==================== design 1
--- config.mk ---
export PLATFORM = sky130hd
export DESIGN_NAME = mmio_output_peripherals
export DESIGN_NICKNAME = d
export VERILOG_FILES = /design/src/rtl/mmio_output_peripherals.sv
export SDC_FILE = /design/constraint.sdc
export NUM_CORES = 1
export LEC_CHECK = 0
export CAP_MARGIN = 30
export CORE_ASPECT_RATIO = 0.6
export CORE_MARGIN = 8
export CORE_UTILIZATION = 55
export DETAILED_ROUTE_END_ITERATION = 7
export MAX_ROUTING_LAYER = met4
export PLACE_DENSITY = 0.91
export SETUP_SLACK_MARGIN = 0.1
export SYNTH_ARGS = -nofsm -noshare
export SYNTH_HDL_FRONTEND = slang
export SYNTH_SLANG_ARGS = --single-unit
--- constraint.sdc ---
create_clock -name clock -period 2.32 [get_ports clock]
set_input_delay 0.348 -clock clock [delete_from_list [all_inputs] [get_ports clock]]
set_output_delay 0.348 -clock clock [all_outputs]
set_load 0.05 [all_outputs]
--- src/rtl/mmio_output_peripherals.sv ---
// Memory-mapped N-channel output port with static/blink/PWM modes; OUTPUT_PWM_EN enables PWM.
// Latency: store reaches pins 2 edges after strobe; read_data valid 1 cycle after read_enable.
// Backpressure: none, single-cycle strobes are always accepted.
module mmio_output_peripherals #(
    parameter int NUM_CHANNELS = 4,
    parameter int DATA_WIDTH   = 32,
    parameter int ADDR_WIDTH   = 5,
    parameter int PWM_BITS     = 8
) (
    input  logic                    clock,
    input  logic                    reset_n,
    input  logic                    write_enable,
    input  logic                    read_enable,
    input  logic [ADDR_WIDTH-1:0]   address,
    input  logic [DATA_WIDTH-1:0]   write_data,
    output logic [DATA_WIDTH-1:0]   read_data,
    output logic [NUM_CHANNELS-1:0] output_peripherals
);

    localparam logic [ADDR_WIDTH-1:0] ADDR_OUT    = ADDR_WIDTH'(0);
    localparam logic [ADDR_WIDTH-1:0] ADDR_MODE   = ADDR_WIDTH'(1);
    localparam logic [ADDR_WIDTH-1:0] ADDR_PRESC  = ADDR_WIDTH'(2);
    localparam logic [ADDR_WIDTH-1:0] ADDR_STATUS = ADDR_WIDTH'(3);

    logic [NUM_CHANNELS-1:0]   out_data_q, out_data_d;
    logic [2*NUM_CHANNELS-1:0] mode_q, mode_d;
    logic [DATA_WIDTH-1:0]     prescale_q, prescale_d;
    logic [DATA_WIDTH-1:0]     presc_cnt_q, presc_cnt_d;
    logic                      blink_phase_q, blink_phase_d;
    logic [DATA_WIDTH-1:0]     read_data_q, read_data_d;
    logic [NUM_CHANNELS-1:0]   out_q, out_d;
    logic [DATA_WIDTH-1:0]     rd_val;
    logic                      tick;
    logic                      wr_out, wr_mode, wr_presc;

`ifdef OUTPUT_PWM_EN
    logic [PWM_BITS-1:0]       pwm_cnt_q, pwm_cnt_d;
    logic [PWM_BITS-1:0]       duty_q [NUM_CHANNELS];
`endif

    assign wr_out   = write_enable && (address == ADDR_OUT);
    assign wr_mode  = write_enable && (address == ADDR_MODE);
    assign wr_presc = write_enable && (address == ADDR_PRESC);

    // A PRESCALE store restarts the period; a tick coinciding with it still fires.
    always_comb begin
        tick          = (presc_cnt_q == '0);
        out_data_d    = wr_out   ? write_data[NUM_CHANNELS-1:0]   : out_data_q;
        mode_d        = wr_mode  ? write_data[2*NUM_CHANNELS-1:0] : mode_q;
        prescale_d    = wr_presc ? write_data                      : prescale_q;
        blink_phase_d = blink_phase_q ^ tick;
        if (wr_presc) begin
            presc_cnt_d = write_data;
        end else if (tick) begin
            presc_cnt_d = prescale_q;
        end else begin
            presc_cnt_d = presc_cnt_q - 1'b1;
        end
`ifdef OUTPUT_PWM_EN
        pwm_cnt_d = tick ? pwm_cnt_q + 1'b1 : pwm_cnt_q;
`endif
    end

    always_comb begin
        out_d = '0;
        for (int ch = 0; ch < NUM_CHANNELS; ch++) begin
            case (mode_q[2*ch +: 2])
                2'b01:   out_d[ch] = out_data_q[ch] & blink_phase_q;
`ifdef OUTPUT_PWM_EN
                2'b10:   out_d[ch] = out_data_q[ch] & (pwm_cnt_q < duty_q[ch]);
`endif
                default: out_d[ch] = out_data_q[ch];
            endcase
        end
    end

    // Read mux sees pre-edge state, so a same-cycle read+write returns the old value.
    always_comb begin
        rd_val = '0;
        case (address)
            ADDR_OUT:    rd_val[NUM_CHANNELS-1:0]   = out_data_q;
            ADDR_MODE:   rd_val[2*NUM_CHANNELS-1:0] = mode_q;
            ADDR_PRESC:  rd_val                     = prescale_q;
            ADDR_STATUS: begin
                rd_val[0] = blink_phase_q;
`ifdef OUTPUT_PWM_EN
                rd_val[PWM_BITS:1] = pwm_cnt_q;
`endif
            end
            default: begin
`ifdef OUTPUT_PWM_EN
                for (int ch = 0; ch < NUM_CHANNELS; ch++) begin
                    if (address == ADDR_WIDTH'(4 + ch)) begin
                        rd_val[PWM_BITS-1:0] = duty_q[ch];
                    end
                end
`endif
            end
        endcase
        read_data_d = read_enable ? rd_val : read_data_q;
    end

    always_ff @(posedge clock or negedge reset_n) begin
        if (!reset_n) begin
            out_data_q    <= '0;
            mode_q        <= '0;
            prescale_q    <= '0;
            presc_cnt_q   <= '0;
            blink_phase_q <= 1'b0;
            read_data_q   <= '0;
            out_q         <= '0;
        end else begin
            out_data_q    <= out_data_d;
            mode_q        <= mode_d;
            prescale_q    <= prescale_d;
            presc_cnt_q   <= presc_cnt_d;
            blink_phase_q <= blink_phase_d;
            read_data_q   <= read_data_d;
            out_q         <= out_d;
        end
    end

`ifdef OUTPUT_PWM_EN
    always_ff @(posedge clock or negedge reset_n) begin
        if (!reset_n) begin
            pwm_cnt_q <= '0;
            for (int ch = 0; ch < NUM_CHANNELS; ch++) begin
                duty_q[ch] <= '0;
            end
        end else begin
            pwm_cnt_q <= pwm_cnt_d;
            for (int ch = 0; ch < NUM_CHANNELS; ch++) begin
                if (write_enable && (address == ADDR_WIDTH'(4 + ch))) begin
                    duty_q[ch] <= write_data[PWM_BITS-1:0];
                end
            end
        end
    end
`endif

    assign read_data          = read_data_q;
    assign output_peripherals = out_q;

endmodule

==================== design 2
--- config.mk ---
export PLATFORM = sky130hd
export DESIGN_NAME = alu_result_stage
export DESIGN_NICKNAME = d
export VERILOG_FILES = /design/src/rtl/alu_pkg.sv /design/src/rtl/alu_flag_gen.sv /design/src/rtl/alu_result_stage.sv
export SDC_FILE = /design/constraint.sdc
export NUM_CORES = 1
export LEC_CHECK = 0
export ABC_AREA = 1
export CAP_MARGIN = 10
export CORE_ASPECT_RATIO = 1.75
export CORE_MARGIN = 4
export CORE_UTILIZATION = 55
export CTS_CLUSTER_SIZE = 30
export DETAILED_ROUTE_END_ITERATION = 6
export PLACE_DENSITY = 0.89
export SLEW_MARGIN = 20
export SYNTH_ARGS = -nofsm -noshare
export SYNTH_HDL_FRONTEND = slang
export SYNTH_SLANG_ARGS = --single-unit
--- constraint.sdc ---
create_clock -name clk -period 2.1 [get_ports clk]
set_input_delay 0.21 -clock clk [delete_from_list [all_inputs] [get_ports clk]]
set_output_delay 0.21 -clock clk [all_outputs]
set_load 0.01 [all_outputs]
--- src/rtl/alu_pkg.sv ---
// Shared ALU definitions: default width, op codes, flag bit positions, entry sizing.
// Pure declarations; no timing or flow-control behaviour.
package alu_pkg;

  localparam int ALU_WIDTH = 8;
  localparam int SEL_W     = 2;
  localparam int FLAG_W    = 3;

  localparam int FLAG_ZERO = 0;
  localparam int FLAG_NEG  = 1;
  localparam int FLAG_PAR  = 2;

  typedef enum logic [1:0] {
    OP_AND = 2'b00,
    OP_OR  = 2'b01,
    OP_XOR = 2'b10,
    OP_NOT = 2'b11
  } alu_op_e;

  // Stored entry layout is {select, flags, result}.
  function automatic int entry_width(input int width);
    return width + FLAG_W + SEL_W;
  endfunction

endpackage

--- src/rtl/alu_flag_gen.sv ---
// Result flag generator {parity, negative, zero}; purely combinational (0 cycles).
// No flow control: flags follow the input result directly.
module alu_flag_gen
  import alu_pkg::*;
#(
  parameter int WIDTH = ALU_WIDTH
) (
  input  logic [WIDTH-1:0]  result,
  output logic [FLAG_W-1:0] flags
);

  always_comb begin
    flags            = '0;
    flags[FLAG_ZERO] = (result == '0);
    flags[FLAG_NEG]  = result[WIDTH-1];
    flags[FLAG_PAR]  = ^result;
  end

endmodule

--- src/rtl/alu_result_stage.sv ---
// ALU result buffer: DEPTH-entry FIFO with flags captured at push; 1-cycle latency, no fall-through.
// in_ready depends only on registered level (no out_ready path); a full buffer refuses input even when popping.
module alu_result_stage
  import alu_pkg::*;
#(
  parameter int WIDTH = ALU_WIDTH,
  parameter int DEPTH = 4
) (
  input  logic                     clk,
  input  logic                     rst,
  input  logic                     in_valid,
  output logic                     in_ready,
  input  logic [WIDTH-1:0]         in_result,
  input  logic [1:0]               in_select,
  input  logic                     flush,
  output logic                     out_valid,
  input  logic                     out_ready,
  output logic [WIDTH-1:0]         out_result,
  output logic [1:0]               out_select,
  output logic [2:0]               out_flags,
  output logic [$clog2(DEPTH):0]   level
);

  localparam int PTR_W   = $clog2(DEPTH);
  localparam int LVL_W   = PTR_W + 1;
  localparam int ENTRY_W = entry_width(WIDTH);

  logic [ENTRY_W-1:0] mem [DEPTH];
  logic [PTR_W-1:0]   wr_ptr;
  logic [PTR_W-1:0]   rd_ptr;
  logic [FLAG_W-1:0]  in_flags;
  logic [ENTRY_W-1:0] head;
  logic               push;
  logic               pop;

  alu_flag_gen #(.WIDTH(WIDTH)) u_flag_gen (
    .result (in_result),
    .flags  (in_flags)
  );

  assign in_ready  = (level != LVL_W'(DEPTH));
  assign out_valid = (level != '0);

  // Flush overrides both sides so a same-cycle push or pop leaves no trace.
  assign push = in_valid && in_ready && !flush;
  assign pop  = out_valid && out_ready && !flush;

  always_ff @(posedge clk or negedge rst) begin
    if (!rst) begin
      wr_ptr <= '0;
      rd_ptr <= '0;
      level  <= '0;
    end else if (flush) begin
      wr_ptr <= '0;
      rd_ptr <= '0;
      level  <= '0;
    end else begin
      if (push) wr_ptr <= wr_ptr + PTR_W'(1);
      if (pop)  rd_ptr <= rd_ptr + PTR_W'(1);
      case ({push, pop})
        2'b10:   level <= level + LVL_W'(1);
        2'b01:   level <= level - LVL_W'(1);
        default: level <= level;
      endcase
    end
  end

  always_ff @(posedge clk or negedge rst) begin
    if (!rst) begin
      for (int i = 0; i < DEPTH; i++) mem[i] <= '0;
    end else if (push) begin
      mem[wr_ptr] <= {in_select, in_flags, in_result};
    end
  end

  assign head = mem[rd_ptr];

  // Head entry is only written when the buffer is empty, so it is stable while stalled.
  always_comb begin
    out_result = '0;
    out_flags  = '0;
    out_select = '0;
    if (out_valid) begin
      out_result = head[WIDTH-1:0];
      out_flags  = head[WIDTH +: FLAG_W];
      out_select = head[ENTRY_W-1 -: SEL_W];
    end
  end

endmodule


==> screenshots <==
Register map, names as in the netlist.
panel A
Bar = 20 microns.
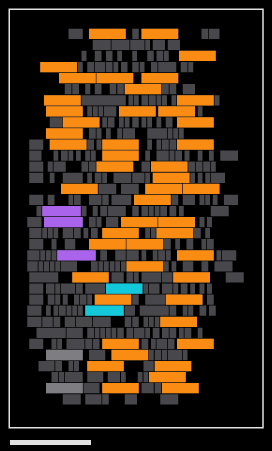
panel B
Bar = 50 microns.
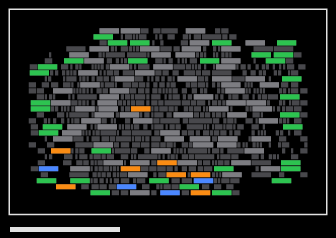
Design 2 is panel A.
Design 1 is panel B.

Fig. 1: design 2, M3 wires
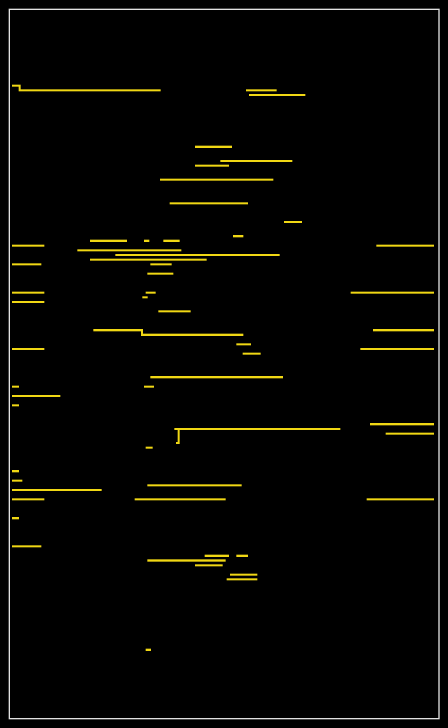
share of all routed wire: 6.2%
longest straight run: 23.7 microns
main direction: horizontal
nets with wire on the layer: 42
wire length on this layer: 401 microns

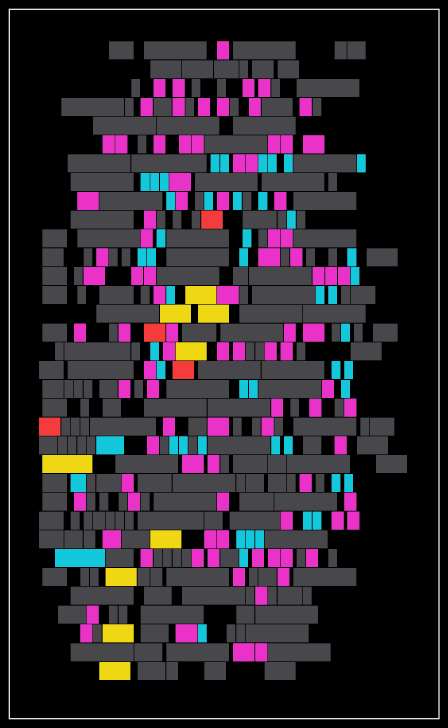
Fig. 2. Selected gate families (design 2).
| colour | family | cells |
|---|---|---|
| cyan | nor cells | 49 |
| red | xor and xnor cells | 4 |
| magenta | aoi and oai cells | 92 |
| yellow | fa/ha/maj cells | 9 |

==> flow_metrics.tcl, design 2 <==
# flow metrics
set metrics [dict create \
    overflow 0 \
    ir_drop_v 0.00101 \
    mostFrequentLayoutCells "68 x nand2_1, 51 x dfrtp_1, 46 x nor2_1, 35 x o21ai_1, 28 x o21ai_0" \
    coreArea_sq_um 4930 \
    gr-usage-met1_pct 27.5 \
    critPathLaunch "rd_ptr[1]$_DFFE_PN0P_" \
    status "complete, no violations" \
    syn-instance-count 326 \
    drtIter0Drc 122 \
    crit_path_start_kind "flop" \
    largest_reg_flops 48 \
    max_slew_margin_pct 54.8 \
    ctsHtreeMaxLevel 2 \
    grt.busiest_layer "met2" \
    postCtsSetupRepairBufs 5 \
    sequentialPower_w 0.00171 \
    antenna_left 0 \
    grt_start_max_net_pins 56 \
]
[design 2: per-stage QoR]
stage / hold slack [ns] / cell area, sq um / setup WS [ns] / std cells / power [W]
3_3_place_gp: 0.365 / 3150 / 0.180 / 406 / 0.00358
6_report: 0.0115 / 3340 / 0.210 / 420 / 0.00439
3_5_place_dp: 0.370 / 3150 / 0.110 / 406 / 0.00366
4_1_cts: 0.0322 / 3310 / 0.000459 / 419 / 0.00441
5_1_grt: 0.0801 / 3340 / 0.0434 / 420 / 0.00473
2_1_floorplan: -0.0856 / 2800 / 0.214 / 326 / 0.00287
[design 2: synth_stat cells (all sizes together)]
library cell	number	area, sq um
inv	21	78.8
ha	8	100
fa	1	20.0
nand3	4	20.0
buf	13	118
xor2	1	8.76
o21ai	72	394
xnor2	3	26.3
a21boi	1	7.51
nand4	1	6.26
a21oi	19	103
nand2	74	323
clkbuf	4	15.0
dfrtp	55	1380
nor2	49	205
[design 2: cell type report]
| cell class | count | area share [%] |
|---|---|---|
| tap | 54 | 2.02 |
| clock inverter | 2 | 1.05 |
| inverter | 21 | 2.36 |
| sequential | 55 | 41.4 |
| clock buffer | 6 | 2.47 |
| multi-input combinational | 233 | 36.5 |
| timing repair buffer | 49 | 14.2 |
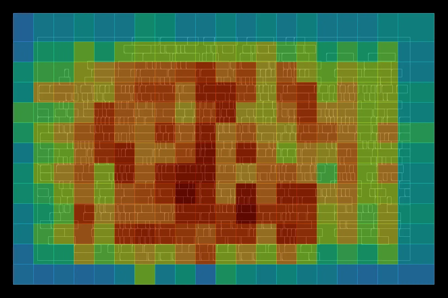
Fig. 3. Congestion heat map (design 1).
GRT Total Usage: 24.4%
M1 GR Usage: 31.5%
WL/cell: 19.5 microns
routing usage on met3: 7.09%

==> flow_metrics.tcl, design 1 <==
# flow metrics
set metrics [dict create \
    setup_viol 1 \
    seq_power_share_pct 41.9 \
    ir_drop_v 0.000738 \
    swShare_pct 31.4 \
    clk_pin_slew_ns 0.05 \
    overflow 0 \
    cts_made_buffers 17 \
    status "complete, but fails checks" \
    fin_ws_ns -0.0899 \
    path_buffers 1 \
    crit_arrival_ns 2.68 \
    violations "setup timing" \
    port_buffers 76 \
    synth.distinct_cells 56 \
    netlist_area_sq_um 5360 \
    internal_power_w 0.00451 \
    crit_path_start_kind "flop" \
]
design 1: worst paths after layout:
| path | endpoint | slack (ns) |
|---|---|---|
| setup / recovery | presc_cnt_q[2]$_DFF_PN0_ | -0.09 |
| hold / removal | prescale_q[14]$_DFFE_PN0P_ | 0.50 |
| setup reg to reg | presc_cnt_q[2]$_DFF_PN0_ | -0.09 |
| hold reg to reg | read_data[20]$_DFFE_PN0P_ | 0.51 |
| max in group asynchronous | presc_cnt_q[9]$_DFF_PN0_ | 1.10 |
| min in group asynchronous | read_data[11]$_DFFE_PN0P_ | 0.52 |
design 1: cell type report:
| class | count | area (sq um) | area share [%] |
|---|---|---|---|
| clock buffer | 25 | 495 | 6.94 |
| inverter | 33 | 124 | 1.73 |
| sequential | 113 | 2830 | 39.6 |
| tap | 135 | 169 | 2.36 |
| multi-input combinational | 378 | 2340 | 32.7 |
| timing repair buffer | 120 | 1130 | 15.9 |
| clock inverter | 6 | 55.1 | 0.771 |
design 1: worst register-to-register path, stage by stage, from the launching register on:
cell,delay [ns]
dfrtp_1,0.44
or3_4,0.43
nand2b_2,0.26
nor4_4,0.41
buf_4,0.26
mux2i_1,0.31
o21ai_0,0.16

==================== design 3
Fig. 4: design 3, congestion heat map
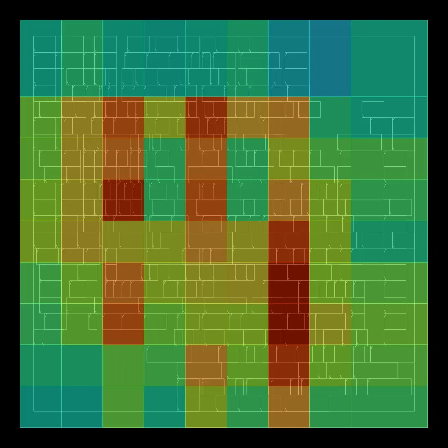

===== config.mk =====
export PLATFORM = sky130hd
export DESIGN_NAME = control_sequencer
export DESIGN_NICKNAME = d
export VERILOG_FILES = /design/src/rtl/control_sequencer.sv
export SDC_FILE = /design/constraint.sdc
export NUM_CORES = 1
export LEC_CHECK = 0
export CAP_MARGIN = 40
export CORE_MARGIN = 2
export CORE_UTILIZATION = 41
export CTS_CLUSTER_DIAMETER = 200
export CTS_CLUSTER_SIZE = 28
export DETAILED_ROUTE_END_ITERATION = 7
export GPL_ROUTABILITY_DRIVEN = 0
export PLACE_DENSITY = 0.87
export SLEW_MARGIN = 20
export SYNTH_ARGS = -nofsm -noshare
export SYNTH_HDL_FRONTEND = slang
export SYNTH_SLANG_ARGS = --single-unit

===== constraint.sdc =====
create_clock -name Clock -period 4.1 [get_ports Clock]
set_input_delay 0.615 -clock Clock [delete_from_list [all_inputs] [get_ports Clock]]
set_output_delay 0.615 -clock Clock [all_outputs]
set_load 0.01 [all_outputs]

===== src/rtl/control_sequencer.sv =====
// control_sequencer
// Hardwired control unit for the datapath. Steps through the fetch T-states
// and, from the latched instruction, the execute T-states for register ALU
// ops (add/sub/and/or), addi, nop and halt. Strobes are Moore outputs decoded
// from the current state and IR.
//
// State table:
//   RESET_ST | idle after reset, all strobes low, Run low
//   T0       | PC -> MAR, start PC increment into Z
//   T1       | Z -> PC, memory read into MDR
//   T2       | MDR -> IR
//   T3       | decode; Rb -> Y for ALU/addi, nop/halt/illegal finish here
//   T4       | Rc (or C) through ALU into Z
//   T5       | Z -> Ra, instruction complete
//   HALT     | terminal until Reset, all strobes low, Run low
//
// Ports:
//   Clock, Reset (sync, active-high), Stop (halt request)
//   IR          instruction register contents
//   Rin, Rout   one-hot general register load / bus-drive enables
//   PCout .. Cout  single-bit datapath strobes
//   alu_op      0 none/inc, 1 add, 2 sub, 3 and, 4 or
//   Run         high while sequencing
//   illegal_op  sticky undecodable-opcode flag
//   instr_count completed instruction count (wraps)
module control_sequencer #(
  parameter int IW = 32
) (
  input  logic          Clock,
  input  logic          Reset,
  input  logic          Stop,
  input  logic [IW-1:0] IR,
  output logic [15:0]   Rin,
  output logic [15:0]   Rout,
  output logic          PCout,
  output logic          PCin,
  output logic          IncPC,
  output logic          MARin,
  output logic          Read,
  output logic          MDRin,
  output logic          MDRout,
  output logic          IRin,
  output logic          Yin,
  output logic          Zin,
  output logic          ZLOout,
  output logic          Cout,
  output logic [3:0]    alu_op,
  output logic          Run,
  output logic          illegal_op,
  output logic [15:0]   instr_count
);

  typedef enum logic [2:0] {
    RESET_ST, T0, T1, T2, T3, T4, T5, HALT
  } state_t;

  localparam logic [4:0] OP_ADD  = 5'b00011;
  localparam logic [4:0] OP_SUB  = 5'b00100;
  localparam logic [4:0] OP_AND  = 5'b00101;
  localparam logic [4:0] OP_OR   = 5'b00110;
  localparam logic [4:0] OP_ADDI = 5'b01100;
  localparam logic [4:0] OP_NOP  = 5'b11010;
  localparam logic [4:0] OP_HALT = 5'b11011;

  state_t     state;
  logic       stop_pend;

  logic [4:0] opcode;
  logic [3:0] ra, rb, rc;
  logic       is_alu, is_addi, is_nop, is_halt;
  logic [3:0] alu_code;
  logic       stop_now;

  // The C field is routed to the bus by the datapath, not used here.
  logic       unused_c;
  assign unused_c = ^IR[14:0];

  assign opcode = IR[31:27];
  assign ra     = IR[26:23];
  assign rb     = IR[22:19];
  assign rc     = IR[18:15];

  assign is_alu  = (opcode == OP_ADD) || (opcode == OP_SUB) ||
                   (opcode == OP_AND) || (opcode == OP_OR);
  assign is_addi = (opcode == OP_ADDI);
  assign is_nop  = (opcode == OP_NOP);
  assign is_halt = (opcode == OP_HALT);

  // A Stop arriving in the final cycle of an instruction still counts.
  assign stop_now = stop_pend | Stop;

  always_comb begin
    alu_code = 4'b0000;
    case (opcode)
      OP_ADD:  alu_code = 4'b0001;
      OP_SUB:  alu_code = 4'b0010;
      OP_AND:  alu_code = 4'b0011;
      OP_OR:   alu_code = 4'b0100;
      OP_ADDI: alu_code = 4'b0001;
      default: alu_code = 4'b0000;
    endcase
  end

  always_ff @(posedge Clock) begin
    if (Reset) begin
      state       <= RESET_ST;
      stop_pend   <= 1'b0;
      illegal_op  <= 1'b0;
      instr_count <= 16'h0000;
    end else begin
      stop_pend <= stop_pend | Stop;
      case (state)
        RESET_ST: state <= T0;
        T0:       state <= T1;
        T1:       state <= T2;
        T2:       state <= T3;
        T3: begin
          if (is_nop) begin
            instr_count <= instr_count + 16'h0001;
            if (stop_now) begin
              state     <= HALT;
              stop_pend <= 1'b0;
            end else begin
              state <= T0;
            end
          end else if (is_halt) begin
            instr_count <= instr_count + 16'h0001;
            state       <= HALT;
            stop_pend   <= 1'b0;
          end else if (is_alu || is_addi) begin
            state <= T4;
          end else begin
            illegal_op <= 1'b1;
            state      <= HALT;
            stop_pend  <= 1'b0;
          end
        end
        T4:       state <= T5;
        T5: begin
          instr_count <= instr_count + 16'h0001;
          if (stop_now) begin
            state     <= HALT;
            stop_pend <= 1'b0;
          end else begin
            state <= T0;
          end
        end
        HALT: begin
          state     <= HALT;
          stop_pend <= 1'b0;
        end
        default:  state <= RESET_ST;
      endcase
    end
  end

  always_comb begin
    Rin    = 16'h0000;
    Rout   = 16'h0000;
    PCout  = 1'b0;
    PCin   = 1'b0;
    IncPC  = 1'b0;
    MARin  = 1'b0;
    Read   = 1'b0;
    MDRin  = 1'b0;
    MDRout = 1'b0;
    IRin   = 1'b0;
    Yin    = 1'b0;
    Zin    = 1'b0;
    ZLOout = 1'b0;
    Cout   = 1'b0;
    alu_op = 4'b0000;
    Run    = 1'b0;
    case (state)
      T0: begin
        Run   = 1'b1;
        PCout = 1'b1;
        MARin = 1'b1;
        IncPC = 1'b1;
        Zin   = 1'b1;
      end
      T1: begin
        Run    = 1'b1;
        ZLOout = 1'b1;
        PCin   = 1'b1;
        Read   = 1'b1;
        MDRin  = 1'b1;
      end
      T2: begin
        Run    = 1'b1;
        MDRout = 1'b1;
        IRin   = 1'b1;
      end
      T3: begin
        Run = 1'b1;
        // nop, halt and illegal opcodes finish here with no bus activity.
        if (is_alu || is_addi) begin
          Rout = 16'h0001 << rb;
          Yin  = 1'b1;
        end
      end
      T4: begin
        Run    = 1'b1;
        Zin    = 1'b1;
        alu_op = alu_code;
        if (is_addi) Cout = 1'b1;
        else         Rout = 16'h0001 << rc;
      end
      T5: begin
        Run    = 1'b1;
        ZLOout = 1'b1;
        Rin    = 16'h0001 << ra;
      end
      default: begin
        Run = 1'b0;
      end
    endcase
  end

endmodule


==================== design 4
### src/rtl/memory_arbiter_pkg.sv
// ============================================================================
// memory_arbiter_pkg
//   Shared types for the memory arbiter and its round-robin picker.
//   Revision: 1.0
// ============================================================================
`default_nettype none

package memory_arbiter_pkg;

   localparam int REGSIZE = 32;

   typedef logic [REGSIZE-1:0] DEFAULT_TYPE;

   typedef enum logic {
      MEMORY_READ  = 1'b0,
      MEMORY_WRITE = 1'b1
   } MEMORY_FLAG_TYPE;

   typedef enum logic [1:0] {
      ARB_IDLE    = 2'd0,
      ARB_ACCESS  = 2'd1,
      ARB_RESPOND = 2'd2
   } ARB_STATE_TYPE;

endpackage

`default_nettype wire

### src/rtl/memory_arbiter_rr_pick.sv
// ============================================================================
// memory_arbiter_rr_pick
//   Combinational round-robin winner search, starting after last_grant_i.
//   Revision: 1.0
// ============================================================================
`default_nettype none

module memory_arbiter_rr_pick #(
   parameter  int NUM_REQ = 2,
   localparam int IDX_W   = $clog2(NUM_REQ)
) (
   input  logic [NUM_REQ-1:0] req_i,
   input  logic [IDX_W-1:0]   last_grant_i,
   input  logic [NUM_REQ-1:0] exclude_i,
   output logic [IDX_W-1:0]   grant_idx_o,
   output logic               valid_o
);

   logic [NUM_REQ-1:0] eligible;
   int                 cand;
   logic [IDX_W-1:0]   cand_idx;

   // The requester right after the last grant is examined first, the last grant itself last.
   always_comb begin
      eligible    = req_i & ~exclude_i;
      grant_idx_o = '0;
      valid_o     = 1'b0;
      cand        = 0;
      cand_idx    = '0;
      for (int off = 1; off <= NUM_REQ; off++) begin
         cand     = (int'(last_grant_i) + off) % NUM_REQ;
         cand_idx = IDX_W'(cand);
         if (!valid_o && eligible[cand_idx]) begin
            valid_o     = 1'b1;
            grant_idx_o = cand_idx;
         end
      end
   end

endmodule

`default_nettype wire

### src/rtl/memory_arbiter.sv
// ============================================================================
// memory_arbiter
//   Round-robin sharing of the single-ported memory_unit, one access per grant.
//   Revision: 1.0
// ============================================================================
`default_nettype none

module memory_arbiter
   import memory_arbiter_pkg::*;
#(
   parameter int NUM_REQ = 2
) (
   input  logic            clk_i,
   input  logic            rst_ni,
   input  logic [NUM_REQ-1:0] req_i,
   input  MEMORY_FLAG_TYPE req_rw_flag_i     [NUM_REQ],
   input  DEFAULT_TYPE     req_address_i     [NUM_REQ],
   input  DEFAULT_TYPE     req_write_value_i [NUM_REQ],
   output logic [NUM_REQ-1:0] done_o,
   output DEFAULT_TYPE     read_value_o,
   output logic            busy_o,
   output MEMORY_FLAG_TYPE mem_rw_flag_o,
   output DEFAULT_TYPE     mem_address_o,
   output DEFAULT_TYPE     mem_write_value_o,
   input  DEFAULT_TYPE     mem_read_value_i
);

   localparam int IDX_W = $clog2(NUM_REQ);

   ARB_STATE_TYPE      state_q, state_d;
   logic [IDX_W-1:0]   grant_q, grant_d;
   logic [IDX_W-1:0]   last_grant_q, last_grant_d;
   logic [NUM_REQ-1:0] done_q, done_d;
   DEFAULT_TYPE        read_value_q, read_value_d;
   logic               busy_q, busy_d;
   MEMORY_FLAG_TYPE    mem_rw_q, mem_rw_d;
   DEFAULT_TYPE        mem_addr_q, mem_addr_d;
   DEFAULT_TYPE        mem_wdata_q, mem_wdata_d;

   logic [NUM_REQ-1:0] exclude;
   logic [IDX_W-1:0]   pick_idx;
   logic               pick_valid;

   // During RESPOND the just-served requester still shows its old req, so it must be skipped.
   assign exclude = (state_q == ARB_RESPOND) ? (NUM_REQ'(1) << grant_q) : '0;

   memory_arbiter_rr_pick #(
      .NUM_REQ (NUM_REQ)
   ) u_rr_pick (
      .req_i        (req_i),
      .last_grant_i (last_grant_q),
      .exclude_i    (exclude),
      .grant_idx_o  (pick_idx),
      .valid_o      (pick_valid)
   );

   always_comb begin
      state_d      = state_q;
      grant_d      = grant_q;
      last_grant_d = last_grant_q;
      done_d       = '0;
      read_value_d = read_value_q;
      mem_rw_d     = mem_rw_q;
      mem_addr_d   = mem_addr_q;
      mem_wdata_d  = mem_wdata_q;

      case (state_q)
         ARB_IDLE, ARB_RESPOND: begin
            if (pick_valid) begin
               grant_d     = pick_idx;
               mem_rw_d    = req_rw_flag_i[pick_idx];
               mem_addr_d  = req_address_i[pick_idx];
               mem_wdata_d = req_write_value_i[pick_idx];
               state_d     = ARB_ACCESS;
            end else begin
               state_d     = ARB_IDLE;
            end
         end
         ARB_ACCESS: begin
            read_value_d = mem_read_value_i;
            done_d       = NUM_REQ'(1) << grant_q;
            last_grant_d = grant_q;
            mem_rw_d     = MEMORY_READ;
            state_d      = ARB_RESPOND;
         end
         default: begin
            state_d = ARB_IDLE;
         end
      endcase

      busy_d = (state_d != ARB_IDLE);
   end

   always_ff @(posedge clk_i or negedge rst_ni) begin
      if (!rst_ni) begin
         state_q      <= ARB_IDLE;
         grant_q      <= '0;
         last_grant_q <= IDX_W'(NUM_REQ - 1);
         done_q       <= '0;
         read_value_q <= '0;
         busy_q       <= 1'b0;
         mem_rw_q     <= MEMORY_READ;
         mem_addr_q   <= '0;
         mem_wdata_q  <= '0;
      end else begin
         state_q      <= state_d;
         grant_q      <= grant_d;
         last_grant_q <= last_grant_d;
         done_q       <= done_d;
         read_value_q <= read_value_d;
         busy_q       <= busy_d;
         mem_rw_q     <= mem_rw_d;
         mem_addr_q   <= mem_addr_d;
         mem_wdata_q  <= mem_wdata_d;
      end
   end

   assign done_o            = done_q;
   assign read_value_o      = read_value_q;
   assign busy_o            = busy_q;
   assign mem_rw_flag_o     = mem_rw_q;
   assign mem_address_o     = mem_addr_q;
   assign mem_write_value_o = mem_wdata_q;

endmodule

`default_nettype wire

### config.mk
export PLATFORM = sky130hd
export DESIGN_NAME = memory_arbiter
export DESIGN_NICKNAME = d
export VERILOG_FILES = /design/src/rtl/memory_arbiter_pkg.sv /design/src/rtl/memory_arbiter_rr_pick.sv /design/src/rtl/memory_arbiter.sv
export SDC_FILE = /design/constraint.sdc
export NUM_CORES = 1
export LEC_CHECK = 0
export CELL_PAD_IN_SITES_DETAIL_PLACEMENT = 0
export CELL_PAD_IN_SITES_GLOBAL_PLACEMENT = 1
export CORE_MARGIN = 3
export CORE_UTILIZATION = 31
export CTS_CLUSTER_SIZE = 8
export DETAILED_ROUTE_END_ITERATION = 8
export MAX_ROUTING_LAYER = met4
export PLACE_DENSITY_LB_ADDON = 0.05
export SETUP_SLACK_MARGIN = 0.2
export SLEW_MARGIN = 20
export SYNTH_ARGS = -nofsm -noshare
export SYNTH_HDL_FRONTEND = slang
export SYNTH_SLANG_ARGS = --single-unit
### constraint.sdc
create_clock -name clk_i -period 3.3 [get_ports clk_i]
set_clock_uncertainty 0.2 [all_clocks]
set_input_delay 0.495 -clock clk_i [delete_from_list [all_inputs] [get_ports clk_i]]
set_output_delay 0.495 -clock clk_i [all_outputs]
set_load 0.05 [all_outputs]
Fig. 5: design 3, signal wires on met2
Bar = 20 microns.
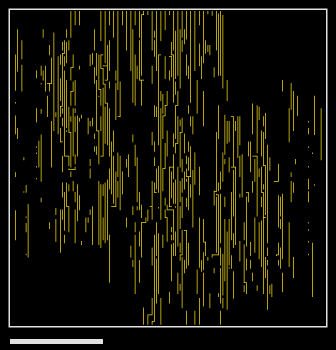
share of all routed wire: 48%
longest straight run: 23.8 microns
wire length on this layer: 2,240 microns
nets with wire on the layer: 287

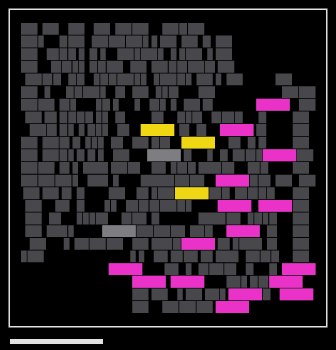
Fig. 6. Register map, names as in the netlist (design 3).
Bar = 20 microns.
| colour | signal | flops |
|---|---|---|
| yellow | state | 3 |
| magenta | instr_count | 16 |

About Fig. 4:
routing usage on met3: 2.14%
WL/cell: 12.9 microns
GR peak layer: met2

==> flow_metrics.tcl, design 3 <==
# flow metrics
set metrics [dict create \
    rrSetupSlack_ns 2.05 \
    post-route-util_pct 64.4 \
    drv_slew 0 \
    holdPathEnd "illegal_op$_SDFFE_PP0P_" \
    crit_arrival_ns 3.10 \
    ir_drop_v 0.000137 \
    max_slew_margin_pct 45.9 \
    antenna_found_initial 0 \
    log.warning_count 41 \
    r2r-start "state[2]$_SDFF_PP0_" \
    end_kind "output port" \
    mostFrequentLayoutCells "84 x clkdlybuf4s50_1, 29 x nor2_1, 27 x nand2_1, 21 x o21ai_0, 21 x dfxtp_1" \
    status "complete, no violations" \
    comb_power_share_pct 22.7 \
    syn-num-nets 272 \
    ys.warnings.count 0 \
    die_x_microns 68.0 \
    instances_no_fill 362 \
    ctsHoldBuffers 0 \
    ys_cells 236 \
    nNetsFinal 349 \
    grt_start_max_net_pins 24 \
    cpMaxStageDelayCell "clkdlybuf4s50_1" \
    fin_ws_ns 0.385 \
    row_count 23 \
    vias_per_cell 5.41 \
    top_area_share_pct 25.1 \
    regToRegEndpoint "instr_count[13]$_SDFFE_PP0P_" \
    fin_crit_sh_pct 90.6 \
    hold_depth 2 \
    overflow 0 \
]
design 3: tightest hold or removal path: stages, from the launching register on:
cell,delay [ns]
dfxtp_1,0.34
nand2b_1,0.06
o41ai_1,0.05
design 3: kinds of logic (layout without fill, tap and decap cells):
logic type	after synthesis	in the layout	share of synthesized area, %
xor gates and xnor gates	7	7	3.65
DFF	21	21	25.1
muxes	1	1	0.597
and+or+nand+nor	126	126	40.7
AOI/OAI and AO/OA	56	56	21.5
buffers and inverters	22	98	6.94
other	1	1	0.223
adders and majority gates	2	2	1.34
design 3: cell usage after synthesis, drive strengths merged (2+ instances only):
library cell  instances
a2111oi               4
a21oi                14
and2                  2
and3                  2
and3b                 2
and4                  3
and4b                 2
and4bb                2
buf                  10
clkbuf                5
dfxtp                21
inv                   7
nand2                27
nand2b                7
nand3                12
nand3b                4
nand4                 4
nor2                 29
nor2b                10
nor3                  7
o211ai                4
o21ai                23
o31ai                 5
or3                   6
or4                   4
xor2                  7
design 3: layout make-up:
type | instances | area share (%)
inverters | 7 | 1.03
multi-input cells | 193 | 44.6
well taps | 50 | 2.44
clock buffers | 4 | 1.76
repair buffers | 87 | 33.7
flip-flops and latches | 21 | 16.4
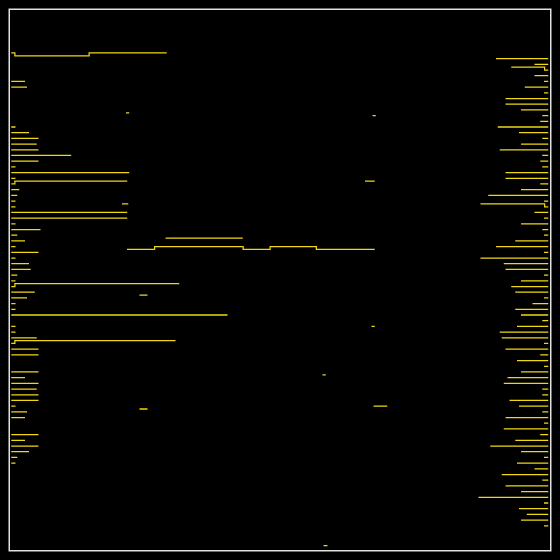
Fig. 7. M3 wires (design 4).
main direction: horizontal
nets with wire on the layer: 143
longest straight run: 51.3 microns
share of all routed wire: 7.7%

==> flow_metrics.tcl, design 4 <==
# flow metrics
set metrics [dict create \
    status "complete, but fails checks" \
    violations "hold timing" \
    worst_pin_slew_ns 1.01 \
    final-hold-violation-count 48 \
    post-dp-hpwl_mm 10.3 \
    mux_share_pct 31.2 \
    layout_top_cell "clkdlybuf4s50_1" \
    fin_ws_ns 0.915 \
    ys_sh_xor_pct 0 \
    drv_slew 0 \
    wl_met3_mm 1.04 \
    r2r-start "grant_q$_DFFE_PN0P_" \
    synth.area.top_cells "dfrtp_1 55%, mux2_2 31%, nand2_1 7.9%" \
    edf_count 0 \
    power_density_nw_per_um2 1110 \
    wl_met2_mm 6.42 \
    cts_buffer_depth 2 \
    slowest_delay_ns 0.55 \
    rrSetupSlack_ns 1.09 \
    log.warning_count 26 \
    worstSetupPathType "input pin to flop" \
    gr-usage-met1_pct 19.9 \
    clock_latency_ns 0.34 \
    ys_top_logic_family "multiplexers" \
    root_buffer "clkbuf_16" \
    mostFrequentLayoutCells "264 x clkdlybuf4s50_1, 128 x mux2_2, 103 x dfrtp_1, 99 x nand2_1, 9 x clkbuf_16" \
    cp_cell_sequence "clkdlybuf4s50_1 -> a21oi_1 -> a311o_1 -> inv_2 -> buf_12 -> mux2_2" \
    syn_to_final_growth_pct 67.4 \
    crit_arrival_ns 2.41 \
    synth_area_per_cell_sq_um 12.7 \
    most_common_cell "mux2_2" \
    ys_seq_elements 104 \
    crit_path_start_kind "input pin" \
    grt_pass1_vias 3693 \
    whs_ns -0.0235 \
    place_area_sq_um 7530 \
    cap_violations 0 \
    netlist_area_sq_um 4680 \
    n_antenna_cell 0 \
    rsz0062_at_grt "no" \
    flop_cell "dfrtp_1" \
    coreArea_sq_um 14600 \
    max_slew_margin_pct 32.9 \
    wl_met1_mm 5.86 \
]
-- design 4: cell type report --
type,instances,area (sq um),share of cell area [%]
clock inverter,3,40.0,0.511
clock buffer,13,270,3.45
timing repair buffer,273,2760,35.2
multi-input combinational,240,1920,24.5
sequential,104,2600,33.2
inverter,4,15.0,0.192
tap,184,230,2.94
-- design 4: power groups by stage --
stage / clock, W / sequential, W / combinational (W)
6_report: 0.00110 / 0.00227 / 0.00531
3_5_place_dp: 0 / 0.00229 / 0.00539
3_3_place_gp: 0 / 0.00227 / 0.00534
5_1_grt: 0.00119 / 0.00236 / 0.00558
4_1_cts: 0.00114 / 0.00228 / 0.00540
2_1_floorplan: 0 / 0.00443 / 0.00138
-- design 4: logic make-up (layout without fill, tap and decap cells) --
family / count (synthesis) / in the layout
flip-flops: 104 / 104
multiplexers: 130 / 130
AND-OR/OR-AND: 5 / 5
AND/OR/NAND/NOR: 105 / 105
buffers and inverters: 25 / 293
-- design 4: state kept, by name, indices dropped and copies added, names as in the netlist --
register / flops
busy_o: 1
mem_rw_flag_o: 1
read_value_o: 32
mem_write_value_o: 32
last_grant_q: 1
mem_address_o: 32
grant_q: 1
state_q: 2
done_o: 2

==================== design 5
Fig. 8: design 5, register map, names as in the netlist
Bar = 50 microns.
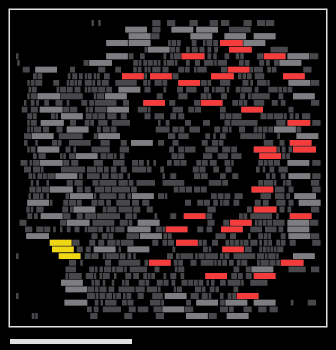

## config.mk

```make
export PLATFORM = sky130hd
export DESIGN_NAME = game_sequencer_flat
export DESIGN_NICKNAME = d
export VERILOG_FILES = /design/src/rtl/tetris_pkg.sv /design/src/rtl/game_sequencer_if.sv /design/src/rtl/row_clear_step.sv /design/src/rtl/game_sequencer.sv /design/src/flat_wrapper.sv
export SDC_FILE = /design/constraint.sdc
export NUM_CORES = 1
export LEC_CHECK = 0
export ABC_CLOCK_PERIOD_IN_PS = 2300
export CAP_MARGIN = 5
export CORE_MARGIN = 2
export CORE_UTILIZATION = 40
export CTS_CLUSTER_SIZE = 30
export DETAILED_ROUTE_END_ITERATION = 12
export RECOVER_POWER = 25
export SYNTH_ARGS = -nofsm -noshare
export SYNTH_HDL_FRONTEND = slang
export SYNTH_HIERARCHICAL = 1
export SYNTH_SLANG_ARGS = --single-unit
```

## constraint.sdc

```tcl
create_clock -name clka -period 2.3 [get_ports clka]
set_input_delay 0.46 -clock clka [delete_from_list [all_inputs] [get_ports clka]]
set_output_delay 0.46 -clock clka [all_outputs]
set_load 0.02 [all_outputs]
```

## src/rtl/tetris_pkg.sv

```systemverilog
// Shared types and board constants for the 4x8 block game.
// Used by game_sequencer and row_clear_step.
package tetris_pkg;

  typedef enum logic [2:0] {
    IDLE,
    SPAWN,
    FALL,
    LOCK,
    CLEAR,
    OVER
  } state_t;

  localparam int ROW_W = 4;
  localparam int ROWS  = 8;

  localparam logic [31:0] COL0_MASK = 32'h1111_1111;
  localparam logic [31:0] COL3_MASK = 32'h8888_8888;
  localparam logic [31:0] ROW7_MASK = 32'hF000_0000;

  localparam logic [31:0] SHAPE_1  = 32'h0000_0002;
  localparam logic [31:0] SHAPE_2  = 32'h0000_0006;
  localparam logic [31:0] SHAPE_SQ = 32'h0000_0066;
  localparam logic [31:0] SHAPE_L  = 32'h0000_0062;

  function automatic logic [31:0] spawn_mask(
    input logic [1:0] sel
  );
    logic [31:0] m;
    m = SHAPE_1;
    unique case (sel)
      2'b00: m = SHAPE_1;
      2'b01: m = SHAPE_2;
      2'b10: m = SHAPE_SQ;
      2'b11: m = SHAPE_L;
    endcase
    return m;
  endfunction

endpackage

```

## src/rtl/game_sequencer_if.sv

```systemverilog
// Control/status bundle between input logic, the sequencer
// and the display driver.
interface game_sequencer_if;

  logic        start;
  logic [1:0]  piece_sel;
  logic        move_left;
  logic        move_right;
  logic        drop;
  logic [31:0] board_out;
  logic        busy;
  logic        game_over;
  logic [7:0]  lines_cleared;

  modport master (
    output start, piece_sel,
    output move_left, move_right, drop,
    input  board_out, busy,
    input  game_over, lines_cleared
  );

  modport slave (
    input  start, piece_sel,
    input  move_left, move_right, drop,
    output board_out, busy,
    output game_over, lines_cleared
  );

endinterface

```

## src/rtl/row_clear_step.sv

```systemverilog
// Removes the highest-index full row; rows above shift down
// one and row 0 becomes empty.
module row_clear_step
  import tetris_pkg::*;
(
  input  logic [31:0] board,
  output logic        found,
  output logic [31:0] board_next
);

  logic        w_found;
  logic [5:0]  w_sh;
  logic [31:0] w_keep;

  // Rows below the removed one keep their place.
  always_comb begin
    w_found = 1'b0;
    w_sh    = '0;
    for (int r = 0; r < ROWS; r++) begin
      if (&board[r*ROW_W +: ROW_W]) begin
        w_found = 1'b1;
        w_sh    = 6'((r + 1) * ROW_W);
      end
    end
    w_keep = 32'hFFFF_FFFF << w_sh;
  end

  assign found      = w_found;
  assign board_next = w_found
    ? ((board & w_keep) |
       ((board << ROW_W) & ~w_keep))
    : board;

endmodule

```

## src/rtl/game_sequencer.sv

```systemverilog
// Play controller: spawn, gravity, moves, lock, line clear.
// Define SCORE_EN to build the lines_cleared counter.
module game_sequencer
  import tetris_pkg::*;
#(
  parameter int TICK_DIV = 8
) (
  input  logic             clka,
  input  logic             rst_n,
  game_sequencer_if.slave  bus
);

  localparam int CW = $clog2(TICK_DIV);
  localparam logic [CW-1:0] TICK_LAST =
    CW'(TICK_DIV - 1);

  state_t        r_state;
  state_t        w_next;
  logic [31:0]   r_settled;
  logic [31:0]   r_piece;
  logic [31:0]   r_board;
  logic [CW-1:0] r_tick;

  logic [31:0] w_mask;
  logic [31:0] w_target;
  logic [31:0] w_cleared;
  logic        w_spawn_hit;
  logic        w_fall;
  logic        w_hit;
  logic        w_left_ok;
  logic        w_right_ok;
  logic        w_found;
  logic        w_busy;
  logic        w_over;
  logic        w_restart;

  row_clear_step u_clear (
    .board      (r_settled),
    .found      (w_found),
    .board_next (w_cleared)
  );

  assign w_restart   = bus.start &&
    (r_state == IDLE || r_state == OVER);
  assign w_mask      = spawn_mask(bus.piece_sel);
  assign w_spawn_hit = (w_mask & r_settled) != '0;
  assign w_fall      = (r_tick == TICK_LAST) || bus.drop;
  assign w_target    = r_piece << ROW_W;
  assign w_hit       = ((r_piece & ROW7_MASK) != '0) ||
                       ((w_target & r_settled) != '0);

  // A move only counts when it is the sole request.
  assign w_left_ok = bus.move_left && !bus.move_right &&
    ((r_piece & COL0_MASK) == '0) &&
    (((r_piece >> 1) & r_settled) == '0);
  assign w_right_ok = bus.move_right && !bus.move_left &&
    ((r_piece & COL3_MASK) == '0) &&
    (((r_piece << 1) & r_settled) == '0);

  always_ff @(posedge clka or negedge rst_n) begin
    if (!rst_n) r_state <= IDLE;
    else        r_state <= w_next;
  end

  always_comb begin
    w_next = r_state;
    unique case (r_state)
      IDLE, OVER: if (bus.start) w_next = SPAWN;
      SPAWN:      w_next = w_spawn_hit ? OVER : FALL;
      FALL:       if (w_fall && w_hit) w_next = LOCK;
      LOCK:       w_next = CLEAR;
      CLEAR:      if (!w_found) w_next = SPAWN;
      default:    w_next = IDLE;
    endcase
  end

  always_comb begin
    w_busy = 1'b0;
    w_over = 1'b0;
    unique case (r_state)
      CLEAR, SPAWN: w_busy = 1'b1;
      OVER:         w_over = 1'b1;
      default:      ;
    endcase
  end

  always_ff @(posedge clka or negedge rst_n) begin
    if (!rst_n) begin
      r_settled <= '0;
      r_piece   <= '0;
      r_tick    <= '0;
    end else begin
      unique case (r_state)
        IDLE, OVER: begin
          if (bus.start) begin
            r_settled <= '0;
            r_piece   <= '0;
          end
        end
        SPAWN: begin
          if (!w_spawn_hit) begin
            r_piece <= w_mask;
            r_tick  <= '0;
          end
        end
        FALL: begin
          r_tick <= (r_tick == TICK_LAST)
            ? '0 : r_tick + 1'b1;
          if (w_fall) begin
            if (!w_hit) r_piece <= w_target;
          end else if (w_left_ok) begin
            r_piece <= r_piece >> 1;
          end else if (w_right_ok) begin
            r_piece <= r_piece << 1;
          end
        end
        LOCK: begin
          r_settled <= r_settled | r_piece;
          r_piece   <= '0;
        end
        CLEAR: begin
          if (w_found) r_settled <= w_cleared;
        end
        default: ;
      endcase
    end
  end

  always_ff @(posedge clka or negedge rst_n) begin
    if (!rst_n) r_board <= '0;
    else        r_board <= r_settled | r_piece;
  end

`ifdef SCORE_EN
  logic [7:0] r_lines;

  always_ff @(posedge clka or negedge rst_n) begin
    if (!rst_n) begin
      r_lines <= '0;
    end else if (w_restart) begin
      r_lines <= '0;
    end else if (r_state == CLEAR && w_found &&
                 r_lines != 8'hFF) begin
      r_lines <= r_lines + 8'd1;
    end
  end

  assign bus.lines_cleared = r_lines;
`else
  assign bus.lines_cleared = 8'd0;
`endif

  assign bus.board_out = r_board;
  assign bus.busy      = w_busy;
  assign bus.game_over = w_over;

endmodule

```

## src/flat_wrapper.sv

```systemverilog
// flat-port wrapper written by rule: the top's interface ports become plain ports
module game_sequencer_flat import tetris_pkg::*;
#(
  parameter int TICK_DIV = 8
)
  (clka, rst_n, bus_start, bus_piece_sel, bus_move_left, bus_move_right, bus_drop, bus_board_out, bus_busy, bus_game_over, bus_lines_cleared);
  game_sequencer_if bus_i ();
  input  logic clka;
  input  logic rst_n;
  input wire logic [$bits(bus_i.start)-1:0] bus_start;
  input wire logic [$bits(bus_i.piece_sel)-1:0] bus_piece_sel;
  input wire logic [$bits(bus_i.move_left)-1:0] bus_move_left;
  input wire logic [$bits(bus_i.move_right)-1:0] bus_move_right;
  input wire logic [$bits(bus_i.drop)-1:0] bus_drop;
  output wire logic [$bits(bus_i.board_out)-1:0] bus_board_out;
  output wire logic [$bits(bus_i.busy)-1:0] bus_busy;
  output wire logic [$bits(bus_i.game_over)-1:0] bus_game_over;
  output wire logic [$bits(bus_i.lines_cleared)-1:0] bus_lines_cleared;
  assign bus_i.start = bus_start;
  assign bus_i.piece_sel = bus_piece_sel;
  assign bus_i.move_left = bus_move_left;
  assign bus_i.move_right = bus_move_right;
  assign bus_i.drop = bus_drop;
  assign bus_board_out = bus_i.board_out;
  assign bus_busy = bus_i.busy;
  assign bus_game_over = bus_i.game_over;
  assign bus_lines_cleared = bus_i.lines_cleared;
  game_sequencer #(.TICK_DIV(TICK_DIV)) u_core (.clka(clka), .rst_n(rst_n), .bus(bus_i));
endmodule
```

==================== design 6
### config.mk
export PLATFORM = sky130hd
export DESIGN_NAME = segment_descriptor_loader_flat
export DESIGN_NICKNAME = d
export VERILOG_FILES = /design/src/rtl/segment_descriptor_loader_if.sv /design/src/rtl/segment_descriptor_loader.sv /design/src/flat_wrapper.sv
export SDC_FILE = /design/constraint.sdc
export NUM_CORES = 1
export LEC_CHECK = 0
export ABC_AREA = 1
export CAP_MARGIN = 30
export CORE_MARGIN = 2
export CORE_UTILIZATION = 50
export CTS_BUF_LIST = sky130_fd_sc_hd__clkbuf_8
export CTS_CLUSTER_DIAMETER = 30
export DETAILED_ROUTE_END_ITERATION = 16
export GPL_TIMING_DRIVEN = 0
export PLACE_DENSITY = 0.94
export RECOVER_POWER = 50
export SLEW_MARGIN = 15
export SYNTH_ARGS = -nofsm -noshare
export SYNTH_HDL_FRONTEND = slang
export SYNTH_SLANG_ARGS = --single-unit
### constraint.sdc
create_clock -name clock -period 8.07 [get_ports clock]
set_input_delay 0.807 -clock clock [delete_from_list [all_inputs] [get_ports clock]]
set_output_delay 0.807 -clock clock [all_outputs]
set_load 0.005 [all_outputs]
### src/rtl/segment_descriptor_loader_if.sv
// Request, memory-read and result bundle of the segment descriptor loader.
// The loader takes the slave view; the requester/memory side takes the master view.
interface segment_descriptor_loader_if #(
  parameter int ADDR_WIDTH = 32
);
  logic                  load_valid;
  logic                  load_ready;
  logic [2:0]            load_index;
  logic [15:0]           load_selector;

  logic                  mem_req;
  logic [ADDR_WIDTH-1:0] mem_addr;
  logic                  mem_ack;
  logic [31:0]           mem_rdata;

  logic                  seg_write_enable;
  logic [4:0]            seg_write_index;
  logic [15:0]           seg_write_data;

  logic                  desc_valid;
  logic [2:0]            desc_index;
  logic [31:0]           desc_base;
  logic [31:0]           desc_limit;
  logic [7:0]            desc_access;
  logic [3:0]            desc_flags;

  logic                  fault;
  logic [1:0]            fault_code;
  logic [15:0]           fault_selector;

  modport master (
    output load_valid, load_index, load_selector, mem_ack, mem_rdata,
    input  load_ready, mem_req, mem_addr,
    input  seg_write_enable, seg_write_index, seg_write_data,
    input  desc_valid, desc_index, desc_base, desc_limit, desc_access, desc_flags,
    input  fault, fault_code, fault_selector
  );

  modport slave (
    input  load_valid, load_index, load_selector, mem_ack, mem_rdata,
    output load_ready, mem_req, mem_addr,
    output seg_write_enable, seg_write_index, seg_write_data,
    output desc_valid, desc_index, desc_base, desc_limit, desc_access, desc_flags,
    output fault, fault_code, fault_selector
  );
endinterface

### src/rtl/segment_descriptor_loader.sv
// Loads a selector into a segment register and fills its descriptor cache, either
// directly (real mode) or by reading and checking the 8-byte GDT/LDT descriptor.
module segment_descriptor_loader #(
  parameter int ADDR_WIDTH = 32,
  parameter int SEG_COUNT  = 6
) (
  input  logic                  clock,
  input  logic                  reset,
  input  logic                  protected_mode,
  input  logic [ADDR_WIDTH-1:0] gdtr_base,
  input  logic [15:0]           gdtr_limit,
  input  logic [ADDR_WIDTH-1:0] ldtr_base,
  input  logic [15:0]           ldtr_limit,
  segment_descriptor_loader_if.slave bus
);

  typedef enum logic [2:0] {
    IDLE    = 3'd0,
    CHECK   = 3'd1,
    READ_LO = 3'd2,
    READ_HI = 3'd3,
    COMMIT  = 3'd4,
    FAULT   = 3'd5
  } state_e;

  typedef struct packed {
    logic [31:0] base;
    logic [31:0] limit;
    logic [7:0]  access;
    logic [3:0]  flags;
  } desc_t;

  localparam int unsigned SegCountU      = SEG_COUNT;
  localparam logic [1:0] FaultBadIndex   = 2'b00;
  localparam logic [1:0] FaultNullSel    = 2'b01;
  localparam logic [1:0] FaultTableLimit = 2'b10;
  localparam logic [1:0] FaultNotPresent = 2'b11;

  function automatic desc_t decode_desc(input logic [31:0] lo, input logic [31:0] hi);
    desc_t       d;
    logic [19:0] raw;
    raw      = {hi[19:16], lo[15:0]};
    d.base   = {hi[31:24], hi[7:0], lo[31:16]};
    d.limit  = hi[23] ? {raw, 12'hFFF} : {12'h000, raw};
    d.access = hi[15:8];
    d.flags  = hi[23:20];
    return d;
  endfunction

  state_e                state_q, state_d;
  logic [2:0]            index_q, index_d;
  logic [15:0]           sel_q, sel_d;
  logic                  pmode_q, pmode_d;
  logic [31:0]           lo_q, lo_d;
  logic [ADDR_WIDTH-1:0] addr_q, addr_d;

  logic        load_ready_q, load_ready_d;
  logic        mem_req_q, mem_req_d;
  logic        seg_we_q, seg_we_d;
  logic [4:0]  seg_idx_q, seg_idx_d;
  logic [15:0] seg_data_q, seg_data_d;
  logic        desc_valid_q, desc_valid_d;
  logic [2:0]  desc_index_q, desc_index_d;
  desc_t       desc_q, desc_d;
  logic        fault_q, fault_d;
  logic [1:0]  fault_code_q, fault_code_d;
  logic [15:0] fault_sel_q, fault_sel_d;

  logic [15:0]           offset_s;
  logic [ADDR_WIDTH-1:0] table_base_s;
  logic [15:0]           table_limit_s;
  logic                  limit_over_s;
  logic                  null_sel_s;
  logic                  bad_index_s;

  assign offset_s      = {sel_q[15:3], 3'b000};
  assign table_base_s  = sel_q[2] ? ldtr_base : gdtr_base;
  assign table_limit_s = sel_q[2] ? ldtr_limit : gdtr_limit;
  assign limit_over_s  = ({1'b0, offset_s} + 17'd7) > {1'b0, table_limit_s};
  assign null_sel_s    = (sel_q[15:2] == 14'd0);
  assign bad_index_s   = ({29'd0, index_q} >= SegCountU);

  // Next-state, request latching, address sequencing and descriptor selection.
  always_comb begin
    state_d      = state_q;
    index_d      = index_q;
    sel_d        = sel_q;
    pmode_d      = pmode_q;
    lo_d         = lo_q;
    addr_d       = addr_q;
    desc_d       = '0;
    fault_code_d = FaultBadIndex;
    case (state_q)
      IDLE: begin
        if (bus.load_valid && load_ready_q) begin
          index_d = bus.load_index;
          sel_d   = bus.load_selector;
          pmode_d = protected_mode;
          state_d = CHECK;
        end else begin
          state_d = IDLE;
        end
      end
      CHECK: begin
        if (bad_index_s) begin
          state_d      = FAULT;
          fault_code_d = FaultBadIndex;
        end else if (!pmode_q) begin
          state_d       = COMMIT;
          desc_d.base   = {12'h000, sel_q, 4'h0};
          desc_d.limit  = 32'h0000_FFFF;
          desc_d.access = 8'h93;
        end else if (null_sel_s) begin
          if (index_q <= 3'd1) begin
            state_d      = FAULT;
            fault_code_d = FaultNullSel;
          end else begin
            state_d = COMMIT;
          end
        end else if (limit_over_s) begin
          state_d      = FAULT;
          fault_code_d = FaultTableLimit;
        end else begin
          state_d = READ_LO;
          addr_d  = table_base_s + ADDR_WIDTH'(offset_s);
        end
      end
      READ_LO: begin
        if (bus.mem_ack) begin
          lo_d    = bus.mem_rdata;
          addr_d  = addr_q + ADDR_WIDTH'(3'd4);
          state_d = READ_HI;
        end else begin
          state_d = READ_LO;
        end
      end
      READ_HI: begin
        if (bus.mem_ack) begin
          // Present bit lives at bit 15 of the high descriptor word.
          if (!bus.mem_rdata[15]) begin
            state_d      = FAULT;
            fault_code_d = FaultNotPresent;
          end else begin
            state_d = COMMIT;
            desc_d  = decode_desc(lo_q, bus.mem_rdata);
          end
        end else begin
          state_d = READ_HI;
        end
      end
      COMMIT:  state_d = IDLE;
      FAULT:   state_d = IDLE;
      default: state_d = IDLE;
    endcase
  end

  // Output strobes are derived from the next state so they register in step with it.
  always_comb begin
    load_ready_d = (state_d == IDLE);
    mem_req_d    = (state_d == READ_LO) || (state_d == READ_HI);
    if (state_d == COMMIT) begin
      seg_we_d     = 1'b1;
      seg_idx_d    = {2'b00, index_q};
      seg_data_d   = sel_q;
      desc_valid_d = 1'b1;
      desc_index_d = index_q;
    end else begin
      seg_we_d     = 1'b0;
      seg_idx_d    = 5'd0;
      seg_data_d   = 16'd0;
      desc_valid_d = 1'b0;
      desc_index_d = 3'd0;
    end
    if (state_d == FAULT) begin
      fault_d     = 1'b1;
      fault_sel_d = sel_q;
    end else begin
      fault_d     = 1'b0;
      fault_sel_d = 16'd0;
    end
  end

  // State and registered outputs; reset aborts any access in flight.
  always_ff @(posedge clock or negedge reset) begin
    if (!reset) begin
      state_q      <= IDLE;
      index_q      <= 3'd0;
      sel_q        <= 16'd0;
      pmode_q      <= 1'b0;
      lo_q         <= 32'd0;
      addr_q       <= '0;
      load_ready_q <= 1'b1;
      mem_req_q    <= 1'b0;
      seg_we_q     <= 1'b0;
      seg_idx_q    <= 5'd0;
      seg_data_q   <= 16'd0;
      desc_valid_q <= 1'b0;
      desc_index_q <= 3'd0;
      desc_q       <= '0;
      fault_q      <= 1'b0;
      fault_code_q <= 2'b00;
      fault_sel_q  <= 16'd0;
    end else begin
      state_q      <= state_d;
      index_q      <= index_d;
      sel_q        <= sel_d;
      pmode_q      <= pmode_d;
      lo_q         <= lo_d;
      addr_q       <= addr_d;
      load_ready_q <= load_ready_d;
      mem_req_q    <= mem_req_d;
      seg_we_q     <= seg_we_d;
      seg_idx_q    <= seg_idx_d;
      seg_data_q   <= seg_data_d;
      desc_valid_q <= desc_valid_d;
      desc_index_q <= desc_index_d;
      desc_q       <= desc_d;
      fault_q      <= fault_d;
      fault_code_q <= fault_code_d;
      fault_sel_q  <= fault_sel_d;
    end
  end

  assign bus.load_ready       = load_ready_q;
  assign bus.mem_req          = mem_req_q;
  assign bus.mem_addr         = addr_q;
  assign bus.seg_write_enable = seg_we_q;
  assign bus.seg_write_index  = seg_idx_q;
  assign bus.seg_write_data   = seg_data_q;
  assign bus.desc_valid       = desc_valid_q;
  assign bus.desc_index       = desc_index_q;
  assign bus.desc_base        = desc_q.base;
  assign bus.desc_limit       = desc_q.limit;
  assign bus.desc_access      = desc_q.access;
  assign bus.desc_flags       = desc_q.flags;
  assign bus.fault            = fault_q;
  assign bus.fault_code       = fault_code_q;
  assign bus.fault_selector   = fault_sel_q;

endmodule

### src/flat_wrapper.sv
// flat-port wrapper written by rule: the top's interface ports become plain ports
module segment_descriptor_loader_flat 
#(
  parameter int ADDR_WIDTH = 32,
  parameter int SEG_COUNT  = 6
)
  (clock, reset, protected_mode, gdtr_base, gdtr_limit, ldtr_base, ldtr_limit, bus_load_valid, bus_load_index, bus_load_selector, bus_mem_ack, bus_mem_rdata, bus_load_ready, bus_mem_req, bus_mem_addr, bus_seg_write_enable, bus_seg_write_index, bus_seg_write_data, bus_desc_valid, bus_desc_index, bus_desc_base, bus_desc_limit, bus_desc_access, bus_desc_flags, bus_fault, bus_fault_code, bus_fault_selector);
  segment_descriptor_loader_if #(.ADDR_WIDTH(ADDR_WIDTH)) bus_i ();
  input  logic clock;
  input  logic reset;
  input  logic protected_mode;
  input  logic [ADDR_WIDTH-1:0] gdtr_base;
  input  logic [15:0] gdtr_limit;
  input  logic [ADDR_WIDTH-1:0] ldtr_base;
  input  logic [15:0] ldtr_limit;
  input wire logic [$bits(bus_i.load_valid)-1:0] bus_load_valid;
  input wire logic [$bits(bus_i.load_index)-1:0] bus_load_index;
  input wire logic [$bits(bus_i.load_selector)-1:0] bus_load_selector;
  input wire logic [$bits(bus_i.mem_ack)-1:0] bus_mem_ack;
  input wire logic [$bits(bus_i.mem_rdata)-1:0] bus_mem_rdata;
  output wire logic [$bits(bus_i.load_ready)-1:0] bus_load_ready;
  output wire logic [$bits(bus_i.mem_req)-1:0] bus_mem_req;
  output wire logic [$bits(bus_i.mem_addr)-1:0] bus_mem_addr;
  output wire logic [$bits(bus_i.seg_write_enable)-1:0] bus_seg_write_enable;
  output wire logic [$bits(bus_i.seg_write_index)-1:0] bus_seg_write_index;
  output wire logic [$bits(bus_i.seg_write_data)-1:0] bus_seg_write_data;
  output wire logic [$bits(bus_i.desc_valid)-1:0] bus_desc_valid;
  output wire logic [$bits(bus_i.desc_index)-1:0] bus_desc_index;
  output wire logic [$bits(bus_i.desc_base)-1:0] bus_desc_base;
  output wire logic [$bits(bus_i.desc_limit)-1:0] bus_desc_limit;
  output wire logic [$bits(bus_i.desc_access)-1:0] bus_desc_access;
  output wire logic [$bits(bus_i.desc_flags)-1:0] bus_desc_flags;
  output wire logic [$bits(bus_i.fault)-1:0] bus_fault;
  output wire logic [$bits(bus_i.fault_code)-1:0] bus_fault_code;
  output wire logic [$bits(bus_i.fault_selector)-1:0] bus_fault_selector;
  assign bus_i.load_valid = bus_load_valid;
  assign bus_i.load_index = bus_load_index;
  assign bus_i.load_selector = bus_load_selector;
  assign bus_i.mem_ack = bus_mem_ack;
  assign bus_i.mem_rdata = bus_mem_rdata;
  assign bus_load_ready = bus_i.load_ready;
  assign bus_mem_req = bus_i.mem_req;
  assign bus_mem_addr = bus_i.mem_addr;
  assign bus_seg_write_enable = bus_i.seg_write_enable;
  assign bus_seg_write_index = bus_i.seg_write_index;
  assign bus_seg_write_data = bus_i.seg_write_data;
  assign bus_desc_valid = bus_i.desc_valid;
  assign bus_desc_index = bus_i.desc_index;
  assign bus_desc_base = bus_i.desc_base;
  assign bus_desc_limit = bus_i.desc_limit;
  assign bus_desc_access = bus_i.desc_access;
  assign bus_desc_flags = bus_i.desc_flags;
  assign bus_fault = bus_i.fault;
  assign bus_fault_code = bus_i.fault_code;
  assign bus_fault_selector = bus_i.fault_selector;
  segment_descriptor_loader #(.ADDR_WIDTH(ADDR_WIDTH), .SEG_COUNT(SEG_COUNT)) u_core (.clock(clock), .reset(reset), .protected_mode(protected_mode), .gdtr_base(gdtr_base), .gdtr_limit(gdtr_limit), .ldtr_base(ldtr_base), .ldtr_limit(ldtr_limit), .bus(bus_i));
endmodule
==================== design 7
`config.mk`:
```
export PLATFORM = sky130hd
export DESIGN_NAME = pipe_hazard_ctrl
export DESIGN_NICKNAME = d
export VERILOG_FILES = /design/src/rtl/pipe_pkg.sv /design/src/rtl/hazard_detect.sv /design/src/rtl/pipe_hazard_ctrl.sv
export SDC_FILE = /design/constraint.sdc
export NUM_CORES = 1
export LEC_CHECK = 0
export ABC_AREA = 1
export CAP_MARGIN = 10
export CORE_AREA = 2 2 71 86
export DETAILED_ROUTE_END_ITERATION = 10
export DIE_AREA = 0 0 73 88
export PLACE_DENSITY_LB_ADDON = 0.2
export SYNTH_ARGS = -nofsm -noshare
export SYNTH_HDL_FRONTEND = slang
export SYNTH_SLANG_ARGS = --single-unit
export TNS_END_PERCENT = 20
```
`constraint.sdc`:
```
create_clock -name clk -period 2.1 [get_ports clk]
set_input_delay 0.315 -clock clk [delete_from_list [all_inputs] [get_ports clk]]
set_output_delay 0.315 -clock clk [all_outputs]
set_load 0.005 [all_outputs]
```
`src/rtl/pipe_pkg.sv`:
```
// Shared types and width constants for the pipeline hazard controller.
package pipe_pkg;

  localparam int REG_W  = 6;   // register-specifier width
  localparam int CNT_W  = 8;   // MDU stall counter width
  localparam int WDOG_W = 16;  // memory-wait watchdog width

  typedef enum logic {
    RUN = 1'b0,
    MDU = 1'b1
  } state_t;

endpackage

```
`src/rtl/hazard_detect.sv`:
```
// Load-use comparator: flags an ID instruction that reads the destination of
// a load currently in EX. Register 0 is hardwired and never creates a hazard.
module hazard_detect
  import pipe_pkg::*;
(
  input  logic [REG_W-1:0] id_rs,
  input  logic [REG_W-1:0] id_rt,
  input  logic             id_use_rs,
  input  logic             id_use_rt,
  input  logic [REG_W-1:0] ex_write_reg,
  input  logic             ex_mem_to_reg,
  input  logic             ex_reg_write,
  output logic             ldu
);

  logic rs_hit;
  logic rt_hit;

  assign rs_hit = id_use_rs & (id_rs == ex_write_reg);
  assign rt_hit = id_use_rt & (id_rt == ex_write_reg);
  assign ldu    = ex_mem_to_reg & ex_reg_write & (ex_write_reg != '0) & (rs_hit | rt_hit);

endmodule

```
`src/rtl/pipe_hazard_ctrl.sv`:
```
// Central stall/flush sequencer for the 5-stage pipeline. Resolves memory
// wait, multi-cycle MDU, taken branch and load-use hazards in that priority
// order, and keeps a sticky watchdog flag for over-long memory waits.
module pipe_hazard_ctrl
  import pipe_pkg::*;
#(
  parameter int MDU_LAT     = 8,   // 2..255, stall cycles incl. issue cycle
  parameter int MEM_TIMEOUT = 64   // 1..65535, wait cycles before mem_err
) (
  input  logic             clk,
  input  logic             clr,
  input  logic [REG_W-1:0] id_rs,
  input  logic [REG_W-1:0] id_rt,
  input  logic             id_useRs,
  input  logic             id_useRt,
  input  logic [REG_W-1:0] ex_writeReg,
  input  logic             ex_MemToReg,
  input  logic             ex_RegWrite,
  input  logic             ex_mdu,
  input  logic             ex_branch_taken,
  input  logic             mem_req,
  input  logic             dm_ready,
  output logic             pc_en,
  output logic             ifid_en,
  output logic             idex_en,
  output logic             exmem_en,
  output logic             memwb_en,
  output logic             ifid_flush,
  output logic             idex_flush,
  output logic             exmem_flush,
  output logic             memwb_flush,
  output logic             mdu_busy,
  output logic             mem_err
);

  localparam logic [CNT_W-1:0]  MDU_LOAD  = CNT_W'(MDU_LAT - 1);
  localparam logic [WDOG_W-1:0] WAIT_LAST = WDOG_W'(MEM_TIMEOUT - 1);

  state_t            state, state_nxt;
  logic [CNT_W-1:0]  mdu_cnt, mdu_cnt_nxt;
  logic              mdu_done, mdu_done_nxt;
  logic [WDOG_W-1:0] wait_cnt;
  logic              memw;
  logic              mdus;
  logic              ldu;

  hazard_detect u_hazard_detect (
    .id_rs         (id_rs),
    .id_rt         (id_rt),
    .id_use_rs     (id_useRs),
    .id_use_rt     (id_useRt),
    .ex_write_reg  (ex_writeReg),
    .ex_mem_to_reg (ex_MemToReg),
    .ex_reg_write  (ex_RegWrite),
    .ldu           (ldu)
  );

  assign memw = mem_req & ~dm_ready;
  assign mdus = ((state == RUN) & ex_mdu & ~mdu_done) | (state == MDU);

  // Output priority and FSM next-state; the MDU counter freezes under memw.
  always_comb begin
    // NOTE: every output and next-state signal gets a default first, so no
    // path through the if/case chain can leave one unassigned (no latches).
    pc_en        = 1'b1;
    ifid_en      = 1'b1;
    idex_en      = 1'b1;
    exmem_en     = 1'b1;
    memwb_en     = 1'b1;
    ifid_flush   = 1'b0;
    idex_flush   = 1'b0;
    exmem_flush  = 1'b0;
    memwb_flush  = 1'b0;
    mdu_busy     = (state == MDU);
    state_nxt    = state;
    mdu_cnt_nxt  = mdu_cnt;
    mdu_done_nxt = mdu_done;

    if (!clr) begin
      pc_en       = 1'b0;
      ifid_en     = 1'b0;
      idex_en     = 1'b0;
      exmem_en    = 1'b0;
      memwb_en    = 1'b0;
      ifid_flush  = 1'b1;
      idex_flush  = 1'b1;
      exmem_flush = 1'b1;
      memwb_flush = 1'b1;
      mdu_busy    = 1'b0;
    end else if (memw) begin
      pc_en       = 1'b0;
      ifid_en     = 1'b0;
      idex_en     = 1'b0;
      exmem_en    = 1'b0;
      memwb_flush = 1'b1;
    end else if (mdus) begin
      pc_en       = 1'b0;
      ifid_en     = 1'b0;
      idex_en     = 1'b0;
      exmem_flush = 1'b1;
    end else if (ex_branch_taken) begin
      // The load-use consumer sits in ID and is squashed, so no stall.
      ifid_flush  = 1'b1;
      idex_flush  = 1'b1;
    end else if (ldu) begin
      pc_en       = 1'b0;
      ifid_en     = 1'b0;
      idex_flush  = 1'b1;
    end

    // The finished MDU instruction leaving EX re-arms issue for the next one.
    if ((state == RUN) && exmem_en && !exmem_flush) mdu_done_nxt = 1'b0;

    case (state)
      RUN: begin
        if (ex_mdu && !mdu_done && !memw) begin
          state_nxt   = MDU;
          mdu_cnt_nxt = MDU_LOAD;
        end
      end
      MDU: begin
        if (!memw) begin
          if (mdu_cnt == CNT_W'(1)) begin
            state_nxt    = RUN;
            mdu_done_nxt = 1'b1;
          end else begin
            mdu_cnt_nxt = mdu_cnt - CNT_W'(1);
          end
        end
      end
      default: state_nxt = RUN;
    endcase
  end

  // FSM and MDU counter registers; reset aborts any operation in flight.
  always_ff @(posedge clk) begin
    // NOTE: state registers use non-blocking assignments so every flop
    // samples pre-edge values regardless of statement order.
    if (!clr) begin
      state    <= RUN;
      mdu_cnt  <= '0;
      mdu_done <= 1'b0;
    end else begin
      state    <= state_nxt;
      mdu_cnt  <= mdu_cnt_nxt;
      mdu_done <= mdu_done_nxt;
    end
  end

  // Memory watchdog: counts consecutive wait cycles, sets a sticky error.
  always_ff @(posedge clk) begin
    if (!clr) begin
      wait_cnt <= '0;
      mem_err  <= 1'b0;
    end else if (memw) begin
      if (wait_cnt != '1) wait_cnt <= wait_cnt + WDOG_W'(1);
      if (wait_cnt == WAIT_LAST) mem_err <= 1'b1;
    end else begin
      wait_cnt <= '0;
    end
  end

endmodule

```
==================== design 8
### config.mk
export PLATFORM = sky130hd
export DESIGN_NAME = half_adder_behavior
export DESIGN_NICKNAME = d
export VERILOG_FILES = /design/src/rtl/half_adder_behavior.sv
export SDC_FILE = /design/constraint.sdc
export NUM_CORES = 1
export LEC_CHECK = 0
export CORE_ASPECT_RATIO = 0.6
export CORE_MARGIN = 2
export CORE_UTILIZATION = 47
export CTS_CLUSTER_SIZE = 24
export DETAILED_ROUTE_END_ITERATION = 12
export GPL_ROUTABILITY_DRIVEN = 1
export GPL_TIMING_DRIVEN = 1
export HOLD_SLACK_MARGIN = 0.02
export MAX_ROUTING_LAYER = met4
export PLACE_DENSITY = 0.86
export SYNTH_ARGS = -nofsm -noshare
export SYNTH_HDL_FRONTEND = slang
export SYNTH_SLANG_ARGS = --single-unit
### constraint.sdc
create_clock -name clk -period 2.6 [get_ports clk]
set_clock_uncertainty 0.1 [all_clocks]
set_input_delay 0.78 -clock clk [delete_from_list [all_inputs] [get_ports clk]]
set_output_delay 0.78 -clock clk [all_outputs]
set_load 0.03 [all_outputs]
### src/rtl/half_adder_behavior.sv
`default_nettype none
// ============================================================================
//  Module   : half_adder_behavior
//  Brief    : WIDTH-lane half adder with combinational s/c, a registered
//             valid-qualified copy and a saturating carry-event counter.
//  Revision : 1.0
// ============================================================================
module half_adder_behavior #(
  parameter int WIDTH     = 1,
  parameter int CNT_WIDTH = 16
) (
  input  logic                 clk,
  input  logic                 rst_n,
  input  logic [WIDTH-1:0]     a,
  input  logic [WIDTH-1:0]     b,
  input  logic                 in_valid,
  output logic [WIDTH-1:0]     s,
  output logic [WIDTH-1:0]     c,
  output logic [WIDTH-1:0]     s_q,
  output logic [WIDTH-1:0]     c_q,
  output logic                 out_valid,
  output logic [CNT_WIDTH-1:0] carry_cnt,
  input  logic                 clr_cnt
);

  localparam logic [CNT_WIDTH-1:0] c_cnt_max = '1;
  localparam logic [CNT_WIDTH-1:0] c_cnt_one = CNT_WIDTH'(1);

  logic [WIDTH-1:0]     w_sum;
  logic [WIDTH-1:0]     w_carry;
  logic                 w_any_carry;
  logic                 w_cnt_inc;

  logic [WIDTH-1:0]     r_s_q;
  logic [WIDTH-1:0]     r_c_q;
  logic                 r_out_valid;
  logic [CNT_WIDTH-1:0] r_carry_cnt;

  // Lanes are fully independent; no carry propagates between them.
  genvar i;
  generate
    for (i = 0; i < WIDTH; i++) begin : g_lane
      assign w_sum[i]   = a[i] ^ b[i];
      assign w_carry[i] = a[i] & b[i];
    end
  endgenerate

  assign w_any_carry = |w_carry;
  assign w_cnt_inc   = in_valid && w_any_carry && (r_carry_cnt != c_cnt_max);

  always_ff @(posedge clk or negedge rst_n) begin
    if (!rst_n) begin
      r_s_q       <= '0;
      r_c_q       <= '0;
      r_out_valid <= 1'b0;
    end else begin
      r_out_valid <= in_valid;
      if (in_valid) begin
        r_s_q <= w_sum;
        r_c_q <= w_carry;
      end
    end
  end

  // Clear takes priority over a same-cycle increment; count saturates.
  always_ff @(posedge clk or negedge rst_n) begin
    if (!rst_n) begin
      r_carry_cnt <= '0;
    end else if (clr_cnt) begin
      r_carry_cnt <= '0;
    end else if (w_cnt_inc) begin
      r_carry_cnt <= r_carry_cnt + c_cnt_one;
    end
  end

  assign s         = w_sum;
  assign c         = w_carry;
  assign s_q       = r_s_q;
  assign c_q       = r_c_q;
  assign out_valid = r_out_valid;
  assign carry_cnt = r_carry_cnt;

endmodule
`default_nettype wire

Fig. 9: design 7, congestion heat map
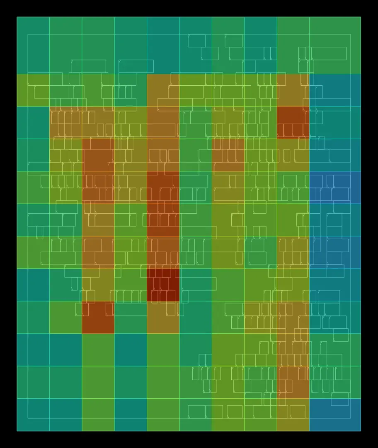
final core occ: 43.7%
WL/cell: 10.0 microns
M1 GR Usage: 18.1%

==> flow_metrics.tcl, design 7 <==
# flow metrics
set metrics [dict create \
    status "complete, no violations" \
    ys_seq_share_pct 28.6 \
    synth.distinct_cells 27 \
    synth_area_per_cell_sq_um 6.05 \
    worst_pin_slew_ns 0.639 \
    grt_start_max_net_pins 17 \
    netlist_area_sq_um 1890 \
    syn-num-nets 344 \
    crit_end "idex_en" \
    tns_ns 0 \
    first_pass_iters 4 \
    clkPwrFrac_pct 27.3 \
    fin_crit_sh_pct 96.3 \
    nNetsFinal 392 \
    post-place-ws_ns -0.167 \
    drc 0 \
    end_kind "output port" \
    rrSetupSlack_ns 0.39 \
    drv_slew 0 \
    sequentialPower_w 0.000554 \
    post-route-min-period_ns 2.02 \
    fp_util_pct 33.8 \
    max_slew_margin_pct 57.3 \
    cap_violations 0 \
    r2r-start "mdu_cnt[1]$_SDFFE_PN0P_" \
    ys_cells 313 \
    ctsHtreeMaxLevel 1 \
    max_freq_mhz 495 \
    final_area_sq_um 2440 \
    power.total_w 0.00116 \
    fin_ws_ns 0.0779 \
    ioPinCount 39 \
    clock_latency_ns 0.28 \
    mostFrequentLayoutCells "90 x nand2_1, 69 x inv_1, 29 x nor2_1, 26 x dfxtp_1, 25 x clkdlybuf4s50_1" \
    cp_cell_sequence "clkdlybuf4s50_1 -> inv_1 -> nor2_1 -> inv_1 -> nor2_1 -> clkdlybuf4s50_1" \
]
-- design 7: metal layers --
layer / global-route usage (%) / wire, microns / vias up / share of wire [%]
met2: 24.1 / 1950 / 40 / 46
li1: - / - / 1063 / -
met3: 2.65 / 197 / 4 / 4.6
met5: 0 / 0 / - / 0
met4: 4.55 / 44 / 0 / 1.0
met1: 18.1 / 2070 / 823 / 49
-- design 7: sequential cells by signal, indices dropped and copies added (netlist names) --
signal / count
mdu_cnt: 8
mem_err: 1
mdu_done: 1
wait_cnt: 16
state: 1
-- design 7: cells by family after synthesis --
group                      Yosys count  share of synthesized area, %
and+or+nand+nor                    176                          44.3
buffers and inverters               76                          16.1
AOI/OAI and AO/OA                   30                          8.66
DFF                                 27                          28.6
adders and majority gates            3                          1.98
xor gates and xnor gates             1                         0.463
-- design 7: tightest hold or removal path, stage by stage (launching register included) --
cell	delay [ns]
dfxtp_1	0.33
inv_1	0.05
a21oi_1	0.05
-- design 7: cell type report --
cell class | count | area, sq um
inverters | 72 | 270
flip-flops and latches | 27 | 542
multi-input cells | 210 | 1060
clock inverters | 1 | 7.51
well taps | 64 | 80.1
clock buffers | 3 | 41.3
repair buffers | 47 | 447
fillers | 598 | 3150
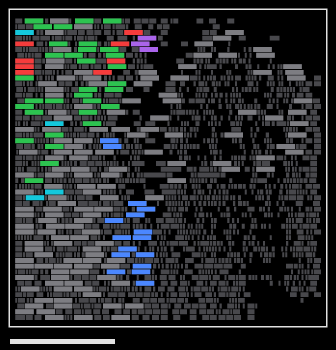
Fig. 10. Register map, names as in the netlist (design 6).
Bar = 50 microns.
| colour | signal | flops |
|---|---|---|
| purple | u_core.bus.seg_write_index | 3 |
| cyan | u_core.bus.desc_flags | 4 |
| blue | u_core.sel_q | 16 |
| red | u_core.bus.desc_access | 8 |
| green | u_core.bus.desc_limit | 32 |
not coloured: 141

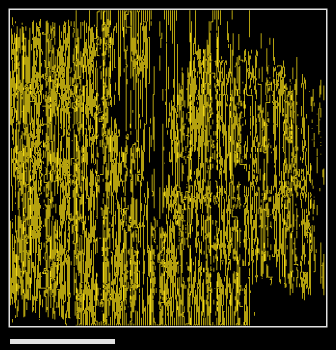
Fig. 11. Signal wires on met2 (design 6).
Bar = 50 microns.
share of all routed wire: 49%
wire length on this layer: 20.0 mm

==> flow_metrics.tcl, design 6 <==
# flow metrics
set metrics [dict create \
    met3_usage_pct 11.0 \
    ys_seq_share_pct 47.4 \
    mux_share_pct 1.11 \
    crit_path_start_kind "flop" \
    crit_fanout 10 \
    antenna_found_initial 2 \
    syn_to_final_growth_pct 38.9 \
    postCtsSetupRepairBufs 0 \
    status "complete, no violations" \
    gr-usage-met1_pct 39.9 \
    antenna_left 0 \
    crit_cells 16 \
    cp_cell_sequence "inv_2 -> clkbuf_1 -> clkbuf_1 -> clkbuf_1 -> nand2_1 -> nand2_1 -> ha_1 -> nand2_1 -> nor2_1 -> nand3_1 -> nand3b_1 -> nand3_1 -> nand4_2 -> nand3_1 -> buf_2 -> nor2_1" \
    top_area_share_pct 47.1 \
    cts_buffer_depth 3 \
    r2r-start "u_core.sel_q[2]$_DFFE_PN0P_" \
]
design 6: cell families (layout without fill, tap and decap cells):
group | Yosys count | in the layout
adders and majority gates | 28 | 28
DFF | 204 | 204
and+or+nand+nor | 784 | 784
muxes | 12 | 12
AOI/OAI and AO/OA | 170 | 170
xor gates and xnor gates | 14 | 14
other | 1 | 2
buffers and inverters | 237 | 610
design 6: metrics by stage:
step | utilization (%) | power (W) | instances | hold slack [ns] | cell area, sq um
finish | 71.0 | 0.00524 | 2099 | 0.243 | 15000
global route | 71.0 | 0.00558 | 2099 | 0.343 | 15000
CTS | 71.1 | 0.00520 | 2099 | 0.313 | 15000
detailed placement | 67.3 | 0.00411 | 2031 | 0.473 | 14200
global placement | 67.2 | 0.00402 | 2030 | 0.464 | 14200
floorplan | - | 0.00300 | 1451 | 0.453 | 10800
design 6: where the power goes:
part / total (W) / internal [W] / switching (W) / leakage (nW)
logic: 0.00260 / 0.000979 / 0.00162 / 4.43
clock network: 0.00104 / 0.000573 / 0.000471 / 0.444
registers: 0.00159 / 0.00133 / 0.000266 / 2.68
total: 0.00524 / 0.00288 / 0.00236 / 7.56
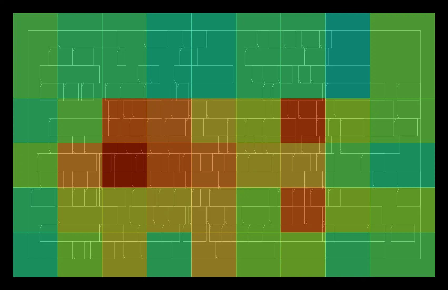
Fig. 12. Congestion heat map (design 8).
WL/cell: 16.2 microns
final core occ: 66.7%

==> flow_metrics.tcl, design 8 <==
# flow metrics
set metrics [dict create \
    status "complete, no violations" \
    async_reset_ff_share_pct 100 \
    ys_cells 108 \
    drive_above_1_share_pct 14.2 \
    rsz0062_at_grt "no" \
    gr-usage-all-layers_pct 23.7 \
    r2r-start "carry_cnt[0]$_DFFE_PN0P_" \
    port_buffers 26 \
    post-place-ws_ns -0.0667 \
    synthAoiAreaFrac_pct 16.0 \
    drv_slew 0 \
    required_ns 1.72 \
    rrSetupSlack_ns 0.56 \
    dieArea_sq_um 2660 \
    antenna_left 0 \
    overflow 0 \
    clock_latency_ns 0.26 \
    post-route-min-period_ns 2.58 \
    gr-usage-met1_pct 29.0 \
    ctsHtreeMaxLevel 1 \
    most_common_cell "dfrtp_1" \
    ys_sh_xor_pct 0 \
    grt_pass1_wl_mm 4.41 \
    flop_cell "dfrtp_1" \
]
==> design 8: cell usage in the layout (no fill, tap or decap), types with 2 or more instances in the layout <==
cell type	Yosys	final
ha_1	2	2
dfrtp_1	19	19
clkdlybuf4s50_1	0	24
nor4_1	3	3
buf_4	0	9
nand3_1	4	4
or3_1	4	4
clkbuf_8	0	3
o21ai_0	6	6
nor2_1	3	3
or4_1	8	8
nor2b_1	2	2
a21oi_1	14	14
nand2_1	7	7
inv_1	4	4
o31ai_1	8	8
nand4_1	4	4
==> design 8: report_power, final <==
group / internal, W / switching (W) / leakage [nW]
Combinational: 0.0000279 / 0.0000375 / 0.272
Sequential: 0.000301 / 0.00000343 / 0.260
Clock: 0.000107 / 0.000106 / 0.0255
Total: 0.000435 / 0.000147 / 0.557
==> design 8: layout make-up <==
| type | count | area share, % |
|---|---|---|
| multi-input combinational | 81 | 38.4 |
| sequential | 19 | 33.2 |
| timing repair buffer | 33 | 21.5 |
| clock buffer | 3 | 2.88 |
| tap | 30 | 2.62 |
| inverter | 4 | 1.05 |
| clock inverter | 1 | 0.349 |
==> design 8: registers in the layout, indices dropped and copies added (netlist names) <==
name       cells
out_valid      1
carry_cnt     16
c_q            1
s_q            1
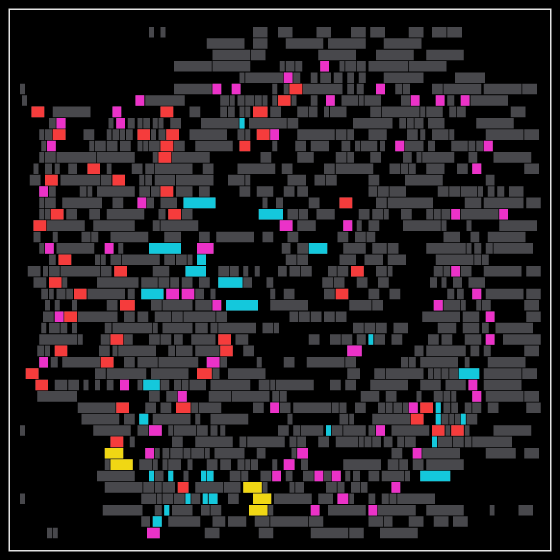
Fig. 13. Selected gate families (design 5).
| colour | family | cells |
|---|---|---|
| magenta | and/or cells | 59 |
| yellow | fa/ha/maj cells | 5 |
| red | non-inverting ao/oa cells | 44 |
| cyan | nor cells | 29 |

Notes on Fig. 8 above:
| colour | signal | flops |
|---|---|---|
| red | u_core/r_settled | 32 |
| yellow | u_core/r_tick | 3 |

==> flow_metrics.tcl, design 5 <==
# flow metrics
set metrics [dict create \
    status "complete, but fails checks" \
    violations "setup timing" \
    rrSetupSlack_ns -0.002 \
    grt_pass1_wl_mm 33.4 \
    ys_top_logic_family "simple AND/OR/NAND/NOR gates" \
    routed_wl_mm 21.4 \
    setup_viol 1 \
    vias_per_cell 5.86 \
    synthAdderAreaFrac_pct 1.00 \
    port_buffers 41 \
    synth.area.top_cells "dfrtp_1 41%, nand2_1 6.4%, a21oi_1 5.5%" \
    fin_ws_ns -0.00162 \
    ff2ff_path_depth 7 \
    synth.distinct_cells 66 \
    ys.warnings.count 6 \
    async_reset_ff_share_pct 100 \
    crit_end "u_core/r_piece[3]$_DFFE_PN0P_" \
    die_height_microns 129 \
    drc 0 \
    layout_top_cell "buf_4" \
    edf_count 0 \
    power.total_w 0.00698 \
    end_kind "flop" \
    yosys-stat-area_sq_um 6260 \
    mux_share_pct 5.08 \
    most_common_cell "nand2_1" \
    syn_to_final_growth_pct 33.1 \
    cts.repair.resized 24 \
    instances_no_fill 1036 \
    fin_crit_sh_pct 100 \
    cp_top_family "simple AND/OR/NAND/NOR gates" \
    cts_made_buffers 9 \
    cpMaxStageDelayCell "dfrtp_1" \
    worstSetupPathType "flop to flop" \
    coreArea_sq_um 15300 \
]
[design 5: area by class of cell]
cell class	count	area [sq um]	area share, %
Multi-Input combinational cell	524	3550	42.6
Sequential cell	102	2580	31.0
Timing Repair Buffer	172	1570	18.9
Clock buffer	12	267	3.20
Tap cell	211	264	3.17
Clock inverter	4	53.8	0.646
Inverter	11	41.3	0.496
[design 5: state kept, by name (all words and copies together), names as in the netlist]
register,cells
u_core/r_settled,32
u_core/r_tick,3
u_core/r_piece,32
u_core/bus.board_out,32
u_core/r_state,3
[design 5: per-stage QoR]
step / hold slack, ns / utilization [%] / worst slack [ns] / setup TNS (ns) / cell area [sq um]
finish: 0.505 / 54.6 / -0.00162 / -0.00162 / 8320
global route: 0.532 / 54.6 / -0.0515 / -0.514 / 8320
CTS: 0.505 / 53.2 / -0.00845 / -0.0787 / 8120
detailed placement: 0.355 / 49.8 / -0.523 / -16.65 / 7590
global placement: 0.351 / 49.8 / -0.475 / -13.34 / 7590
floorplan: 0.164 / - / 0.0284 / 0 / 6300
[design 5: report_power, final]
part	internal [W]	switching (W)
clock	0.000935	0.000698
combinational	0.00140	0.00163
sequential	0.00201	0.000299
total	0.00435	0.00263


## Gallery

Signal wires on met2.
shot_01.png
Bar = 50 microns.
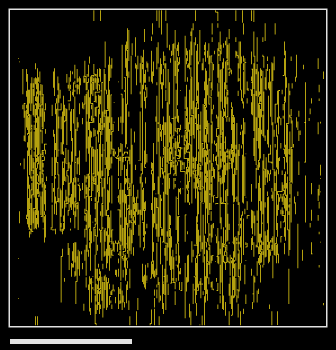
shot_02.png
Bar = 20 microns.
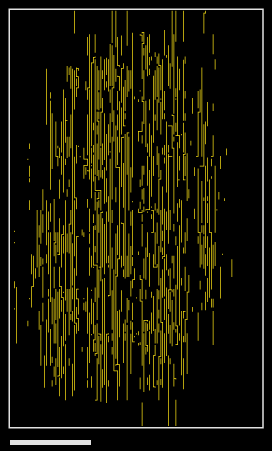
shot_03.png
Bar = 50 microns.
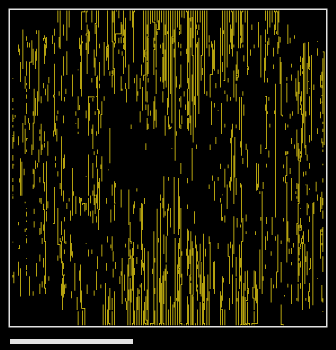
shot_04.png
Bar = 20 microns.
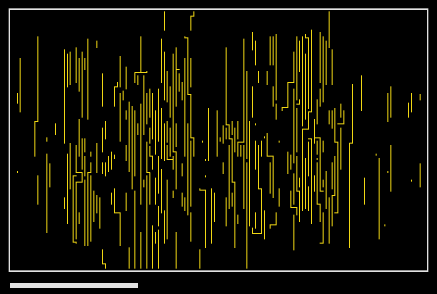
shot_05.png
Bar = 20 microns.
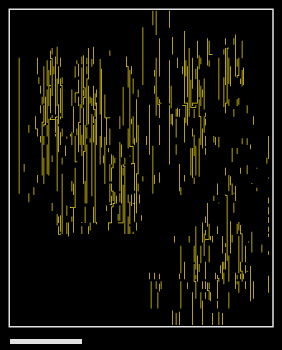
shot_06.png
Bar = 50 microns.
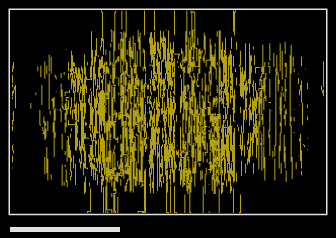
design 7: shot_05.png
design 2: shot_02.png
design 5: shot_01.png
design 4: shot_03.png
design 1: shot_06.png
design 8: shot_04.png
The one with the smallest die is shot_04.png.


==> gallery <==
Selected gate families.
(a)
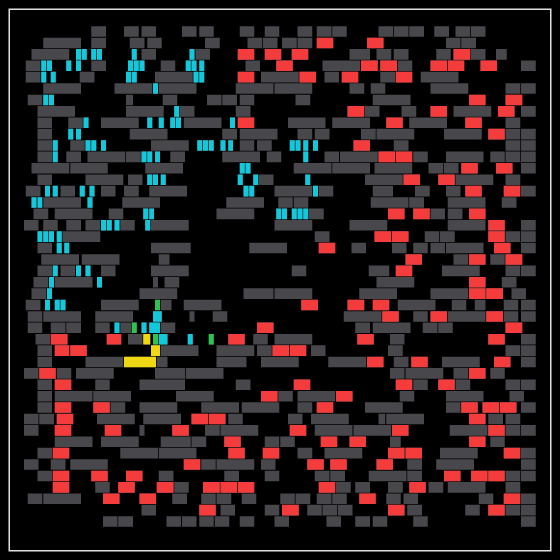
(b)
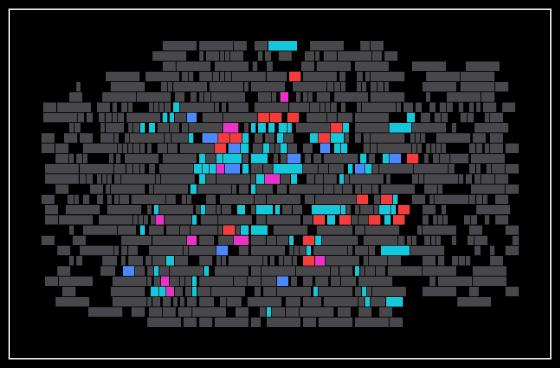
(c)
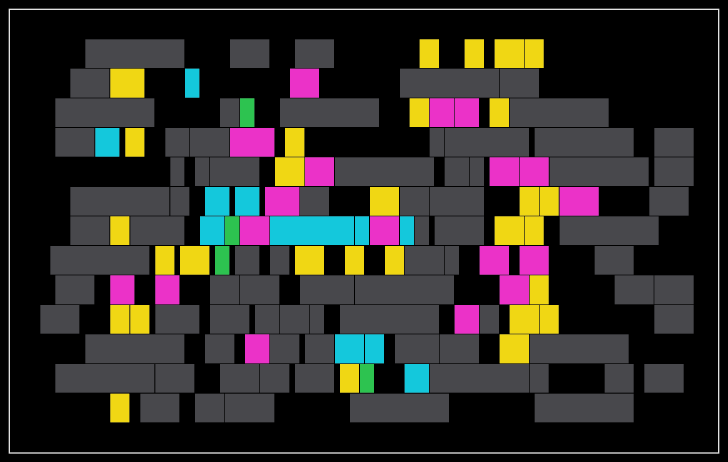
(d)
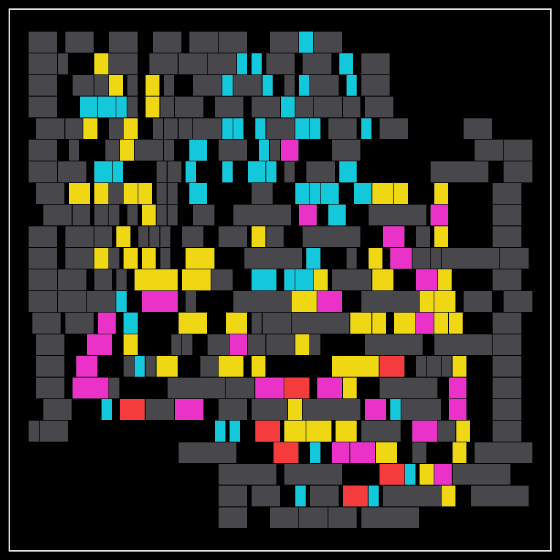
(e)
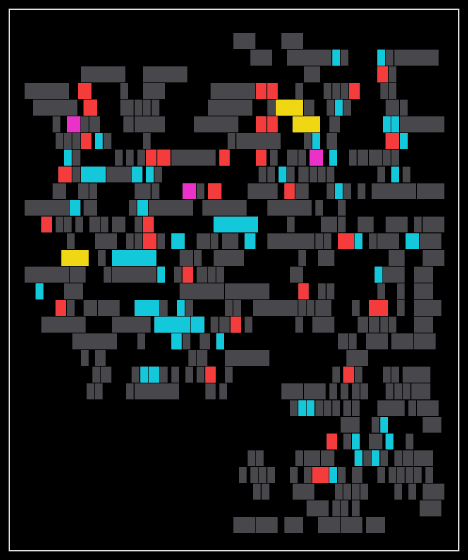
(f)
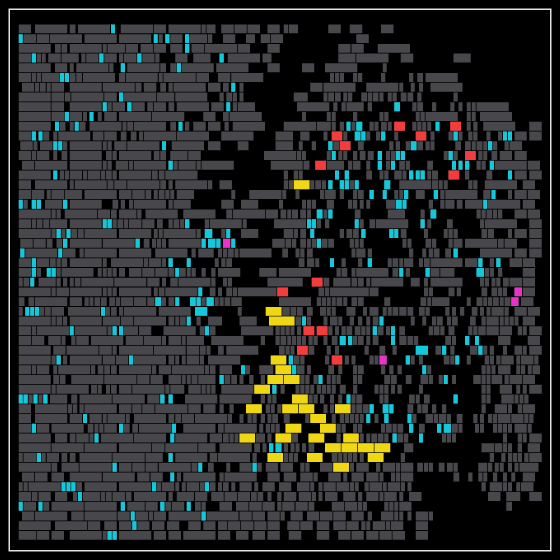
(f): design 6
(e): design 7
(c): design 8
(a): design 4
(d): design 3
(b): design 1

Power is estimated from default activity; no workload was simulated.
